==================== block 1
Figure 1. Metal layers overlaid (block 1).
Two of the layers only.
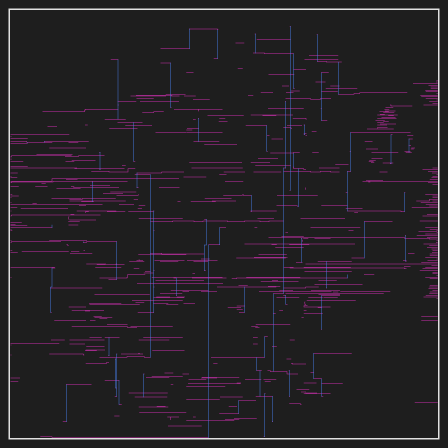

`config.mk`:
```
export PLATFORM = sky130hd
export DESIGN_NAME = n_rot_tagger
export DESIGN_NICKNAME = d
export VERILOG_FILES = /design/src/rtl/n_rot_pkg.sv /design/src/rtl/n_rot_fifo.sv /design/src/rtl/n_rot_tagger.sv
export SDC_FILE = /design/constraint.sdc
export NUM_CORES = 1
export LEC_CHECK = 0
export CORE_MARGIN = 4
export CORE_UTILIZATION = 48
export DETAILED_ROUTE_END_ITERATION = 12
export PLACE_DENSITY = 0.68
export SETUP_SLACK_MARGIN = 0.1
export SYNTH_ARGS = -nofsm -noshare
export SYNTH_HDL_FRONTEND = slang
export SYNTH_SLANG_ARGS = --single-unit
```
`constraint.sdc`:
```
create_clock -name clk -period 12 [get_ports clk]
set_input_delay 1.8 -clock clk [delete_from_list [all_inputs] [get_ports clk]]
set_output_delay 1.8 -clock clk [all_outputs]
set_load 0.1 [all_outputs]
```
`src/rtl/n_rot_pkg.sv`:
```
// Shared constants, packet field layout and watchdog state encoding for the rotation tagger.
// Also holds the saturating-increment helper used by the event counters.
package n_rot_pkg;

    localparam logic [7:0] HEADER = 8'h55;

    // Packet layout: byte 0 is the header, bytes 1..4 the rotation count (byte 1 = LSB).
    localparam int unsigned PKT_W   = 40;
    localparam int unsigned HDR_LSB = 0;
    localparam int unsigned HDR_W   = 8;
    localparam int unsigned ROT_LSB = 8;
    localparam int unsigned ROT_W   = 32;

    localparam int unsigned CNT_W = 16;

    typedef enum logic [1:0] {
        NOSIG,
        LIVE,
        STALE
    } wd_state_e;

    function automatic logic [CNT_W-1:0] sat_inc(input logic [CNT_W-1:0] v);
        return (v == {CNT_W{1'b1}}) ? v : v + {{(CNT_W-1){1'b0}}, 1'b1};
    endfunction

endpackage

```
`src/rtl/n_rot_fifo.sv`:
```
// Synchronous first-word-fall-through FIFO with a registered head word.
// A word pushed into an empty FIFO is presented one cycle after it is written.
module n_rot_fifo #(
    parameter int unsigned WIDTH = 80,
    parameter int unsigned DEPTH = 16
) (
    input  logic                     clk,
    input  logic                     rst,
    input  logic                     push_en,
    input  logic [WIDTH-1:0]         push_data,
    output logic                     full,
    input  logic                     out_ready,
    output logic                     out_valid,
    output logic [WIDTH-1:0]         out_data,
    output logic [$clog2(DEPTH):0]   level
);

    localparam int unsigned AW = $clog2(DEPTH);
    localparam int unsigned LW = AW + 1;
    localparam logic [LW-1:0] DEPTH_L = LW'(DEPTH);

    logic [WIDTH-1:0] mem [DEPTH];

    logic [AW-1:0]    wr_ptr_q, wr_ptr_d;
    logic [AW-1:0]    rd_ptr_q, rd_ptr_d;
    logic [LW-1:0]    level_q, level_d;
    logic [LW-1:0]    resident;
    logic             out_valid_q, out_valid_d;
    logic [WIDTH-1:0] out_data_q, out_data_d;
    logic             push, pop;

    always_comb begin
        full     = (level_q == DEPTH_L);
        push     = push_en && !full;
        pop      = out_valid_q && out_ready;
        wr_ptr_d = wr_ptr_q + AW'(push);
        rd_ptr_d = rd_ptr_q + AW'(pop);
        level_d  = level_q + LW'(push) - LW'(pop);
        // Only words already resident before this edge may become the head, which gives
        // the two-cycle latency from an empty FIFO and never exposes a half-written slot.
        resident    = level_q - LW'(pop);
        out_valid_d = (resident != '0);
        out_data_d  = out_valid_d ? mem[rd_ptr_d] : out_data_q;
    end

    always_ff @(posedge clk) begin
        if (push) begin
            mem[wr_ptr_q] <= push_data;
        end
    end

    always_ff @(posedge clk or negedge rst) begin
        if (!rst) begin
            wr_ptr_q    <= '0;
            rd_ptr_q    <= '0;
            level_q     <= '0;
            out_valid_q <= 1'b0;
            out_data_q  <= '0;
        end else begin
            wr_ptr_q    <= wr_ptr_d;
            rd_ptr_q    <= rd_ptr_d;
            level_q     <= level_d;
            out_valid_q <= out_valid_d;
            out_data_q  <= out_data_d;
        end
    end

    assign out_valid = out_valid_q;
    assign out_data  = out_data_q;
    assign level     = level_q;

endmodule

```
`src/rtl/n_rot_tagger.sv`:
```
// Tags good rotation-count packets with the system timestamp and queues them, while tracking
// header errors, overflow drops, the latest rotation count and signal staleness.
module n_rot_tagger #(
    parameter logic [7:0]  HEADER  = n_rot_pkg::HEADER,
    parameter int unsigned TS_W    = 48,
    parameter int unsigned DEPTH   = 16,
    parameter logic [31:0] TIMEOUT = 32'd20_000_000
) (
    input  logic                      clk,
    input  logic                      rst,
    input  logic                      in_valid,
    input  logic [39:0]               in_q,
    input  logic [TS_W-1:0]           ts,
    input  logic                      out_ready,
    output logic                      out_valid,
    output logic [TS_W+31:0]          out_data,
    output logic [31:0]               rot_latest,
    output logic                      stale,
    output logic [15:0]               hdr_err_cnt,
    output logic [15:0]               drop_cnt,
    output logic [$clog2(DEPTH):0]    level
);

    import n_rot_pkg::*;

    localparam logic [31:0] AGE_LIM = TIMEOUT - 32'd1;

    logic              good, bad;
    logic [ROT_W-1:0]  rot;
    logic              fifo_full;
    logic [TS_W+31:0]  push_data;

    wd_state_e         state_q;
    logic [31:0]       age_q;
    logic              age_hit;

    always_comb begin
        good      = in_valid && (in_q[HDR_LSB +: HDR_W] == HEADER);
        bad       = in_valid && (in_q[HDR_LSB +: HDR_W] != HEADER);
        rot       = in_q[ROT_LSB +: ROT_W];
        push_data = {ts, rot};
        // Widened compare so a near-maximum age cannot wrap when incremented.
        age_hit   = ({1'b0, age_q} + 33'd1) >= {1'b0, AGE_LIM};
    end

    n_rot_fifo #(
        .WIDTH (TS_W + 32),
        .DEPTH (DEPTH)
    ) u_fifo (
        .clk       (clk),
        .rst       (rst),
        .push_en   (good),
        .push_data (push_data),
        .full      (fifo_full),
        .out_ready (out_ready),
        .out_valid (out_valid),
        .out_data  (out_data),
        .level     (level)
    );

    always_ff @(posedge clk or negedge rst) begin
        if (!rst) begin
            rot_latest  <= '0;
            hdr_err_cnt <= '0;
            drop_cnt    <= '0;
        end else begin
            if (good) begin
                rot_latest <= rot;
            end
            if (bad) begin
                hdr_err_cnt <= sat_inc(hdr_err_cnt);
            end
            // Full is judged on the pre-edge level, so a same-cycle pop does not save it.
            if (good && fifo_full) begin
                drop_cnt <= sat_inc(drop_cnt);
            end
        end
    end

    always_ff @(posedge clk or negedge rst) begin
        if (!rst) begin
            state_q <= NOSIG;
            age_q   <= '0;
            stale   <= 1'b1;
        end else begin
            stale <= (state_q != LIVE);
            unique case (state_q)
                NOSIG: begin
                    if (good) begin
                        state_q <= LIVE;
                        age_q   <= '0;
                    end
                end
                LIVE: begin
                    if (good) begin
                        age_q <= '0;
                    end else if (age_hit) begin
                        state_q <= STALE;
                        age_q   <= AGE_LIM;
                    end else begin
                        age_q <= age_q + 32'd1;
                    end
                end
                STALE: begin
                    if (good) begin
                        state_q <= LIVE;
                        age_q   <= '0;
                    end
                end
                default: begin
                    state_q <= NOSIG;
                    age_q   <= '0;
                end
            endcase
        end
    end

endmodule
```
==================== block 2
===== src/rtl/spm_operand_serializer_if.sv =====
// ---------------------------------------------------------------------------
// spm_operand_serializer_if
// Bundles the parallel operand handshake and the serial output stream of
// spm_operand_serializer.
//   master : drives in_valid / in_data / flush, observes everything else
//   slave  : the serializer itself
// Signals:
//   in_valid, in_ready, in_data[WIDTH] : parallel operand handshake
//   flush                              : synchronous abort of the current word
//   seq_clr_n                          : active-low clear for downstream flops
//   serial_out, serial_val             : LSB-first serial bit and its qualifier
//   first, last                        : stream delimiters (bit 0 / final bit)
//   sign                               : MSB of the last accepted operand
//   done                               : one-cycle pulse after the final bit
// ---------------------------------------------------------------------------
interface spm_operand_serializer_if #(
    parameter int WIDTH = 8
);
    logic             in_valid;
    logic             in_ready;
    logic [WIDTH-1:0] in_data;
    logic             flush;
    logic             seq_clr_n;
    logic             serial_out;
    logic             serial_val;
    logic             first;
    logic             last;
    logic             sign;
    logic             done;

    modport master (
        output in_valid, in_data, flush,
        input  in_ready, seq_clr_n, serial_out, serial_val, first, last, sign, done
    );

    modport slave (
        input  in_valid, in_data, flush,
        output in_ready, seq_clr_n, serial_out, serial_val, first, last, sign, done
    );
endinterface


===== src/rtl/spm_operand_serializer.sv =====
// ---------------------------------------------------------------------------
// spm_operand_serializer
// Feeds the bit-serial two's-complement negator of the SPM datapath. Takes a
// signed WIDTH-bit operand over valid/ready, pulses seq_clr_n low for one
// cycle so the downstream serial stage starts from zero, then emits the
// operand LSB-first, sign-extended to OUT_LEN bits, one bit per clk.
// Ports:
//   clk  : clock, all state changes on posedge
//   rst  : synchronous reset, active-high (also gates the outputs idle)
//   bus  : spm_operand_serializer_if.slave (handshake, flush, serial stream)
//
// state   | meaning
// --------+---------------------------------------------------------------
// S_IDLE  | waiting for a word, in_ready=1
// S_LOAD  | word captured, seq_clr_n=0 for this single cycle
// S_SHIFT | streaming shreg[0], one bit per cycle, OUT_LEN cycles
// ---------------------------------------------------------------------------
module spm_operand_serializer #(
    parameter int WIDTH   = 8,
    parameter int OUT_LEN = 16
) (
    input logic                           clk,
    input logic                           rst,
    spm_operand_serializer_if.slave       bus
);
    localparam int CNT_W = $clog2(OUT_LEN);

    typedef enum logic [1:0] {
        S_IDLE  = 2'd0,
        S_LOAD  = 2'd1,
        S_SHIFT = 2'd2
    } state_t;

    state_t             state;
    logic [OUT_LEN-1:0] shreg;
    logic [CNT_W-1:0]   count;
    logic               sign_q;
    logic               done_q;
    logic               cnt_last;

    assign cnt_last = (count == CNT_W'(OUT_LEN - 1));

    always_ff @(posedge clk) begin
        if (rst) begin
            state  <= S_IDLE;
            shreg  <= '0;
            count  <= '0;
            sign_q <= 1'b0;
            done_q <= 1'b0;
        end else begin
            done_q <= 1'b0;
            // flush only matters while a word is in flight; in IDLE it just
            // blocks acceptance (handled in the S_IDLE branch)
            if (bus.flush && state != S_IDLE) begin
                state <= S_IDLE;
            end else begin
                case (state)
                    S_IDLE: begin
                        if (bus.in_valid && !bus.flush) begin
                            // signed size cast replicates the MSB up to OUT_LEN
                            shreg  <= OUT_LEN'($signed(bus.in_data));
                            sign_q <= bus.in_data[WIDTH-1];
                            state  <= S_LOAD;
                        end
                    end
                    S_LOAD: begin
                        count <= '0;
                        state <= S_SHIFT;
                    end
                    S_SHIFT: begin
                        shreg <= {shreg[OUT_LEN-1], shreg[OUT_LEN-1:1]};
                        if (cnt_last) begin
                            state  <= S_IDLE;
                            done_q <= 1'b1;
                        end else begin
                            count <= count + 1'b1;
                        end
                    end
                    default: state <= S_IDLE;
                endcase
            end
        end
    end

    // Stream outputs are decoded from state; rst forces them to their idle
    // values immediately rather than waiting for the reset edge.
    always_comb begin
        bus.in_ready   = !rst && (state == S_IDLE);
        bus.seq_clr_n  = rst || (state != S_LOAD);
        bus.serial_val = !rst && (state == S_SHIFT);
        bus.serial_out = bus.serial_val && shreg[0];
        bus.first      = bus.serial_val && (count == '0);
        bus.last       = bus.serial_val && cnt_last;
        bus.sign       = sign_q;
        bus.done       = done_q;
    end
endmodule


===== src/flat_wrapper.sv =====
// flat-port wrapper written by rule: the top's interface ports become plain ports
module spm_operand_serializer_flat 
#(
    parameter int WIDTH   = 8,
    parameter int OUT_LEN = 16
)
  (clk, rst, bus_in_valid, bus_in_data, bus_flush, bus_in_ready, bus_seq_clr_n, bus_serial_out, bus_serial_val, bus_first, bus_last, bus_sign, bus_done);
  spm_operand_serializer_if #(.WIDTH(WIDTH)) bus_i ();
  input logic clk;
  input logic rst;
  input wire logic [$bits(bus_i.in_valid)-1:0] bus_in_valid;
  input wire logic [$bits(bus_i.in_data)-1:0] bus_in_data;
  input wire logic [$bits(bus_i.flush)-1:0] bus_flush;
  output wire logic [$bits(bus_i.in_ready)-1:0] bus_in_ready;
  output wire logic [$bits(bus_i.seq_clr_n)-1:0] bus_seq_clr_n;
  output wire logic [$bits(bus_i.serial_out)-1:0] bus_serial_out;
  output wire logic [$bits(bus_i.serial_val)-1:0] bus_serial_val;
  output wire logic [$bits(bus_i.first)-1:0] bus_first;
  output wire logic [$bits(bus_i.last)-1:0] bus_last;
  output wire logic [$bits(bus_i.sign)-1:0] bus_sign;
  output wire logic [$bits(bus_i.done)-1:0] bus_done;
  assign bus_i.in_valid = bus_in_valid;
  assign bus_i.in_data = bus_in_data;
  assign bus_i.flush = bus_flush;
  assign bus_in_ready = bus_i.in_ready;
  assign bus_seq_clr_n = bus_i.seq_clr_n;
  assign bus_serial_out = bus_i.serial_out;
  assign bus_serial_val = bus_i.serial_val;
  assign bus_first = bus_i.first;
  assign bus_last = bus_i.last;
  assign bus_sign = bus_i.sign;
  assign bus_done = bus_i.done;
  spm_operand_serializer #(.WIDTH(WIDTH), .OUT_LEN(OUT_LEN)) u_core (.clk(clk), .rst(rst), .bus(bus_i));
endmodule

===== config.mk =====
export PLATFORM = sky130hd
export DESIGN_NAME = spm_operand_serializer_flat
export DESIGN_NICKNAME = d
export VERILOG_FILES = /design/src/rtl/spm_operand_serializer_if.sv /design/src/rtl/spm_operand_serializer.sv /design/src/flat_wrapper.sv
export SDC_FILE = /design/constraint.sdc
export NUM_CORES = 1
export LEC_CHECK = 0
export CORE_ASPECT_RATIO = 0.8
export CORE_MARGIN = 3
export CORE_UTILIZATION = 27
export CTS_CLUSTER_DIAMETER = 30
export CTS_CLUSTER_SIZE = 12
export DETAILED_ROUTE_END_ITERATION = 8
export PLACE_DENSITY = 0.44
export SLEW_MARGIN = 20
export SYNTH_ARGS = -nofsm -noshare
export SYNTH_HDL_FRONTEND = slang
export SYNTH_SLANG_ARGS = --single-unit
export TNS_END_PERCENT = 30

===== constraint.sdc =====
create_clock -name clk -period 1.4 [get_ports clk]
set_clock_uncertainty 0.05 [all_clocks]
set_input_delay 0.35 -clock clk [delete_from_list [all_inputs] [get_ports clk]]
set_output_delay 0.35 -clock clk [all_outputs]
set_load 0.01 [all_outputs]

==================== block 3
--- src/rtl/mux_scan_pkg.sv ---
// Shared definitions for the mux_scan operand selector.
// Mode encodings and the select-width helper used by the top and the selector.
// Pure declarations; no logic.
package mux_scan_pkg;

  localparam logic MODE_MANUAL = 1'b0;
  localparam logic MODE_AUTO   = 1'b1;

  // Index width for n items, never less than one bit.
  function automatic int sel_width(input int n);
    return (n <= 2) ? 1 : $clog2(n);
  endfunction

endpackage

--- src/rtl/mux_nto1.sv ---
// Purely combinational N:1 channel selector.
// Zero latency; an out-of-range select drives all-zero data.
// No flow control; the output follows the inputs.
module mux_nto1
  import mux_scan_pkg::*;
#(
  parameter int WIDTH  = 8,
  parameter int NUM_IN = 4,
  parameter int SEL_W  = sel_width(NUM_IN)
) (
  input  logic [NUM_IN*WIDTH-1:0] in_bus,
  input  logic [SEL_W-1:0]        sel,
  output logic [WIDTH-1:0]        dout
);

  // One-hot style match over all channels; no match leaves the zero default.
  always_comb begin
    dout = '0;
    for (int k = 0; k < NUM_IN; k++) begin
      if (int'(sel) == k) dout = in_bus[k*WIDTH +: WIDTH];
    end
  end

endmodule

--- src/rtl/mux_scan.sv ---
// Registered N:1 operand selector with manual select and auto scan with dwell.
// One clock from sampled in_bus to mux_out; valid/wrap/sel_err are single-cycle pulses.
// en=0 freezes data, channel, pointer and dwell; no other backpressure.
module mux_scan
  import mux_scan_pkg::*;
#(
  parameter int WIDTH  = 8,
  parameter int NUM_IN = 4,
  parameter int DWELL  = 1
) (
  input  logic                      clk,
  input  logic                      rst,
  input  logic                      en,
  input  logic                      mode,
  input  logic [sel_width(NUM_IN)-1:0] sel,
  input  logic [NUM_IN*WIDTH-1:0]   in_bus,
  output logic [WIDTH-1:0]          mux_out,
  output logic [sel_width(NUM_IN)-1:0] ch_out,
  output logic                      valid,
  output logic                      wrap,
  output logic                      sel_err
);

  localparam int SEL_W = sel_width(NUM_IN);
  localparam int DW_W  = sel_width(DWELL);
  localparam logic [SEL_W-1:0] PTR_LAST   = SEL_W'(NUM_IN - 1);
  localparam logic [DW_W-1:0]  DWELL_LAST = DW_W'(DWELL - 1);

  logic [SEL_W-1:0] ptr;
  logic [DW_W-1:0]  dwell_cnt;
  logic [SEL_W-1:0] cur_sel;
  logic [WIDTH-1:0] mux_dat;
  logic             sel_ok;

  // Auto mode reads from the scan pointer, manual mode from the caller.
  always_comb begin
    cur_sel = (mode == MODE_AUTO) ? ptr : sel;
    sel_ok  = (int'(sel) < NUM_IN);
  end

  mux_nto1 #(
    .WIDTH  (WIDTH),
    .NUM_IN (NUM_IN),
    .SEL_W  (SEL_W)
  ) u_sel (
    .in_bus (in_bus),
    .sel    (cur_sel),
    .dout   (mux_dat)
  );

  // Output registers plus scan pointer/dwell state; pulses default low each cycle.
  always_ff @(posedge clk or posedge rst) begin
    if (rst) begin
      mux_out   <= '0;
      ch_out    <= '0;
      valid     <= 1'b0;
      wrap      <= 1'b0;
      sel_err   <= 1'b0;
      ptr       <= '0;
      dwell_cnt <= '0;
    end else begin
      valid   <= 1'b0;
      wrap    <= 1'b0;
      sel_err <= 1'b0;
      if (en) begin
        if (mode == MODE_AUTO) begin
          mux_out <= mux_dat;
          ch_out  <= ptr;
          valid   <= 1'b1;
          if (dwell_cnt == DWELL_LAST) begin
            dwell_cnt <= '0;
            ptr       <= (ptr == PTR_LAST) ? '0 : ptr + 1'b1;
            wrap      <= (ptr == PTR_LAST);
          end else begin
            dwell_cnt <= dwell_cnt + 1'b1;
          end
        end else if (sel_ok) begin
          // Keeping ptr/dwell aligned to sel makes a later switch to auto
          // start on this channel with a full dwell.
          mux_out   <= mux_dat;
          ch_out    <= sel;
          valid     <= 1'b1;
          ptr       <= sel;
          dwell_cnt <= '0;
        end else begin
          sel_err <= 1'b1;
        end
      end
    end
  end

endmodule
--- config.mk ---
export PLATFORM = sky130hd
export DESIGN_NAME = mux_scan
export DESIGN_NICKNAME = d
export VERILOG_FILES = /design/src/rtl/mux_scan_pkg.sv /design/src/rtl/mux_nto1.sv /design/src/rtl/mux_scan.sv
export SDC_FILE = /design/constraint.sdc
export NUM_CORES = 1
export LEC_CHECK = 0
export CAP_MARGIN = 10
export CORE_UTILIZATION = 38
export DETAILED_ROUTE_END_ITERATION = 12
export GPL_ROUTABILITY_DRIVEN = 0
export PLACE_DENSITY = 0.94
export REMOVE_ABC_BUFFERS = 1
export SYNTH_ARGS = -nofsm -noshare
export SYNTH_HDL_FRONTEND = slang
export SYNTH_HIERARCHICAL = 1
export SYNTH_SLANG_ARGS = --single-unit
--- constraint.sdc ---
create_clock -name clk -period 4.5 [get_ports clk]
set_input_delay 0.675 -clock clk [delete_from_list [all_inputs] [get_ports clk]]
set_output_delay 0.675 -clock clk [all_outputs]
set_load 0.01 [all_outputs]
==================== block 4
<file path="src/rtl/contador_bcd_mux.sv">
// Four-digit BCD up/down counter with synchronous load and a multiplexed
// 7-segment scan that blanks leading zeros.
module contador_bcd_mux #(
   parameter int unsigned SCAN_DIV = 1000
) (
   input  logic        clk,
   input  logic        rst,
   input  logic        habilita,
   input  logic        sentido,
   input  logic        carrega,
   input  logic [15:0] valor_carga,
   output logic [15:0] contagem,
   output logic [3:0]  saida_digito,
   output logic [3:0]  seleciona,
   output logic        apaga,
   output logic        estouro
);

   localparam logic [15:0] DIV_MAX = 16'(SCAN_DIV - 1);

   logic [15:0] cont_q, cont_d;
   logic        estouro_q, estouro_d;
   logic [15:0] div_q, div_d;
   logic [1:0]  idx_q, idx_d;
   logic        carry;
   logic [3:0]  nib;

   // Count next state: load clamps each nibble; a step ripples carry/borrow
   // through all four digits, and a carry out of the top digit is a wrap.
   always_comb begin
      cont_d    = cont_q;
      estouro_d = 1'b0;
      carry     = 1'b0;
      nib       = 4'd0;
      if (carrega) begin
         for (int i = 0; i < 4; i++) begin
            nib = valor_carga[4*i +: 4];
            cont_d[4*i +: 4] = (nib > 4'd9) ? 4'd0 : nib;
         end
      end else if (habilita) begin
         carry = 1'b1;
         for (int i = 0; i < 4; i++) begin
            nib = cont_q[4*i +: 4];
            if (carry) begin
               if (sentido) begin
                  if (nib == 4'd9) begin
                     nib = 4'd0;
                  end else begin
                     nib   = nib + 4'd1;
                     carry = 1'b0;
                  end
               end else begin
                  if (nib == 4'd0) begin
                     nib = 4'd9;
                  end else begin
                     nib   = nib - 4'd1;
                     carry = 1'b0;
                  end
               end
            end
            cont_d[4*i +: 4] = nib;
         end
         estouro_d = carry;
      end
   end

   always_comb begin
      div_d = div_q + 16'd1;
      idx_d = idx_q;
      if (div_q == DIV_MAX) begin
         div_d = 16'd0;
         idx_d = idx_q + 2'd1;
      end
   end

   always_ff @(posedge clk or posedge rst) begin
      if (rst) begin
         cont_q    <= 16'h0000;
         estouro_q <= 1'b0;
         div_q     <= 16'd0;
         idx_q     <= 2'd0;
      end else begin
         cont_q    <= cont_d;
         estouro_q <= estouro_d;
         div_q     <= div_d;
         idx_q     <= idx_d;
      end
   end

   assign contagem     = cont_q;
   assign estouro      = estouro_q;
   assign saida_digito = cont_q[{idx_q, 2'b00} +: 4];
   assign seleciona    = 4'b0001 << idx_q;

   // Blank when the scanned digit and every digit above it are zero.
   always_comb begin
      apaga = (idx_q != 2'd0);
      for (int i = 0; i < 4; i++) begin
         if (i >= int'(idx_q) && cont_q[4*i +: 4] != 4'd0) begin
            apaga = 1'b0;
         end
      end
   end

endmodule
</file>
<file path="config.mk">
export PLATFORM = sky130hd
export DESIGN_NAME = contador_bcd_mux
export DESIGN_NICKNAME = d
export VERILOG_FILES = /design/src/rtl/contador_bcd_mux.sv
export SDC_FILE = /design/constraint.sdc
export NUM_CORES = 1
export LEC_CHECK = 0
export CAP_MARGIN = 40
export CORE_MARGIN = 2
export CORE_UTILIZATION = 52
export CTS_CLUSTER_DIAMETER = 80
export DETAILED_ROUTE_END_ITERATION = 16
export GPL_ROUTABILITY_DRIVEN = 0
export PLACE_DENSITY = 0.8
export SLEW_MARGIN = 15
export SYNTH_ARGS = -nofsm -noshare
export SYNTH_HDL_FRONTEND = slang
export SYNTH_SLANG_ARGS = --single-unit
export TNS_END_PERCENT = 30
</file>
<file path="constraint.sdc">
create_clock -name clk -period 2.35 [get_ports clk]
set_clock_uncertainty 0.05 [all_clocks]
set_input_delay 0.5875 -clock clk [delete_from_list [all_inputs] [get_ports clk]]
set_output_delay 0.5875 -clock clk [all_outputs]
set_load 0.005 [all_outputs]
</file>
==================== block 5
<file path="config.mk">
export PLATFORM = sky130hd
export DESIGN_NAME = sevseg_arbiter
export DESIGN_NICKNAME = d
export VERILOG_FILES = /design/src/rtl/sevseg_arbiter.sv
export SDC_FILE = /design/constraint.sdc
export NUM_CORES = 1
export LEC_CHECK = 0
export CORE_ASPECT_RATIO = 1.75
export CORE_MARGIN = 2
export CORE_UTILIZATION = 47
export CTS_BUF_LIST = sky130_fd_sc_hd__clkbuf_4
export DETAILED_ROUTE_END_ITERATION = 6
export PLACE_DENSITY_LB_ADDON = 0.3
export SETUP_SLACK_MARGIN = 0.02
export SLEW_MARGIN = 20
export SYNTH_ARGS = -nofsm -noshare
export SYNTH_HDL_FRONTEND = slang
export SYNTH_SLANG_ARGS = --single-unit
export TNS_END_PERCENT = 1
</file>
<file path="constraint.sdc">
create_clock -name CLK -period 2.28 [get_ports CLK]
set_input_delay 0.684 -clock CLK [delete_from_list [all_inputs] [get_ports CLK]]
set_output_delay 0.684 -clock CLK [all_outputs]
set_load 0.01 [all_outputs]
</file>
<file path="src/rtl/sevseg_arbiter.sv">
// Round-robin arbiter that shares a two-digit hex display between NREQ requesters.
// Each grant latches the winner's byte and holds it on DIGIT1:DIGIT0 for HOLD_CYCLES clocks.
`timescale 1ns/1ps
module sevseg_arbiter #(
  parameter int unsigned NREQ        = 4,
  parameter int unsigned HOLD_CYCLES = 12000000,
  localparam int unsigned OWNER_W    = (NREQ > 2) ? $clog2(NREQ) : 1
) (
  input  logic                CLK,
  input  logic                RST,
  input  logic [NREQ-1:0]     REQ,
  input  logic [8*NREQ-1:0]   VALUE,
  output logic [NREQ-1:0]     GNT,
  output logic [3:0]          DIGIT0,
  output logic [3:0]          DIGIT1,
  output logic                BUSY,
  output logic [OWNER_W-1:0]  OWNER
);

  localparam int unsigned CNT_W = (HOLD_CYCLES > 1) ? $clog2(HOLD_CYCLES) : 1;

  typedef enum logic {IDLE, SHOW} state_t;

  state_t               state_q, state_d;
  logic [OWNER_W-1:0]   ptr_q, ptr_d;
  logic [CNT_W-1:0]     cnt_q, cnt_d;
  logic [NREQ-1:0]      gnt_d;
  logic [3:0]           dig0_d, dig1_d;
  logic                 busy_d;
  logic [OWNER_W-1:0]   owner_d;

  logic                 found_c;
  logic [OWNER_W-1:0]   win_c;
  logic [OWNER_W-1:0]   idx_c;
  logic [7:0]           sel_c;
  logic                 take_c;

  // Rotating search starting just after the last granted requester
  always_comb begin : pick
    found_c = 1'b0;
    win_c   = '0;
    idx_c   = '0;
    for (int i = 1; i <= int'(NREQ); i++) begin
      idx_c = OWNER_W'((int'(ptr_q) + i) % int'(NREQ));
      if (!found_c && REQ[idx_c]) begin
        found_c = 1'b1;
        win_c   = idx_c;
      end
    end
  end

  always_comb begin : value_mux
    sel_c = '0;
    for (int j = 0; j < int'(NREQ); j++) begin
      if (win_c == OWNER_W'(j)) sel_c = VALUE[8*j +: 8];
    end
  end

  always_comb begin : next
    state_d = state_q;
    ptr_d   = ptr_q;
    cnt_d   = cnt_q;
    gnt_d   = '0;
    dig0_d  = DIGIT0;
    dig1_d  = DIGIT1;
    busy_d  = BUSY;
    owner_d = OWNER;
    take_c  = 1'b0;

    case (state_q)
      IDLE: take_c = found_c;
      SHOW: begin
        if (cnt_q == '0) begin
          if (found_c) begin
            take_c = 1'b1;
          end else begin
            state_d = IDLE;
            busy_d  = 1'b0;
          end
        end else begin
          cnt_d = cnt_q - CNT_W'(1);
        end
      end
      default: state_d = IDLE;
    endcase

    // A grant opens a fresh window; the display is frozen until it expires
    if (take_c) begin
      state_d = SHOW;
      gnt_d   = NREQ'(1) << win_c;
      dig0_d  = sel_c[3:0];
      dig1_d  = sel_c[7:4];
      busy_d  = 1'b1;
      owner_d = win_c;
      ptr_d   = win_c;
      cnt_d   = CNT_W'(HOLD_CYCLES - 1);
    end
  end

  always_ff @(posedge CLK) begin : regs
    if (RST) begin
      state_q <= IDLE;
      ptr_q   <= OWNER_W'(NREQ - 1);
      cnt_q   <= '0;
      GNT     <= '0;
      DIGIT0  <= '0;
      DIGIT1  <= '0;
      BUSY    <= 1'b0;
      OWNER   <= '0;
    end else begin
      state_q <= state_d;
      ptr_q   <= ptr_d;
      cnt_q   <= cnt_d;
      GNT     <= gnt_d;
      DIGIT0  <= dig0_d;
      DIGIT1  <= dig1_d;
      BUSY    <= busy_d;
      OWNER   <= owner_d;
    end
  end

endmodule

</file>
Figure 2. Cells by drive strength (block 5).
Bar = 20 um.
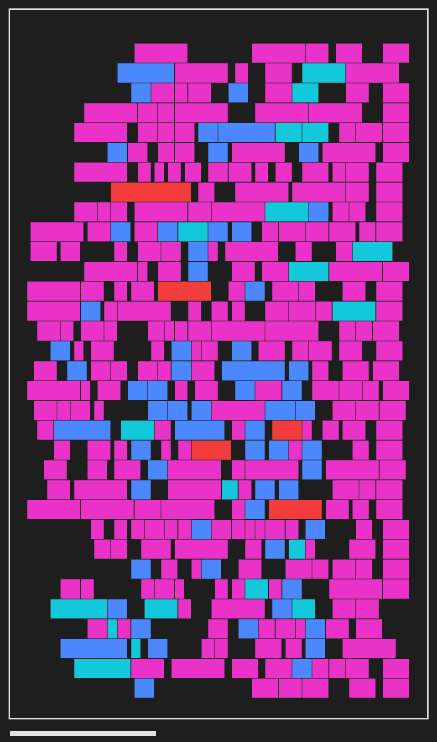
| size | colour | cells | share |
|---|---|---|---|
| _0 and _1 cells | magenta | 264 | 75% |
| _3 and _4 cells | blue | 62 | 18% |
| _6 and larger | red | 5 | 1.4% |
| _2 cells | cyan | 19 | 5.4% |
setup ws final: -37.0 ps
count of plain and timing-repair buffers: 104
Final Instance Area: 3410 um2
Syn-to-layout area delta: 46.6%

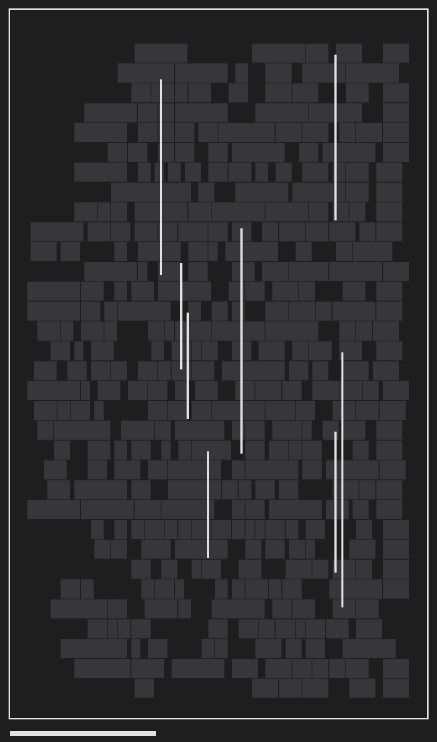
Figure 3: block 5, metal 4.
Bar = 20 um.
longest straight run: 34.7 um
share of all routed wire: 2.5%
total number of vias: 2458
DRT Wirelength: 6950 um

==> ci_impl_report.md, block 5 <==
### Metrics collected by this job

| Metric | Value |
|---|---|
| Non-clock buffering overhead | 27.8% |
| Cell area leaders | dfxtp_1 (36%), a221oi_1 (7.2%), nor3_1 (5.6%) |
| Skew final | 14.7 ps |
| Hold Path Class | reg -> reg |
| Clk pwr share | 26.3% |
| Top non-seq family | simple AND/OR/NAND/NOR gates |
| Yosys xor share | 2.26% |
| Outcome | complete, but fails checks |
| Final count of negative-setup-slack endpoints | 1 |
| Rows | 33 |
| Failing checks | setup timing |
| Setup ws final | -37.0 ps |
| R2R setup slack | -10 ps |
| Hold-fix buffers at CTS | 0 |
| First-pass GRT wire length | 11400 um |
| Syn Area/Cell | about 9.0 um2 |
block 5: per-stage QoR:
step | hold slack [ps] | power [W]
floorplan | 475 | 0.00112
global placement | 457 | 0.00137
detailed placement | 459 | 0.00139
CTS | 487 | 0.00189
global route | 513 | 0.00200
finish | 485 | 0.00191
block 5: cells in the mapped netlist (2+ instances only):
cell,count
mux2i_1,2
a31oi_1,2
a21oi_1,10
nor4_4,3
o21a_1,2
clkbuf_1,12
nand2_1,5
ha_1,2
nor2_1,7
o31a_1,6
buf_4,2
o21ai_0,5
nand3b_1,3
nor4_1,10
xnor2_1,5
or4_1,2
nor3_1,26
a221oi_1,19
o31ai_1,2
buf_2,5
nand2b_1,9
and3_1,20
a41oi_1,4
nand3_1,4
a311oi_1,3
dfxtp_1,42
o32ai_1,8
nor4_2,2
inv_1,7
a211oi_1,8
block 5: sequential cells by signal (all words and copies together) (netlist names):
register and count:
cnt_q 24, DIGIT0 4, DIGIT1 4, GNT 4, OWNER 2, ptr_q 2, BUSY 1, state_q 1
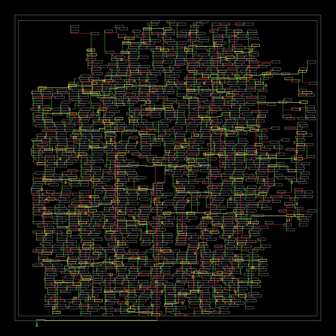
Figure 4: block 1, clock wiring as the flow saved it.
Flop Count: 1473
CTS sink count: 1473
clock buf count: 202
CTS buffer count: 149

Notes on Figure 1 above:
| layer | colour | wire length |
|---|---|---|
| metal 3 | magenta | 8680 um |
| metal 4 | blue | 1910 um |
DR WL/cell: 28.4 um
GRT Util Overall: 21.0%

==> ci_impl_report.md, block 1 <==
### Metrics collected by this job

| Metric | Value |
|---|---|
| Rows | approximately 130 |
| Number of cells in Yosys stat | 2528 |
| Int Pwr | 0.0110 W |
| EDFF count, synth | 1280 |
| Die area | approximately 120000 um2 |
| Synth Seq Share | 76.2% |
| Synthesized Nets | 2637 |
| Async set-reset flop share out of synthesis | between 10% and 20% |
| H-tree lvl count | 4 |
| Crit end category | flip-flop |
| Reg-to-Reg End | u_fifo.out_data[31] |
| Worst Setup SP | out_ready |
| Worst Path Max Fanout | around 50 |
| Cell area leaders | edfxtp_1 (68%), mux4_2 (16%), dfrtp_1 (8.5%) |
| Sequential Power Share | 36.7% |
| Die X-Extent | 352 um |
| Post-Synthesis Cells | around 2500 |
| Outcome | finished, final reports clean |
| Skew final | 20.8 ps |
| Endpoint of the worst hold-timing path | drop_cnt[14] |
| Clk pwr | approximately 0.0045 W |
| First-pass GRT wire length | 190000 um |
| Max Cap Viol | 0 |
| FP Core Util | 48.6% |
| Log Warnings | 37 |
| Hold-critical path depth | 1 |
| Yosys warns | 0 |
| IO Count | 243 |
| Final net count | 2953 |
| Worst Path Buf+Inv | 3 |
| Largest net degree at the start of global routing | around 170 |
| Post-CTS Setup Inserts | 0 |
| Insertion delay at the late pin of the worst-skew pair | 740 ps |
| Vias in the first global route | about 28000 |
| Critical path launch point type | input pin |
| RePlAce Congestion | 0.838 |
| Max Buffers Root-to-Sink | 3 |
| Max-area cell share | 67.7% |
[block 1: stage by stage]
stage	hold WS, ps	total power (W)	instances	utilization, %
CTS	495	0.0164	4491	56.4
detailed placement	487	0.0119	4217	52.3
global placement	472	0.0118	4217	52.3
floorplan	449	0.0105	2528	-
global route	508	0.0170	4493	56.4
finish	490	0.0163	4499	56.4
[block 1: layer usage]
layer	GRT usage [%]	wire, um
met5	0	87
met3	3.82	8680
met2	34.8	64600
met4	4.86	1910
met1	29.3	52600
[block 1: layout make-up]
cell class,count,area [um2]
Timing Repair Buffer,295,2850
Inverter,16,60.1
Fill cell,8422,50900
Multi-Input combinational cell,909,13100
Clock buffer,202,4070
Clock inverter,72,681
Antenna cell,8,20.0
Sequential cell,1473,43300
Tap cell,1524,1910
[block 1: cells by family (layout without fill, tap and decap cells)]
logic type,Yosys count,in the layout,synth area share (%)
AND-OR/OR-AND,86,86,1.10
XOR/XNOR,49,49,0.756
adder cells (fa/ha/maj),17,17,0.388
buffers and inverters,146,585,1.02
flip-flops,1473,1473,76.2
multiplexers,517,517,18.2
other,0,8,0
AND/OR/NAND/NOR,240,240,2.31
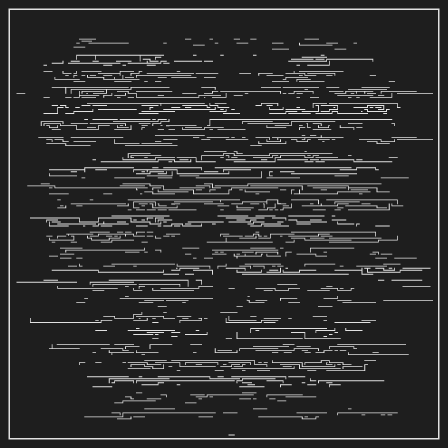
Figure 5: block 4, M1 wires.
main direction: horizontal
longest straight run: 30.8 um
nets with wire on the layer: 341
share of all routed wire: 47%
wire length on this layer: 2780 um
total number of vias: 2323
DRT Wirelength: 5970 um
met1 usage: 32.1%

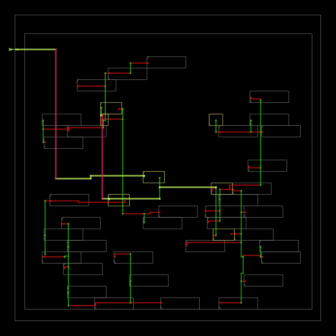
Figure 6: block 4, clock wiring as the flow saved it.
CTS sink count: 35
clock buf count: 5
insertion delay at the late pin of the worst-skew pair: 290 ps

==> ci_impl_report.md, block 4 <==
### Metrics collected by this job

| Metric | Value |
|---|---|
| Hold-fix buffers at CTS | 0 |
| Endpoint of the worst hold-timing path | div_q[15] |
| Crit end category | primary output |
| Commonest cells in the netlist | dfrtp_1 (35), nand3_1 (24), nor2_1 (22) |
| Vias per cell | ~5.7 |
| CTS buffer count | 5 |
| IO Count | 47 |
| Inverters | 13 |
| CTS Root Buffer Type | clkbuf_8 |
| Yosys xor share | 8.63% |
| Max Clk Rate | 0.439 GHz |
| HP Start | div_q[15] |
| Fin crit period | around 2300 ps |
| Log Warnings | 29 |
| DR WL/cell | 14.7 um |
| Final net count | 379 |
| GRT Util Overall | 23.7% |
| Pre-CTS WS | -329 ps |
| Count of plain and timing-repair buffers | approximately 87 |
| H-tree lvl count | 2 |
| Outcome | finished, final reports clean |
| Async set-reset flop share out of synthesis | 100% |
| Post-CTS sizing | 10 |
| Fa+ha+maj area frac | 2.57% |
## block 4: state kept, by name (all words and copies together), names as in the netlist
| signal | count |
|---|---|
| estouro | 1 |
| contagem | 16 |
| idx_q | 2 |
| div_q | 16 |
## block 4: layer usage
metal | vias to the layer above | share of wire, % | routed length, um | track usage (%)
met5 | - | 0 | 0 | 0
met4 | 0 | 1.4 | 83 | 8.02
met3 | 8 | 3.8 | 225 | 3.75
met2 | 60 | 48 | 2880 | 39.0
met1 | 1091 | 47 | 2780 | 32.1
li1 | 1164 | - | - | -
## block 4: power by group through the flow
stage | Combinational, W | Clock [W] | Sequential (W)
6_report | 0.000474 | 0.000418 | 0.000664
3_3_place_gp | 0.000462 | 0 | 0.000672
3_5_place_dp | 0.000472 | 0 | 0.000673
5_1_grt | 0.000519 | 0.000452 | 0.000667
2_1_floorplan | 0.000249 | 0 | 0.000666
4_1_cts | 0.000471 | 0.000429 | 0.000663
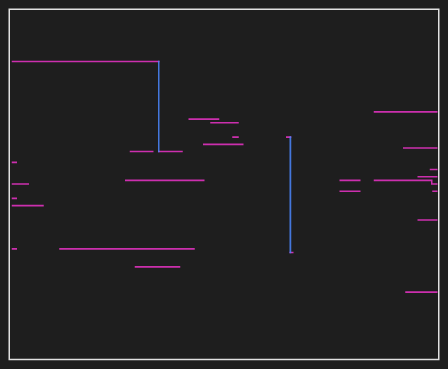
Figure 7: block 2, metal layers overlaid.
Two of the layers only.
| layer | colour | wire length |
|---|---|---|
| metal 4 | blue | 38.8 um |
| metal 3 | magenta | 167 um |
DRT Wirelength: 3450 um
DR WL/cell: 14.0 um
GRT Util Overall: 13.2%
total number of vias: 1203

==> ci_impl_report.md, block 2 <==
### Metrics collected by this job

| Metric | Value |
|---|---|
| Largest net degree at the start of global routing | 17 |
| H-tree lvl count | 1 |
| Compound Share, Synth | between 20% and 30% |
| Yosys stat chip area | 1210 um2 |
| Vias in the first global route | 1165 |
| #FFs+latches synth | 24 |
| Fillers | about 410 |
| Setup ws final | -181 ps |
| Die height | between 60 and 70 um |
| Final count of negative-setup-slack endpoints | 18 |
| CTS sink count | 24 |
| Type of the worst setup path | reg -> out |
| Worst-path cell chain | nand2b_4 > buf_6 > nor3_2 > buf_2 |
| Outcome | complete, but fails checks |
| Highest Signal Layer | met4 |
| Clk slew on worst S/H paths | roughly 90 ps |
| Layout cell share with drive strength beyond 1 | 47.9% |
| Failing checks | setup timing |
## block 2: cell type report
type | count | area, um2 | share of cell area [%]
multi-input combinational | 99 | 813 | 39.7
timing repair buffer | 60 | 591 | 28.8
sequential | 24 | 490 | 23.9
tap | 57 | 71.3 | 3.48
clock buffer | 3 | 41.3 | 2.01
clock inverter | 1 | 30.0 | 1.46
inverter | 3 | 13.8 | 0.671
## block 2: registers in the layout, indices dropped and copies added (netlist names)
register         flops
u_core.bus.done      1
u_core.state         2
u_core.count         4
u_core.bus.sign      1
u_core.shreg        16
## block 2: power groups by stage
stage	logic, W	clock network (W)	registers [W]
after floorplan	0.000131	0	0.000751
after global placement	0.000235	0	0.000753
after detailed placement	0.000238	0	0.000754
after CTS	0.000264	0.000628	0.000739
after global routing	0.000331	0.000657	0.000744
final	0.000305	0.000615	0.000739
## block 2: through the flow
stage / hold slack (ps) / std cells / setup slack [ps]
CTS: 410 / 239 / -177
detailed placement: 405 / 230 / -726
finish: 417 / 247 / -181
floorplan: 388 / 138 / -50.7
global placement: 396 / 230 / -723
global route: 443 / 247 / -269
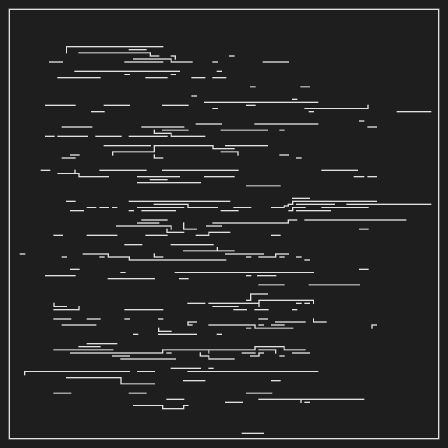
Figure 8: block 3, M1 wires.
share of all routed wire: 34%
wire length on this layer: 628 um
nets with wire on the layer: 102
main direction: horizontal
met1 usage: 23.2%
DRT Wirelength: 1850 um
total number of vias: 641

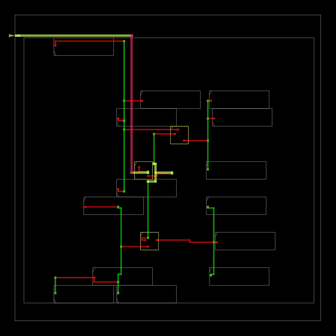
Figure 9: block 3, clock wiring as the flow saved it.
skew final: 5.50 ps
CTS sink count: 14
clock buf count: 3
insertion delay at the late pin of the worst-skew pair: 270 ps
CTS buffer count: 3

==> ci_impl_report.md, block 3 <==
### Metrics collected by this job

| Metric | Value |
|---|---|
| Syn Area/Cell | 14.8 um2 |
| Outcome | finished, final reports clean |
| H-tree lvl count | 1 |
| Comb area | roughly 380 um2 |
| Final period util | 55.1% |
| Wire length on met3 | ~250 um |
| Largest net degree at the start of global routing | 18 |
| Post-CTS Setup Inserts | 0 |
| Critical path's slowest cell | mux4_2 |
| R2R setup slack | 2670 ps |
| Worst Path Max Fanout | 8 |
| Reg-to-Reg End | mux_out[7] |
| Fin Hold WS | ~510 ps |
| Post-CTS sizing | 0 |
| Hold-fix buffers at CTS | 0 |
| Half-perimeter wire length after placement | 1520 um |
[block 3: sequential cells by signal, indices dropped and copies added (netlist names)]
name and count:
ptr 2, mux_out 8, ch_out 2, valid 1, wrap 1
[block 3: cell usage after synthesis]
| master | instances | area (um2) |
|---|---|---|
| dfrtp_1 | 14 | 350 |
| or3b_1 | 1 | 8.76 |
| clkbuf_2 | 1 | 5.00 |
| buf_2 | 1 | 5.00 |
| conb_1 | 1 | 3.75 |
| a31oi_1 | 2 | 12.5 |
| nand2b_1 | 1 | 6.26 |
| mux2_4 | 1 | 15.0 |
| mux2_2 | 9 | 101 |
| inv_1 | 1 | 3.75 |
| a21oi_1 | 1 | 5.00 |
| nand2_1 | 2 | 7.51 |
| and3_1 | 1 | 6.26 |
| ha_1 | 1 | 12.5 |
| mux2i_1 | 1 | 10.0 |
| buf_4 | 2 | 15.0 |
| buf_6 | 1 | 11.3 |
| nor2_1 | 3 | 11.3 |
| mux4_2 | 8 | 180 |
[block 3: power breakdown]
group | internal, W | leakage, nW | switching (W)
combinational | 0.000101 | 0.335 | 0.0000496
clock | 0.0000310 | 0.0138 | 0.0000388
sequential | 0.000148 | 0.164 | 0.0000126

==> notes/layouts.md <==
Pictures saved along the way, in no particular order.

M2 wires.
shot_01.png
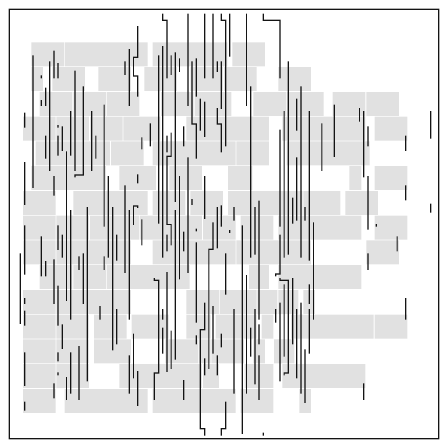
shot_02.png
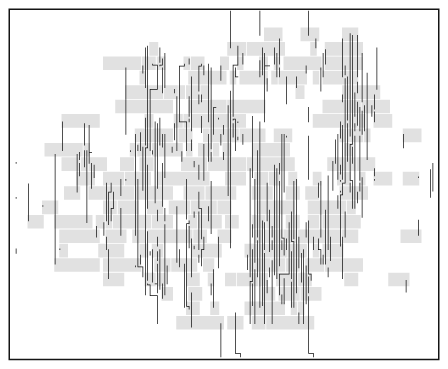
shot_03.png
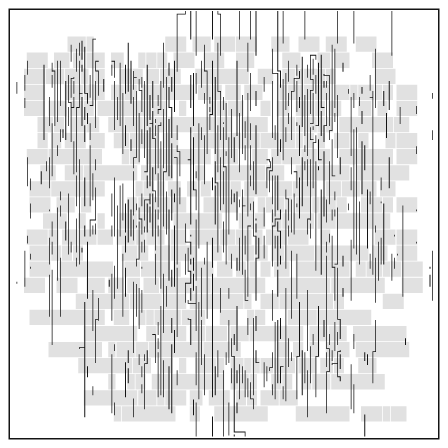
shot_04.png
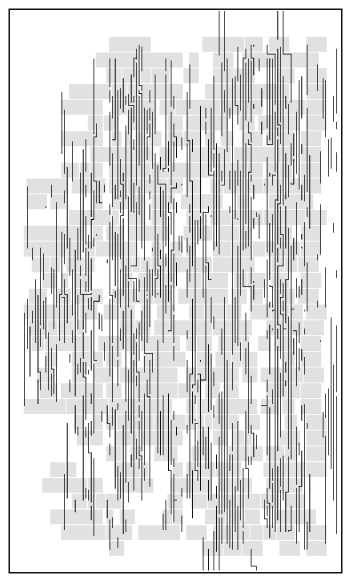
shot_05.png
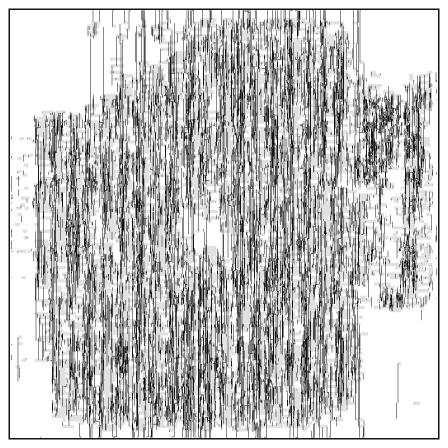
shot_03.png: block 4
shot_02.png: block 2
shot_05.png: block 1
shot_01.png: block 3
shot_04.png: block 5


==================== block 6
Figure 10. Clock wiring as the flow saved it (block 6).
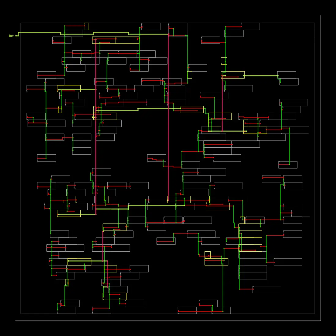

`config.mk`:
```
export PLATFORM = sky130hd
export DESIGN_NAME = enc_pwm_mixer
export DESIGN_NICKNAME = d
export VERILOG_FILES = /design/src/rtl/enc_pwm_mixer.sv
export SDC_FILE = /design/constraint.sdc
export NUM_CORES = 1
export LEC_CHECK = 0
export CORE_MARGIN = 2
export CORE_UTILIZATION = 50
export CTS_CLUSTER_DIAMETER = 120
export CTS_CLUSTER_SIZE = 8
export DETAILED_ROUTE_END_ITERATION = 12
export GPL_TIMING_DRIVEN = 0
export PLACE_DENSITY = 0.73
export SYNTH_ARGS = -nofsm -noshare
export SYNTH_HDL_FRONTEND = slang
export SYNTH_SLANG_ARGS = --single-unit
```
`constraint.sdc`:
```
create_clock -name clk -period 3.8 [get_ports clk]
set_input_delay 0.57 -clock clk [delete_from_list [all_inputs] [get_ports clk]]
set_output_delay 0.57 -clock clk [all_outputs]
set_load 0.005 [all_outputs]
```
`src/rtl/enc_pwm_mixer.sv`:
```
// enc_pwm_mixer: N-channel quadrature encoder to PWM level mixer.
// Ports: clk, reset_N (sync, active-low), enc_a/enc_b (async encoder
// pins per channel), pwm_out (per channel), level (NCH*W packed levels),
// period_start (one-cycle pulse after the PWM counter wraps to 0).

module enc_pwm_mixer #(
   parameter int NCH        = 3,
   parameter int W          = 8,
   parameter int DB_CYCLES  = 255,
   parameter int DECODE_X4  = 0,
   parameter int STEP       = 1,
   parameter int SATURATE   = 1,
   parameter int PRESCALE   = 64,
   parameter int INIT_LEVEL = 0
) (
   input  logic             clk,
   input  logic             reset_N,
   input  logic [NCH-1:0]   enc_a,
   input  logic [NCH-1:0]   enc_b,
   output logic [NCH-1:0]   pwm_out,
   output logic [NCH*W-1:0] level,
   output logic             period_start
);

   localparam int DBW = (DB_CYCLES < 1) ? 1 : $clog2(DB_CYCLES + 1);
   localparam int PSW = (PRESCALE < 2) ? 1 : $clog2(PRESCALE);
   localparam int NIN = 2 * NCH;

   localparam logic [DBW-1:0] DB_MAX   = DBW'(DB_CYCLES);
   localparam logic [PSW-1:0] PS_MAX   = PSW'(PRESCALE - 1);
   localparam logic [W-1:0]   LVL_MAX  = '1;
   localparam logic [W-1:0]   LVL_INIT = W'(INIT_LEVEL);
   localparam logic [W:0]     STEP_X   = (W + 1)'(STEP);

   // Input bit k: a of channel k for k < NCH, b of channel k-NCH above.
   logic [NIN-1:0] raw;
   logic [NIN-1:0] s1_q;
   logic [NIN-1:0] s2_q;

   assign raw = {enc_b, enc_a};

   always_ff @(posedge clk) begin
      if (!reset_N) begin
         s1_q <= '0;
         s2_q <= '0;
      end else begin
         s1_q <= raw;
         s2_q <= s1_q;
      end
   end

   // Debounce: a change is accepted once the counter has reached
   // DB_CYCLES and the input still differs, so DB_CYCLES=0 gives a
   // plain one-cycle follower.
   logic [NIN-1:0] deb_q;
   logic [NIN-1:0] deb_d;
   logic [DBW-1:0] dbc_q [NIN];
   logic [DBW-1:0] dbc_d [NIN];

   always_comb begin
      deb_d = deb_q;
      for (int k = 0; k < NIN; k++) begin
         dbc_d[k] = '0;
         if (s2_q[k] != deb_q[k]) begin
            if (dbc_q[k] == DB_MAX) begin
               deb_d[k] = s2_q[k];
            end else begin
               dbc_d[k] = dbc_q[k] + DBW'(1);
            end
         end
      end
   end

   always_ff @(posedge clk) begin
      if (!reset_N) begin
         deb_q <= '0;
         for (int k = 0; k < NIN; k++) begin
            dbc_q[k] <= '0;
         end
      end else begin
         deb_q <= deb_d;
         for (int k = 0; k < NIN; k++) begin
            dbc_q[k] <= dbc_d[k];
         end
      end
   end

   // Decode: compare previous and current debounced {a,b}.
   logic [NIN-1:0] prev_q;
   logic [NCH-1:0] up;
   logic [NCH-1:0] dn;
   logic [3:0]     tr;

   always_ff @(posedge clk) begin
      if (!reset_N) begin
         prev_q <= '0;
      end else begin
         prev_q <= deb_q;
      end
   end

   always_comb begin
      up = '0;
      dn = '0;
      tr = '0;
      for (int i = 0; i < NCH; i++) begin
         tr = {prev_q[i], prev_q[NCH+i], deb_q[i], deb_q[NCH+i]};
         if (DECODE_X4 != 0) begin
            // Gray sequence 00,10,11,01; double-bit jumps fall to default.
            case (tr)
               4'b0010, 4'b1011, 4'b1101, 4'b0100: up[i] = 1'b1;
               4'b1000, 4'b1110, 4'b0111, 4'b0001: dn[i] = 1'b1;
               default: ;
            endcase
         end else begin
            up[i] = !tr[3] && tr[1] && !tr[0];
            dn[i] = !tr[3] && tr[1] && tr[0];
         end
      end
   end

   // Level update with one spare bit to catch carry and borrow.
   logic [W-1:0] lvl_q [NCH];
   logic [W-1:0] lvl_d [NCH];
   logic [W:0]   sum;
   logic [W:0]   dif;

   always_comb begin
      sum = '0;
      dif = '0;
      for (int i = 0; i < NCH; i++) begin
         lvl_d[i] = lvl_q[i];
         sum = {1'b0, lvl_q[i]} + STEP_X;
         dif = {1'b0, lvl_q[i]} - STEP_X;
         if (up[i]) begin
            lvl_d[i] = (sum[W] && SATURATE != 0) ? LVL_MAX : sum[W-1:0];
         end else if (dn[i]) begin
            lvl_d[i] = (dif[W] && SATURATE != 0) ? '0 : dif[W-1:0];
         end
      end
   end

   // Shared PWM timebase.
   logic [PSW-1:0] ps_q;
   logic [PSW-1:0] ps_d;
   logic [W-1:0]   cnt_q;
   logic [W-1:0]   cnt_d;
   logic           tick;
   logic           wrap;

   always_comb begin
      tick  = (ps_q == PS_MAX);
      wrap  = tick && (cnt_q == LVL_MAX);
      ps_d  = tick ? '0 : ps_q + PSW'(1);
      cnt_d = tick ? cnt_q + W'(1) : cnt_q;
   end

   // Duty shadow is loaded on the wrapping tick, so it takes the level
   // as it stood before any same-cycle update.
   logic [W-1:0]   duty_q [NCH];
   logic [NCH-1:0] pwm_q;
   logic           pstart_q;

   always_ff @(posedge clk) begin
      if (!reset_N) begin
         ps_q     <= '0;
         cnt_q    <= '0;
         pwm_q    <= '0;
         pstart_q <= 1'b0;
         for (int i = 0; i < NCH; i++) begin
            lvl_q[i]  <= LVL_INIT;
            duty_q[i] <= LVL_INIT;
         end
      end else begin
         ps_q     <= ps_d;
         cnt_q    <= cnt_d;
         pstart_q <= wrap;
         for (int i = 0; i < NCH; i++) begin
            lvl_q[i] <= lvl_d[i];
            pwm_q[i] <= (cnt_q < duty_q[i]);
            if (wrap) begin
               duty_q[i] <= lvl_q[i];
            end
         end
      end
   end

   always_comb begin
      level = '0;
      for (int i = 0; i < NCH; i++) begin
         level[i*W +: W] = lvl_q[i];
      end
   end

   assign pwm_out      = pwm_q;
   assign period_start = pstart_q;

endmodule
```
==================== block 7
**config.mk**
```make
export PLATFORM = sky130hd
export DESIGN_NAME = dds_sweep_ctrl
export DESIGN_NICKNAME = d
export VERILOG_FILES = /design/src/rtl/dds_sweep_ctrl.sv
export SDC_FILE = /design/constraint.sdc
export NUM_CORES = 1
export LEC_CHECK = 0
export ABC_AREA = 1
export CAP_MARGIN = 10
export CORE_MARGIN = 3
export CORE_UTILIZATION = 60
export DETAILED_ROUTE_END_ITERATION = 10
export PLACE_DENSITY = 0.85
export SETUP_SLACK_MARGIN = 0.3
export SYNTH_ARGS = -nofsm -noshare
export SYNTH_HDL_FRONTEND = slang
export SYNTH_SLANG_ARGS = --single-unit
```
**constraint.sdc**
```tcl
create_clock -name clk -period 5.9 [get_ports clk]
set_clock_uncertainty 0.05 [all_clocks]
set_input_delay 1.18 -clock clk [delete_from_list [all_inputs] [get_ports clk]]
set_output_delay 1.18 -clock clk [all_outputs]
set_load 0.005 [all_outputs]
```
**src/rtl/dds_sweep_ctrl.sv**
```systemverilog
// Frequency-sweep sequencer for a DDS core: holds one sweep configuration and
// steps the frequency word from start to stop, dwelling a fixed number of cycles per step.
module dds_sweep_ctrl #(
  parameter int FREQ_W  = 28,
  parameter int AMPL_W  = 12,
  parameter int DWELL_W = 16
) (
  input  logic              clk,
  input  logic              rst_n,
  input  logic              cfg_valid,
  output logic              cfg_ready,
  input  logic [FREQ_W-1:0] cfg_start_freq,
  input  logic [FREQ_W-1:0] cfg_stop_freq,
  input  logic [FREQ_W-1:0] cfg_step,
  input  logic [DWELL_W-1:0] cfg_dwell,
  input  logic [AMPL_W-1:0] cfg_ampl,
  input  logic              cfg_loop,
  input  logic              start,
  input  logic              abort,
  output logic [FREQ_W-1:0] Freq_KW,
  output logic [AMPL_W-1:0] Ampl_KW,
  output logic              busy,
  output logic              step_tick,
  output logic              sweep_done
);

  typedef enum logic [1:0] {IDLE, ARMED, SWEEP} state_t;

  typedef struct packed {
    logic [FREQ_W-1:0]  start_freq;
    logic [FREQ_W-1:0]  stop_freq;
    logic [FREQ_W-1:0]  step;
    logic [DWELL_W-1:0] dwell;
    logic [AMPL_W-1:0]  ampl;
    logic               loop;
  } cfg_t;

  state_t             state, state_nxt;
  cfg_t               cfg;
  logic [DWELL_W-1:0] dwell_cnt, dwell_eff;
  logic [FREQ_W:0]    next_sum;
  logic               last, one_step, dwell_end;
  logic               capture, go;

  assign cfg_ready = (state != SWEEP);
  assign busy      = (state == SWEEP);
  assign dwell_eff = (cfg.dwell == '0) ? DWELL_W'(1) : cfg.dwell;
  assign dwell_end = (dwell_cnt >= dwell_eff);
  // Extra bit catches a wrap past the top of the frequency range.
  assign next_sum  = {1'b0, Freq_KW} + {1'b0, cfg.step};
  assign one_step  = (cfg.step == '0) || (cfg.start_freq >= cfg.stop_freq);

  always_ff @(posedge clk) begin
    if (!rst_n) state <= IDLE;
    else        state <= state_nxt;
  end

  always_comb begin
    state_nxt = state;
    capture   = 1'b0;
    go        = 1'b0;
    if (abort) begin
      state_nxt = (state == IDLE) ? IDLE : ARMED;
    end else begin
      case (state)
        IDLE:  if (cfg_valid) begin capture = 1'b1; state_nxt = ARMED; end
        ARMED: begin
          if (cfg_valid)  capture = 1'b1;
          else if (start) begin go = 1'b1; state_nxt = SWEEP; end
        end
        SWEEP: if (dwell_end && last && !cfg.loop) state_nxt = ARMED;
        default: state_nxt = IDLE;
      endcase
    end
  end

  always_ff @(posedge clk) begin
    if (!rst_n) begin
      cfg        <= '0;
      Freq_KW    <= '0;
      Ampl_KW    <= '0;
      step_tick  <= 1'b0;
      sweep_done <= 1'b0;
      dwell_cnt  <= '0;
      last       <= 1'b0;
    end else begin
      step_tick  <= 1'b0;
      sweep_done <= 1'b0;
      if (capture) begin
        cfg.start_freq <= cfg_start_freq;
        cfg.stop_freq  <= cfg_stop_freq;
        cfg.step       <= cfg_step;
        cfg.dwell      <= cfg_dwell;
        cfg.ampl       <= cfg_ampl;
        cfg.loop       <= cfg_loop;
      end
      if (abort) begin
        Freq_KW <= '0;
        Ampl_KW <= '0;
      end else if (go) begin
        Freq_KW   <= cfg.start_freq;
        Ampl_KW   <= cfg.ampl;
        step_tick <= 1'b1;
        dwell_cnt <= DWELL_W'(1);
        last      <= one_step;
      end else if (busy) begin
        if (!dwell_end) begin
          dwell_cnt <= dwell_cnt + DWELL_W'(1);
        end else if (last) begin
          sweep_done <= 1'b1;
          // Single pass leaves the final word on the DDS output.
          if (cfg.loop) begin
            Freq_KW   <= cfg.start_freq;
            step_tick <= 1'b1;
            dwell_cnt <= DWELL_W'(1);
            last      <= one_step;
          end
        end else begin
          step_tick <= 1'b1;
          dwell_cnt <= DWELL_W'(1);
          if (next_sum >= {1'b0, cfg.stop_freq}) begin
            Freq_KW <= cfg.stop_freq;
            last    <= 1'b1;
          end else begin
            Freq_KW <= next_sum[FREQ_W-1:0];
          end
        end
      end
    end
  end

endmodule

```
==================== block 8
### src/rtl/xml_pkg.sv
// Shared types and widths for the XML element extractor.
package xml_pkg;

  localparam int unsigned DEPTH_W   = 4;
  localparam int unsigned BYTE_W    = 8;
  localparam int unsigned CFG_LEN_W = 5;
  localparam int unsigned COUNT_W   = 8;

  typedef enum logic [1:0] {
    ST_SCAN,
    ST_NAME,
    ST_ARMED,
    ST_CAPTURE
  } state_e;

  // One emitted value byte with its framing flags.
  typedef struct packed {
    logic [BYTE_W-1:0] data;
    logic              start;
    logic              last;
  } beat_t;

  function automatic logic [COUNT_W-1:0] sat_inc(input logic [COUNT_W-1:0] v);
    return (v == '1) ? v : v + COUNT_W'(1);
  endfunction

endpackage

### src/rtl/xml_name_cmp.sv
// Serial tag-name comparator: tracks byte index and running equality against
// the programmed target name; o_match_c reports a full-length exact match.
module xml_name_cmp
  import xml_pkg::*;
#(
  parameter int unsigned NAME_MAX = 16
) (
  input  logic                       i_clk,
  input  logic                       i_reset,
  input  logic                       i_start,
  input  logic                       i_step,
  input  logic [BYTE_W-1:0]          i_byte,
  input  logic [BYTE_W*NAME_MAX-1:0] i_cfg_name,
  input  logic [CFG_LEN_W-1:0]       i_cfg_len,
  output logic                       o_match_c
);

  localparam int unsigned IDX_W = $clog2(NAME_MAX + 2);
  localparam logic [IDX_W-1:0] IDX_SAT = IDX_W'(NAME_MAX + 1);

  logic [IDX_W-1:0]  r_idx;
  logic              r_eq;
  logic              w_in_range;
  logic [BYTE_W-1:0] w_ref;

  // Reference byte at the current index (zero once past the name buffer).
  always_comb begin
    w_in_range = (32'(r_idx) < NAME_MAX);
    w_ref      = '0;
    for (int unsigned k = 0; k < NAME_MAX; k++) begin
      if (32'(r_idx) == k) w_ref = i_cfg_name[BYTE_W*k +: BYTE_W];
    end
  end

  always_ff @(posedge i_clk) begin
    if (i_reset) begin
      r_idx <= '0;
      r_eq  <= 1'b0;
    end else if (i_start) begin
      r_idx <= IDX_W'(1);
      r_eq  <= (i_byte == i_cfg_name[BYTE_W-1:0]);
    end else if (i_step) begin
      r_eq <= r_eq && w_in_range && (i_byte == w_ref);
      if (r_idx != IDX_SAT) r_idx <= r_idx + IDX_W'(1);
    end
  end

  assign o_match_c = r_eq && (i_cfg_len != '0) && (32'(r_idx) == 32'(i_cfg_len));

endmodule

### src/rtl/xml_element_extract.sv
// Extracts the text content of a target element (name + depth) from the
// classified decoder byte stream as a framed byte run, one valid byte behind.
module xml_element_extract
  import xml_pkg::*;
#(
  parameter int unsigned NAME_MAX  = 16,
  parameter int unsigned VALUE_MAX = 64
) (
  input  logic                       i_clk,
  input  logic                       i_reset,
  input  logic                       i_new_msg,
  input  logic [BYTE_W-1:0]          i_in,
  input  logic                       i_in_valid,
  input  logic                       i_is_data,
  input  logic                       i_is_tag,
  input  logic                       i_is_tag_name,
  input  logic                       i_is_comment,
  input  logic                       i_depth_pop,
  input  logic [DEPTH_W-1:0]         i_tag_depth,
  input  logic [BYTE_W*NAME_MAX-1:0] i_cfg_name,
  input  logic [CFG_LEN_W-1:0]       i_cfg_len,
  input  logic [DEPTH_W-1:0]         i_cfg_depth,
  output logic [BYTE_W-1:0]          o_out,
  output logic                       o_out_valid,
  output logic                       o_out_start,
  output logic                       o_out_end,
  output logic                       o_overflow,
  output logic [COUNT_W-1:0]         o_match_count
);

  localparam int unsigned CNT_W = $clog2(VALUE_MAX + 1);

  state_e            r_state, w_next;
  logic              r_closing, w_closing_nxt;
  logic [BYTE_W-1:0] r_hold;
  logic              r_first;
  logic [CNT_W-1:0]  r_cnt;
  beat_t             r_beat;
  logic              r_out_valid;
  logic              r_overflow;
  logic [COUNT_W-1:0] r_match_count;

  logic w_match_c, w_cmp_start, w_cmp_step;
  logic w_emit, w_end, w_load, w_arm_load, w_drop, w_term;

  xml_name_cmp #(.NAME_MAX(NAME_MAX)) u_name_cmp (
    .i_clk      (i_clk),
    .i_reset    (i_reset),
    .i_start    (w_cmp_start),
    .i_step     (w_cmp_step),
    .i_byte     (i_in),
    .i_cfg_name (i_cfg_name),
    .i_cfg_len  (i_cfg_len),
    .o_match_c  (w_match_c)
  );

  // Next state and per-byte actions; only valid, non-restart bytes act.
  always_comb begin
    w_next        = r_state;
    w_closing_nxt = r_closing;
    w_cmp_start   = 1'b0;
    w_cmp_step    = 1'b0;
    w_emit        = 1'b0;
    w_end         = 1'b0;
    w_load        = 1'b0;
    w_arm_load    = 1'b0;
    w_drop        = 1'b0;
    w_term        = i_is_tag || i_is_comment || i_depth_pop;
    if (i_in_valid && !i_new_msg) begin
      case (r_state)
        ST_SCAN: begin
          if (i_is_tag_name && (i_cfg_len != '0)) begin
            w_next        = ST_NAME;
            w_cmp_start   = 1'b1;
            w_closing_nxt = i_depth_pop;
          end
        end
        ST_NAME: begin
          if (i_is_tag_name) begin
            w_cmp_step    = 1'b1;
            w_closing_nxt = r_closing || i_depth_pop;
          end else if (w_match_c && !(r_closing || i_depth_pop) &&
                       (i_tag_depth == i_cfg_depth)) begin
            w_next = ST_ARMED;
          end else begin
            w_next = ST_SCAN;
          end
        end
        ST_ARMED: begin
          if (i_depth_pop) begin
            w_next = ST_SCAN;
          end else if (i_is_tag_name) begin
            w_next        = ST_NAME;
            w_cmp_start   = 1'b1;
            w_closing_nxt = 1'b0;
          end else if (i_is_data) begin
            w_next     = ST_CAPTURE;
            w_load     = 1'b1;
            w_arm_load = 1'b1;
          end
        end
        ST_CAPTURE: begin
          if (w_term) begin
            w_emit        = 1'b1;
            w_end         = 1'b1;
            w_next        = i_is_tag_name ? ST_NAME : ST_SCAN;
            w_cmp_start   = i_is_tag_name;
            w_closing_nxt = i_depth_pop;
          end else if (i_is_data) begin
            if (32'(r_cnt) < VALUE_MAX) begin
              w_emit = 1'b1;
              w_load = 1'b1;
            end else begin
              w_drop = 1'b1;
            end
          end
        end
        default: w_next = ST_SCAN;
      endcase
    end
  end

  always_ff @(posedge i_clk) begin
    if (i_reset) begin
      r_state       <= ST_SCAN;
      r_closing     <= 1'b0;
      r_hold        <= '0;
      r_first       <= 1'b0;
      r_cnt         <= '0;
      r_beat        <= '0;
      r_out_valid   <= 1'b0;
      r_overflow    <= 1'b0;
      r_match_count <= '0;
    end else begin
      r_out_valid <= w_emit;
      if (w_emit) begin
        r_beat.data  <= r_hold;
        r_beat.start <= r_first;
        r_beat.last  <= w_end;
      end else begin
        r_beat <= '0;
      end
      if (i_new_msg) begin
        r_state   <= ST_SCAN;
        r_closing <= 1'b0;
        r_hold    <= '0;
        r_first   <= 1'b0;
        r_cnt     <= '0;
      end else if (i_in_valid) begin
        r_state   <= w_next;
        r_closing <= w_closing_nxt;
        if (w_load) begin
          r_hold <= i_in;
          r_cnt  <= w_arm_load ? CNT_W'(1) : r_cnt + CNT_W'(1);
        end
        if (w_arm_load)  r_first <= 1'b1;
        else if (w_emit) r_first <= 1'b0;
        if (w_drop) r_overflow <= 1'b1;
        if (w_end)  r_match_count <= sat_inc(r_match_count);
      end
    end
  end

  assign o_out         = r_beat.data;
  assign o_out_start   = r_beat.start;
  assign o_out_end     = r_beat.last;
  assign o_out_valid   = r_out_valid;
  assign o_overflow    = r_overflow;
  assign o_match_count = r_match_count;

endmodule

### config.mk
export PLATFORM = sky130hd
export DESIGN_NAME = xml_element_extract
export DESIGN_NICKNAME = d
export VERILOG_FILES = /design/src/rtl/xml_pkg.sv /design/src/rtl/xml_name_cmp.sv /design/src/rtl/xml_element_extract.sv
export SDC_FILE = /design/constraint.sdc
export NUM_CORES = 1
export LEC_CHECK = 0
export CORE_UTILIZATION = 30
export CTS_BUF_LIST = sky130_fd_sc_hd__clkbuf_8 sky130_fd_sc_hd__clkbuf_16
export DETAILED_ROUTE_END_ITERATION = 8
export GPL_ROUTABILITY_DRIVEN = 0
export PLACE_DENSITY = 0.58
export SYNTH_ARGS = -nofsm -noshare
export SYNTH_HDL_FRONTEND = slang
export SYNTH_HIERARCHICAL = 1
export SYNTH_SLANG_ARGS = --single-unit
### constraint.sdc
create_clock -name i_clk -period 2.84 [get_ports i_clk]
set_input_delay 0.568 -clock i_clk [delete_from_list [all_inputs] [get_ports i_clk]]
set_output_delay 0.568 -clock i_clk [all_outputs]
set_load 0.05 [all_outputs]
==================== block 9
**src/rtl/pipe_hazard_ctrl.sv**
```systemverilog
// -----------------------------------------------------------------------------
// pipe_hazard_ctrl
//
// Hazard controller for a classic 5-stage pipeline. Produces the same-cycle
// pipeline-register controls for three hazards:
//   - load-use: the ID/EX load writes a register that IF/ID reads. The front
//     end holds for one cycle and a bubble is sent into ID/EX.
//   - taken branch/jump resolved in ID: the wrong-path IF/ID entry is flushed.
//   - multi-cycle data memory: the whole pipe freezes for MEM_LAT+1 cycles.
//     A branch seen during the freeze is remembered and its flush is issued
//     in a single FLUSH_PEND cycle after the wait.
//
// There is no valid/ready handshake here. All outputs are combinational
// functions of the current state and inputs. They are meant to be consumed in
// the same cycle.
//
// Parameters
//   MEM_LAT         data-memory wait cycles, legal range 1..15
//
// Ports
//   clk_i           clock, all state updates on posedge
//   rst_i           asynchronous active-high reset
//   idex_memread_i  instruction in ID/EX is a load
//   idex_rt_i       load destination register in ID/EX
//   ifid_rs_i       source register rs of the instruction in IF/ID
//   ifid_rt_i       source register rt of the instruction in IF/ID
//   branch_taken_i  branch/jump resolved taken in ID this cycle
//   mem_start_i     multi-cycle data-memory access begins this cycle
//   pc_write_o      1 = PC loads its next value
//   ifid_write_o    1 = IF/ID loads, 0 = IF/ID holds
//   ifid_flush_o    1 = IF/ID clears to 0
//   idex_bubble_o   1 = ID/EX control fields forced to 0
//   freeze_o        1 = EX/MEM and MEM/WB hold
//   busy_o          controller state is not RUN
//   stall_cnt_o     saturating count of stall cycles
//   flush_cnt_o     saturating count of issued flushes
//   dbg_state_o     current FSM state (0 RUN, 1 MEM_WAIT, 2 FLUSH_PEND)
// -----------------------------------------------------------------------------
module pipe_hazard_ctrl #(
  parameter int unsigned MEM_LAT = 4
) (
  input  logic        clk_i,
  input  logic        rst_i,
  input  logic        idex_memread_i,
  input  logic [4:0]  idex_rt_i,
  input  logic [4:0]  ifid_rs_i,
  input  logic [4:0]  ifid_rt_i,
  input  logic        branch_taken_i,
  input  logic        mem_start_i,
  output logic        pc_write_o,
  output logic        ifid_write_o,
  output logic        ifid_flush_o,
  output logic        idex_bubble_o,
  output logic        freeze_o,
  output logic        busy_o,
  output logic [15:0] stall_cnt_o,
  output logic [15:0] flush_cnt_o,
  output logic [1:0]  dbg_state_o
);

  typedef enum logic [1:0] {
    ST_RUN        = 2'd0,
    ST_MEM_WAIT   = 2'd1,
    ST_FLUSH_PEND = 2'd2
  } state_t;

  // The start cycle is the first frozen cycle. MEM_WAIT therefore runs for
  // MEM_LAT cycles, with wcnt counting MEM_LAT-1 down to 0.
  localparam logic [3:0] LP_WAIT_INIT = 4'(MEM_LAT - 1);

  state_t      r_state;
  state_t      w_state_nxt;
  logic [3:0]  r_wcnt;
  logic [3:0]  w_wcnt_nxt;
  logic        r_pend;
  logic        w_pend_nxt;
  logic [15:0] r_stall_cnt;
  logic [15:0] r_flush_cnt;
  logic        w_load_use;
  logic        w_stall_inc;
  logic        w_flush_inc;
  logic        w_pend_or_br;

  // Register 0 is hardwired to zero, so a load targeting it cannot create a
  // hazard.
  assign w_load_use = idex_memread_i & (idex_rt_i != 5'd0) &
                      ((idex_rt_i == ifid_rs_i) | (idex_rt_i == ifid_rt_i));

  // A branch in the last wait cycle still has to be honoured. The exit
  // decision therefore looks at the live input as well as the flag.
  assign w_pend_or_br = r_pend | branch_taken_i;

  always_comb begin
    pc_write_o    = 1'b1;
    ifid_write_o  = 1'b1;
    ifid_flush_o  = 1'b0;
    idex_bubble_o = 1'b0;
    freeze_o      = 1'b0;
    w_stall_inc   = 1'b0;
    w_flush_inc   = 1'b0;
    w_state_nxt   = r_state;
    w_wcnt_nxt    = r_wcnt;
    w_pend_nxt    = r_pend;

    // While reset is high, the outputs stay at the RUN defaults. The state
    // registers are already held in reset during this time.
    if (!rst_i) begin
      case (r_state)
        ST_RUN: begin
          if (mem_start_i) begin
            // The memory freeze wins. A simultaneous branch is deferred and
            // a simultaneous load-use is covered by the freeze itself.
            pc_write_o   = 1'b0;
            ifid_write_o = 1'b0;
            freeze_o     = 1'b1;
            w_state_nxt  = ST_MEM_WAIT;
            w_wcnt_nxt   = LP_WAIT_INIT;
            w_pend_nxt   = branch_taken_i;
          end else if (branch_taken_i) begin
            ifid_flush_o = 1'b1;
            w_flush_inc  = 1'b1;
          end else if (w_load_use) begin
            pc_write_o    = 1'b0;
            ifid_write_o  = 1'b0;
            idex_bubble_o = 1'b1;
            w_stall_inc   = 1'b1;
          end
        end

        ST_MEM_WAIT: begin
          pc_write_o   = 1'b0;
          ifid_write_o = 1'b0;
          freeze_o     = 1'b1;
          w_stall_inc  = 1'b1;
          w_pend_nxt   = w_pend_or_br;
          if (r_wcnt == 4'd0) begin
            w_state_nxt = w_pend_or_br ? ST_FLUSH_PEND : ST_RUN;
          end else begin
            w_wcnt_nxt = r_wcnt - 4'd1;
          end
        end

        ST_FLUSH_PEND: begin
          // The IF/ID write enable stays at 1 in this cycle so that a flush
          // never coincides with a hold.
          ifid_flush_o = 1'b1;
          w_flush_inc  = 1'b1;
          w_pend_nxt   = 1'b0;
          w_state_nxt  = ST_RUN;
        end

        default: begin
          w_state_nxt = ST_RUN;
          w_pend_nxt  = 1'b0;
          w_wcnt_nxt  = 4'd0;
        end
      endcase
    end
  end

  always_ff @(posedge clk_i or posedge rst_i) begin
    if (rst_i) begin
      r_state     <= ST_RUN;
      r_wcnt      <= 4'd0;
      r_pend      <= 1'b0;
      r_stall_cnt <= 16'd0;
      r_flush_cnt <= 16'd0;
    end else begin
      r_state <= w_state_nxt;
      r_wcnt  <= w_wcnt_nxt;
      r_pend  <= w_pend_nxt;
      // The counters saturate at all ones instead of wrapping.
      if (w_stall_inc && (r_stall_cnt != 16'hFFFF)) begin
        r_stall_cnt <= r_stall_cnt + 16'd1;
      end
      if (w_flush_inc && (r_flush_cnt != 16'hFFFF)) begin
        r_flush_cnt <= r_flush_cnt + 16'd1;
      end
    end
  end

  assign busy_o      = (r_state != ST_RUN);
  assign stall_cnt_o = r_stall_cnt;
  assign flush_cnt_o = r_flush_cnt;
  assign dbg_state_o = r_state;

endmodule

```
**config.mk**
```make
export PLATFORM = sky130hd
export DESIGN_NAME = pipe_hazard_ctrl
export DESIGN_NICKNAME = d
export VERILOG_FILES = /design/src/rtl/pipe_hazard_ctrl.sv
export SDC_FILE = /design/constraint.sdc
export NUM_CORES = 1
export LEC_CHECK = 0
export ABC_CLOCK_PERIOD_IN_PS = 2100
export CELL_PAD_IN_SITES_DETAIL_PLACEMENT = 1
export CELL_PAD_IN_SITES_GLOBAL_PLACEMENT = 2
export CORE_MARGIN = 2
export CORE_UTILIZATION = 29
export CTS_CLUSTER_SIZE = 25
export DETAILED_ROUTE_END_ITERATION = 10
export PLACE_DENSITY_LB_ADDON = 0.15
export RECOVER_POWER = 50
export SYNTH_ARGS = -nofsm -noshare
export SYNTH_HDL_FRONTEND = slang
export SYNTH_SLANG_ARGS = --single-unit
```
**constraint.sdc**
```tcl
create_clock -name clk_i -period 2.1 [get_ports clk_i]
set_input_delay 0.315 -clock clk_i [delete_from_list [all_inputs] [get_ports clk_i]]
set_output_delay 0.315 -clock clk_i [all_outputs]
set_load 0.05 [all_outputs]
```
Figure 11. M2 wires (block 9).
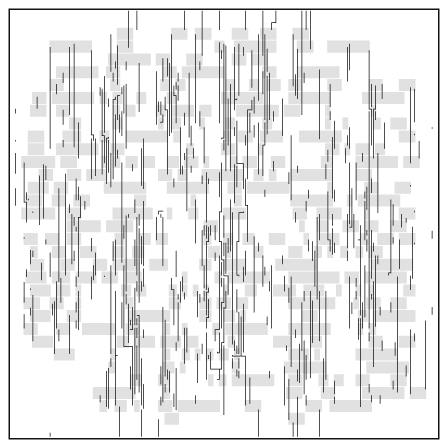
nets with wire on the layer: 286
longest straight run: 45.9 um
share of all routed wire: 48%
wire length on this layer: 2740 um
main direction: vertical
met2 GRT Util: 25.0%
DRT Wirelength: 5690 um

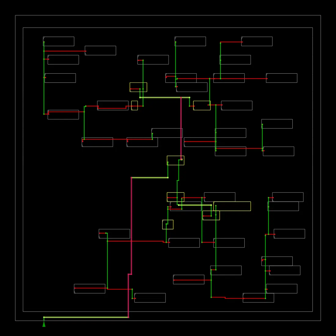
Figure 12: block 9, clock wiring as the flow saved it.
CTS sink count: 39
CTS buffer count: 5
clock buf count: 5
skew final: 5.36 ps

==> ci_impl_report.md, block 9 <==
### Metrics collected by this job

| Metric | Value |
|---|---|
| Clk pwr share | between 20% and 30% |
| Hold Path Class | in -> async |
| Rows | 31 |
| RSZ-0062 raised after global routing | true |
| Clk slew on worst S/H paths | 80 ps |
| Max Buffers Root-to-Sink | 2 |
| Insertion delay at the late pin of the worst-skew pair | 290 ps |
| Logic power comb | 0.00142 W |
| Met1 usage | between 10% and 20% |
| Layout cell share with drive strength beyond 1 | a little under a fifth |
| Most used logic cell in the final layout | dfrtp_1 |
| DR WL/cell | 14.4 um |
| Core Area | 7250 um2 |
| Ant. Diodes | 0 |
| Outcome | finished, final reports clean |
| TritonCTS clock tree | done |
| GRT Util Overall | between 10% and 20% |
| Count of plain and timing-repair buffers | roughly 79 |
| RePlAce Congestion | 0.735 |
| Final design utilization | 44.0% |
| Reg-to-Reg End | flush_cnt_o[1] |
| Vias per cell | 4.78 |
| Slew @ Worst Pin | 593 ps |
| Clock-cell share of area | around 3.5% |
| Vias in the first global route | 1984 |
| Syn-to-layout area delta | 46.3% |
| Reg area | a little under 1000 um2 |
| Synthesized Nets | between 200 and 250 |
| Initial antenna violation count | 0 |
| R2R setup slack | 290 ps |
| Port buffer count | 59 |
| Setup ws final | between 70 and 80 ps |
| Pwr dens | 979 nW/um2 |
| Sw Ratio | roughly 43% |
| Flop Count | 39 |
| Inverters | 10 |
| Syn Area/Cell | 10.1 um2 |
| Die X-Extent | about 90 um |
-- block 9: per-layer routing --
layer	share of wire, %	vias up
met5	0	-
met3	4.8	4
met1	46	925
li1	-	914
met2	48	48
met4	1.1	0
-- block 9: cell families (layout without fill, tap and decap cells) --
kind of cell	count (synthesis)	count (layout)	share of synthesized area [%]
flip-flops	39	39	44.8
buffers and inverters	16	97	3.21
XOR/XNOR	40	40	16.1
AND-OR/OR-AND	28	28	9.58
multiplexers	2	2	1.03
AND/OR/NAND/NOR	87	87	23.1
adder cells (fa/ha/maj)	4	4	2.29
-- block 9: per-stage QoR --
step                hold WS, ps  power, W
floorplan                   313   0.00200
global placement            477   0.00252
detailed placement          480   0.00254
CTS                         341   0.00320
global route                355   0.00334
finish                      339   0.00312
-- block 9: worst max-delay path, stage by stage --
cell             delay, ps
clkdlybuf4s15_1        210
or4_4                  550
o21ai_2                180
nor2_2                  70
a21oi_4                210
buf_12                 170
-- block 9: flip-flops by register name (all words and copies together) (netlist names) --
name,flops
r_wcnt,4
stall_cnt_o,16
dbg_state_o,2
flush_cnt_o,16
r_pend,1
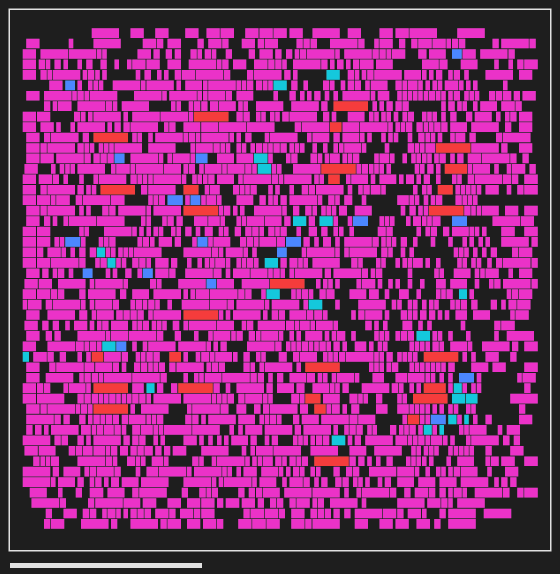
Figure 13: block 7, cells by drive strength.
Bar = 50 um.
| size | colour | cells | share |
|---|---|---|---|
| _2 cells | cyan | 24 | 1.4% |
| _3 and _4 cells | blue | 18 | 1.0% |
| _6 and larger | red | 28 | 1.6% |
| _0 and _1 cells | magenta | 1701 | 96% |
setup ws final: 1570 ps
Syn-to-layout area delta: 20.5%
Final Instance Area: 13100 um2
count of plain and timing-repair buffers: 169

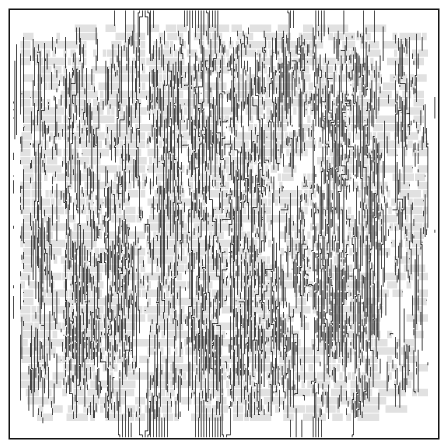
Figure 14: block 7, M2 wires.
wire length on this layer: 14500 um
main direction: vertical
share of all routed wire: 46%
nets with wire on the layer: 1585
longest straight run: 44.2 um
total number of vias: 11200
DRT Wirelength: 31300 um

==> ci_impl_report.md, block 7 <==
### Metrics collected by this job

| Metric | Value |
|---|---|
| Outcome | finished, final reports clean |
| RePlAce Congestion | 0.937 |
| Top Layout Cells | nand2_1 (304), nor2_1 (254), inv_1 (196) |
| Insertion delay at the late pin of the worst-skew pair | 450 ps |
| Cell area leaders | dfxtp_1 (32%), ha_1 (12%), nand2_1 (11%) |
| Initial DRC count | 814 |
| Final ANT Viol Nets | 0 |
| Top power group | registers |
| CTS Root Buffer Type | clkbuf_16 |
| Library cells used by synthesis | 37 |
| Crit end category | flip-flop |
| Async set-reset flop share out of synthesis | 0% |
| Iteration tally of the first detailed-router pass | 5 |
| Crit path depth | 22 |
| Critical path launch point type | flip-flop |
| Global route hottest layer | met2 |
| Met1 usage | 40.9% |
| Seq area share | 26.6% |
| Port buffer count | 161 |
| Final Instance Count excl. Fillers | 1996 |
| Post-Synthesis Cells | 1639 |
| Fillers | 1476 |
| Number of cells in Yosys stat | ~1600 |
| Die height | 141 um |
| Seq. pwr | 0.00128 W |
| Type of the worst setup path | reg -> reg |
| Vias in the first global route | 10400 |
| Reg area | 3480 um2 |
| Largest net degree at the start of global routing | 93 |
| Post-route total power | 0.00302 W |
| Log Warnings | 26 |
| Dominant flop cell | dfxtp_1 |
| Die area | approximately 20000 um2 |
[block 7: cells by family (layout without fill, tap and decap cells)]
| kind of cell | Yosys count | in the layout | synth area share, % |
|---|---|---|---|
| and+or+nand+nor | 746 | 746 | 29.6 |
| AOI/OAI and AO/OA | 334 | 334 | 15.7 |
| buffers and inverters | 268 | 400 | 9.68 |
| DFF | 174 | 174 | 32.0 |
| adders and majority gates | 102 | 102 | 11.8 |
| xor gates and xnor gates | 15 | 15 | 1.21 |
[block 7: sequential cells by signal, indices dropped and copies added (netlist names)]
| name | cells |
|---|---|
| Ampl_KW | 12 |
| state | 2 |
| last | 1 |
| dwell_cnt | 16 |
| step_tick | 1 |
| sweep_done | 1 |
| Freq_KW | 28 |
| cfg | 113 |
[block 7: worst paths after layout]
check / from / to / slack [ps]
max: Freq_KW[2] / Freq_KW[22] / 1570
min: cfg[28] / cfg[28] / 430
max reg2reg: Freq_KW[2] / Freq_KW[22] / 1570
min reg2reg: cfg[28] / cfg[28] / 430
[block 7: worst register-to-register path, delay by kind of cell, from the launching register on]
family | cells | cell delay [ps]
compound gates | 2 | 290
fa+ha+maj | 2 | 680
buf+inv | 1 | 60
flops | 1 | 360
simple gates | 17 | 2840
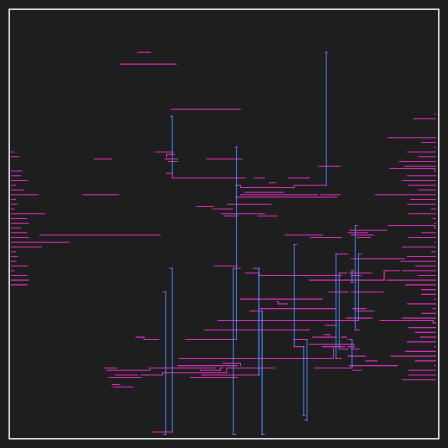
Figure 15: block 8, metal layers overlaid.
Two of the layers only.
| layer | colour | wire length |
|---|---|---|
| metal 4 | blue | 495 um |
| metal 3 | magenta | 1380 um |
GRT Util Overall: 24.5%
total number of vias: 5466
DRT Wirelength: 18600 um
DR WL/cell: 19.7 um

==> ci_impl_report.md, block 8 <==
### Metrics collected by this job

| Metric | Value |
|---|---|
| Top non-seq family | AND-OR/OR-AND gates |
| Reg-to-Reg End | u_name_cmp/r_eq |
| Wire length on met3 | 1380 um |
| Final ANT Viol Nets | 0 |
| Global route hottest layer | met2 |
| Log Warnings | 34 |
| DRC | 0 |
| R2R setup slack | 110 ps |
| Vias in the first global route | 5263 |
| Gr ovfl total | 0 |
| Final count of negative-setup-slack endpoints | 0 |
| Worst Path Max Fanout | 12 |
| Port buffer count | 177 |
| Final net count | 935 |
| TritonCTS clock tree | done |
| Max Clk Rate | 0.367 GHz |
| Top Layout Cells | clkdlybuf4s50_1 (173), a21oi_1 (52), dfxtp_1 (42) |
| Crit end category | flip-flop |
| Comb power frac | 28.1% |
| Leak | roughly 2.5 nW |
| Int Pwr | roughly 0.0013 W |
| RSZ-0062 raised after global routing | false |
| Worst vdd ir | around 0.00022 V |
| Clk slew on worst S/H paths | roughly 60 ps |
| Final Instance Count excl. Fillers | 944 |
| Largest area contributor in the netlist | dfxtp_1 |
| Outcome | finished, final reports clean |
| Grt met3 use | about 3.4% |
| Fin Hold WS | 451 ps |
| Initial antenna violation count | 0 |
block 8: power by group through the flow:
| stage | logic, W | registers, W | clock network [W] |
|---|---|---|---|
| after floorplan | 0.000158 | 0.000650 | 0 |
| after global placement | 0.000478 | 0.000651 | 0 |
| after detailed placement | 0.000478 | 0.000651 | 0 |
| after CTS | 0.000482 | 0.000637 | 0.000655 |
| after global routing | 0.000527 | 0.000635 | 0.000689 |
| final | 0.000498 | 0.000636 | 0.000639 |
block 8: layout make-up:
cell class	count	share of cell area (%)
repair buffers	222	31.8
inverters	23	1.27
clock inverters	2	0.515
flip-flops and latches	45	13.4
well taps	180	3.31
multi-input cells	467	47.9
clock buffers	5	1.84
block 8: how the worst min path moves through the flow:
stage	start	slack [ps]	end
CTS	r_hold[7]	460	o_out[7]
floorplan	r_hold[0]	420	o_out[0]
detailed placement	r_hold[2]	440	o_out[2]
global placement	r_hold[3]	440	o_out[3]
global route	r_hold[4]	470	o_out[4]
finish	r_hold[3]	450	o_out[3]
block 8: sequential cells by signal (all words and copies together) (netlist names), 2 cells and up:
signal / flops
r_hold: 8
o_out: 8
u_name_cmp/r_idx: 5
r_state: 2
o_match_count: 8
r_cnt: 7
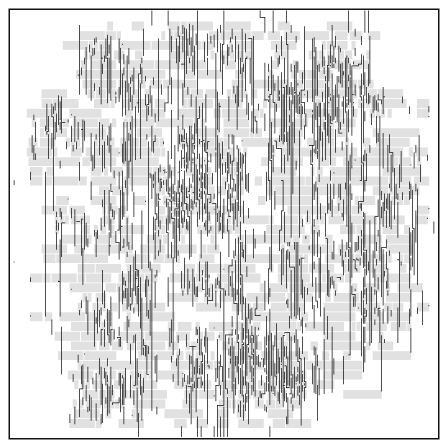
Figure 16: block 6, M2 wires.
nets with wire on the layer: 686
longest straight run: 40.5 um
share of all routed wire: 48%
main direction: vertical
DRT Wirelength: 14300 um
met2 GRT Util: 34.8%

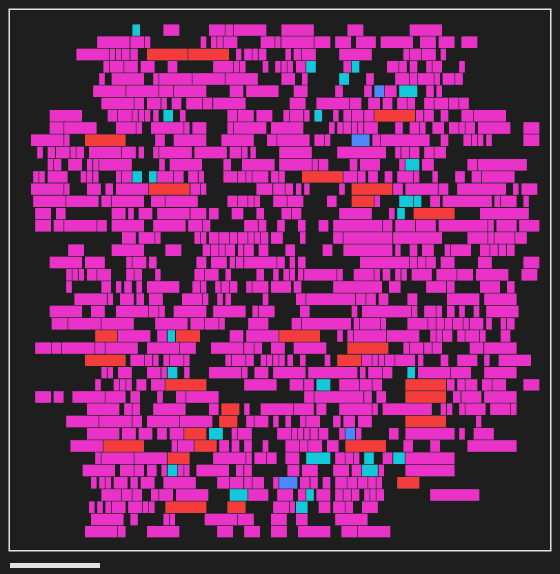
Figure 17: block 6, cells by drive strength.
Bar = 20 um.
| size | colour | cells | share |
|---|---|---|---|
| _3 and _4 cells | blue | 4 | 0.49% |
| _2 cells | cyan | 26 | 3.2% |
| _0 and _1 cells | magenta | 758 | 93% |
| _6 and larger | red | 29 | 3.5% |
count of plain and timing-repair buffers: 82
Syn-to-layout area delta: 16.7%
setup ws final: 1110 ps
Final Instance Area: 7860 um2

Notes on Figure 10 above:
clock buf count: 24
clk pwr: 0.00150 W
Flop Count: 135

==> ci_impl_report.md, block 6 <==
### Metrics collected by this job

| Metric | Value |
|---|---|
| CTS sink count | between 100 and 150 |
| Worst Path Buf+Inv | 3 |
| Fin Hold WS | between 400 and 500 ps |
| Logic share of the area | 43.2% |
| GRT Util Overall | 20.8% |
| Initial DRC count | 475 |
| Outcome | finished, final reports clean |
| Post-route total power | 0.00309 W |
| Seq. pwr | 0.00149 W |
| DRC | 0 |
| Slew @ Worst Pin | 779 ps |
| Post-placement cell count | 961 |
| Sequential Power Share | 48.3% |
| Clock-cell share of area | 6.94% |
| FP Core Util | between 50 and 60% |
## block 6: Yosys cell counts, types with 3 or more instances
cell type / number / area share [%]
dfxtp_1: 111 / 33
nor2_1: 95 / 5.3
nand3_1: 42 / 3.1
inv_1: 40 / 2.2
nand2_1: 37 / 2.1
clkbuf_1: 35 / 2.0
ha_1: 35 / 6.5
and2_1: 34 / 3.2
a21oi_1: 32 / 2.4
xor2_1: 31 / 4.0
edfxtp_1: 24 / 11
xnor2_1: 23 / 3.0
and3_1: 21 / 2.0
o21ai_0: 19 / 1.4
a31oi_1: 15 / 1.4
nor3_1: 15 / 1.1
mux2i_1: 11 / 1.6
a21o_1: 10 / 1.1
nor4_1: 10 / 0.93
nand4_1: 9 / 0.84
nand2b_1: 8 / 0.74
nor2b_1: 7 / 0.65
or2_2: 7 / 0.65
o31ai_1: 6 / 0.67
o21a_1: 5 / 0.56
o221ai_1: 4 / 0.52
or3_1: 4 / 0.37
a211o_1: 3 / 0.39
and4_1: 3 / 0.39
buf_2: 3 / 0.22
buf_6: 3 / 0.50
clkbuf_8: 3 / 0.61
o311a_1: 3 / 0.45
o41ai_1: 3 / 0.39
or4_1: 3 / 0.33

==> gallery <==
Metal 4.
Plate I
Bar = 20 um.
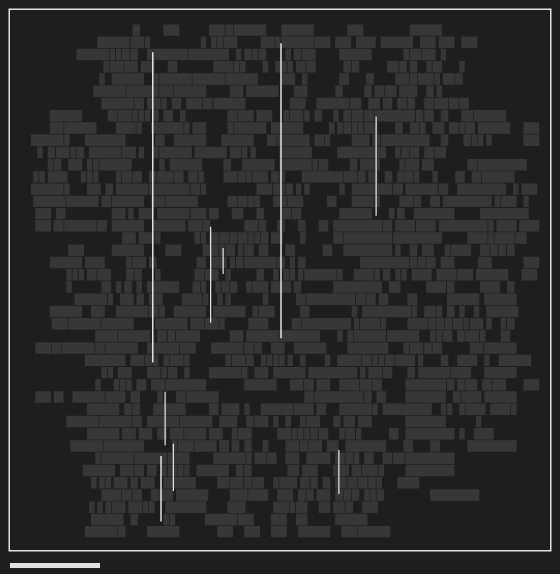
Plate II
Bar = 20 um.
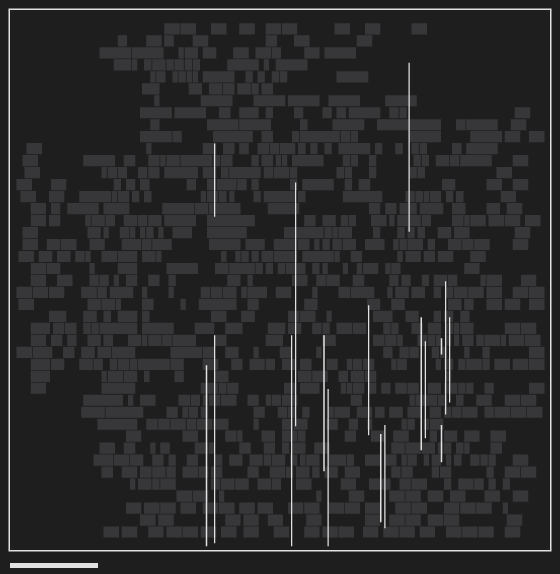
Plate III
Bar = 50 um.
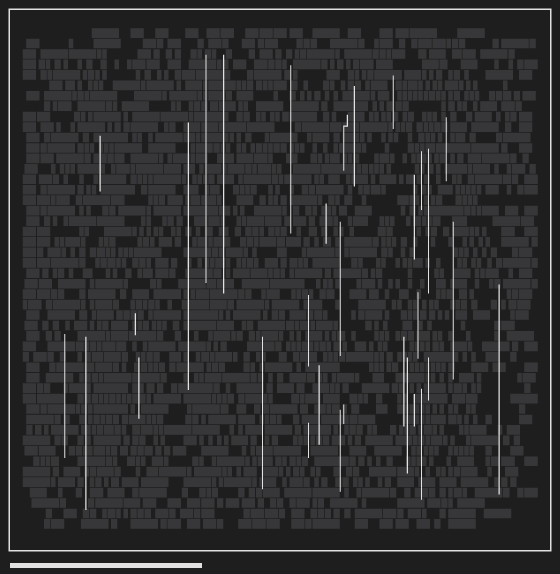
| from | picture |
|---|---|
| block 7 | Plate III |
| block 8 | Plate II |
| block 6 | Plate I |
The one with the largest die is Plate III.



==> notes/layouts.md <==
Pictures saved along the way, in no particular order.

Metal layers overlaid.
Two of the layers only.
image #1
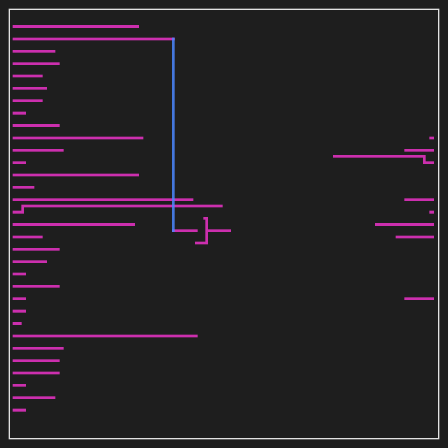
image #2
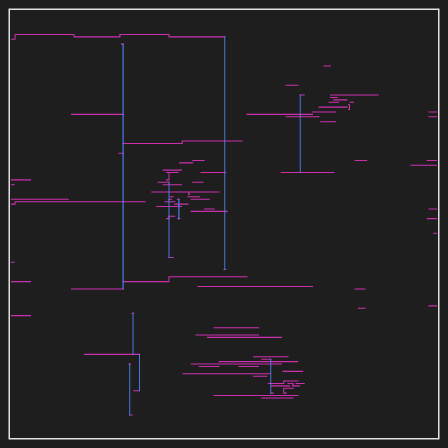
image #3
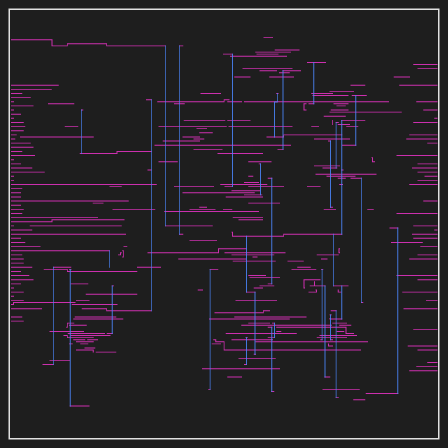
image #4
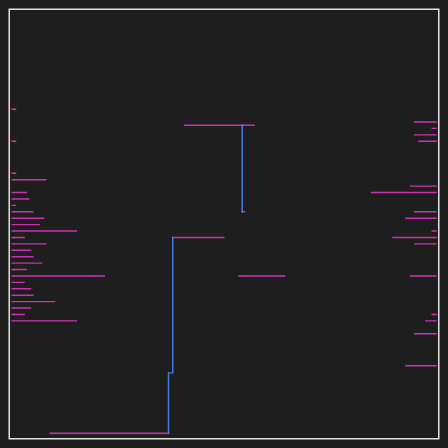
image #5
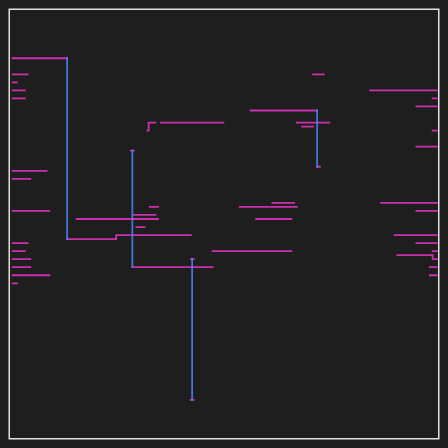
image #6
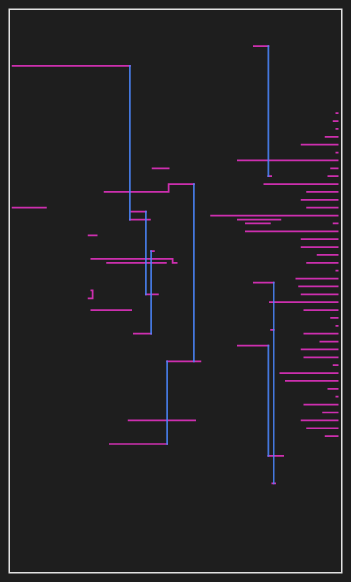
- image #6 = block 5
- image #5 = block 4
- image #3 = block 7
- image #2 = block 6
- image #4 = block 9
- image #1 = block 3

Key to image #6:
| layer | colour | wire length |
|---|---|---|
| metal 3 | magenta | 368 um |
| metal 4 | blue | 176 um |


## Gallery

Clock wiring as the flow saved it.
panel A
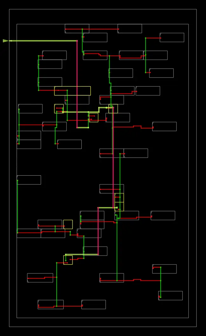
panel B
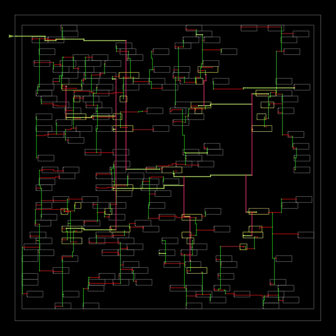
panel C
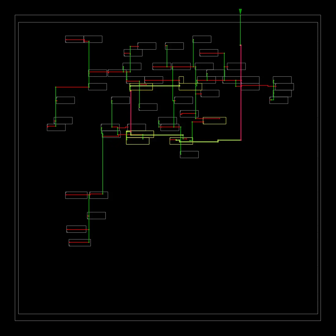
panel D
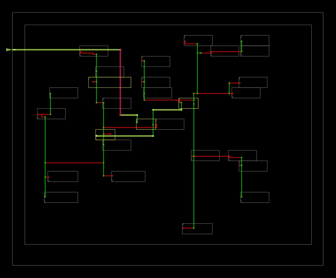
| from | picture |
|---|---|
| block 5 | panel A |
| block 7 | panel B |
| block 8 | panel C |
| block 2 | panel D |

Power figures rest on the tool's default switching activity, not on a simulated workload.
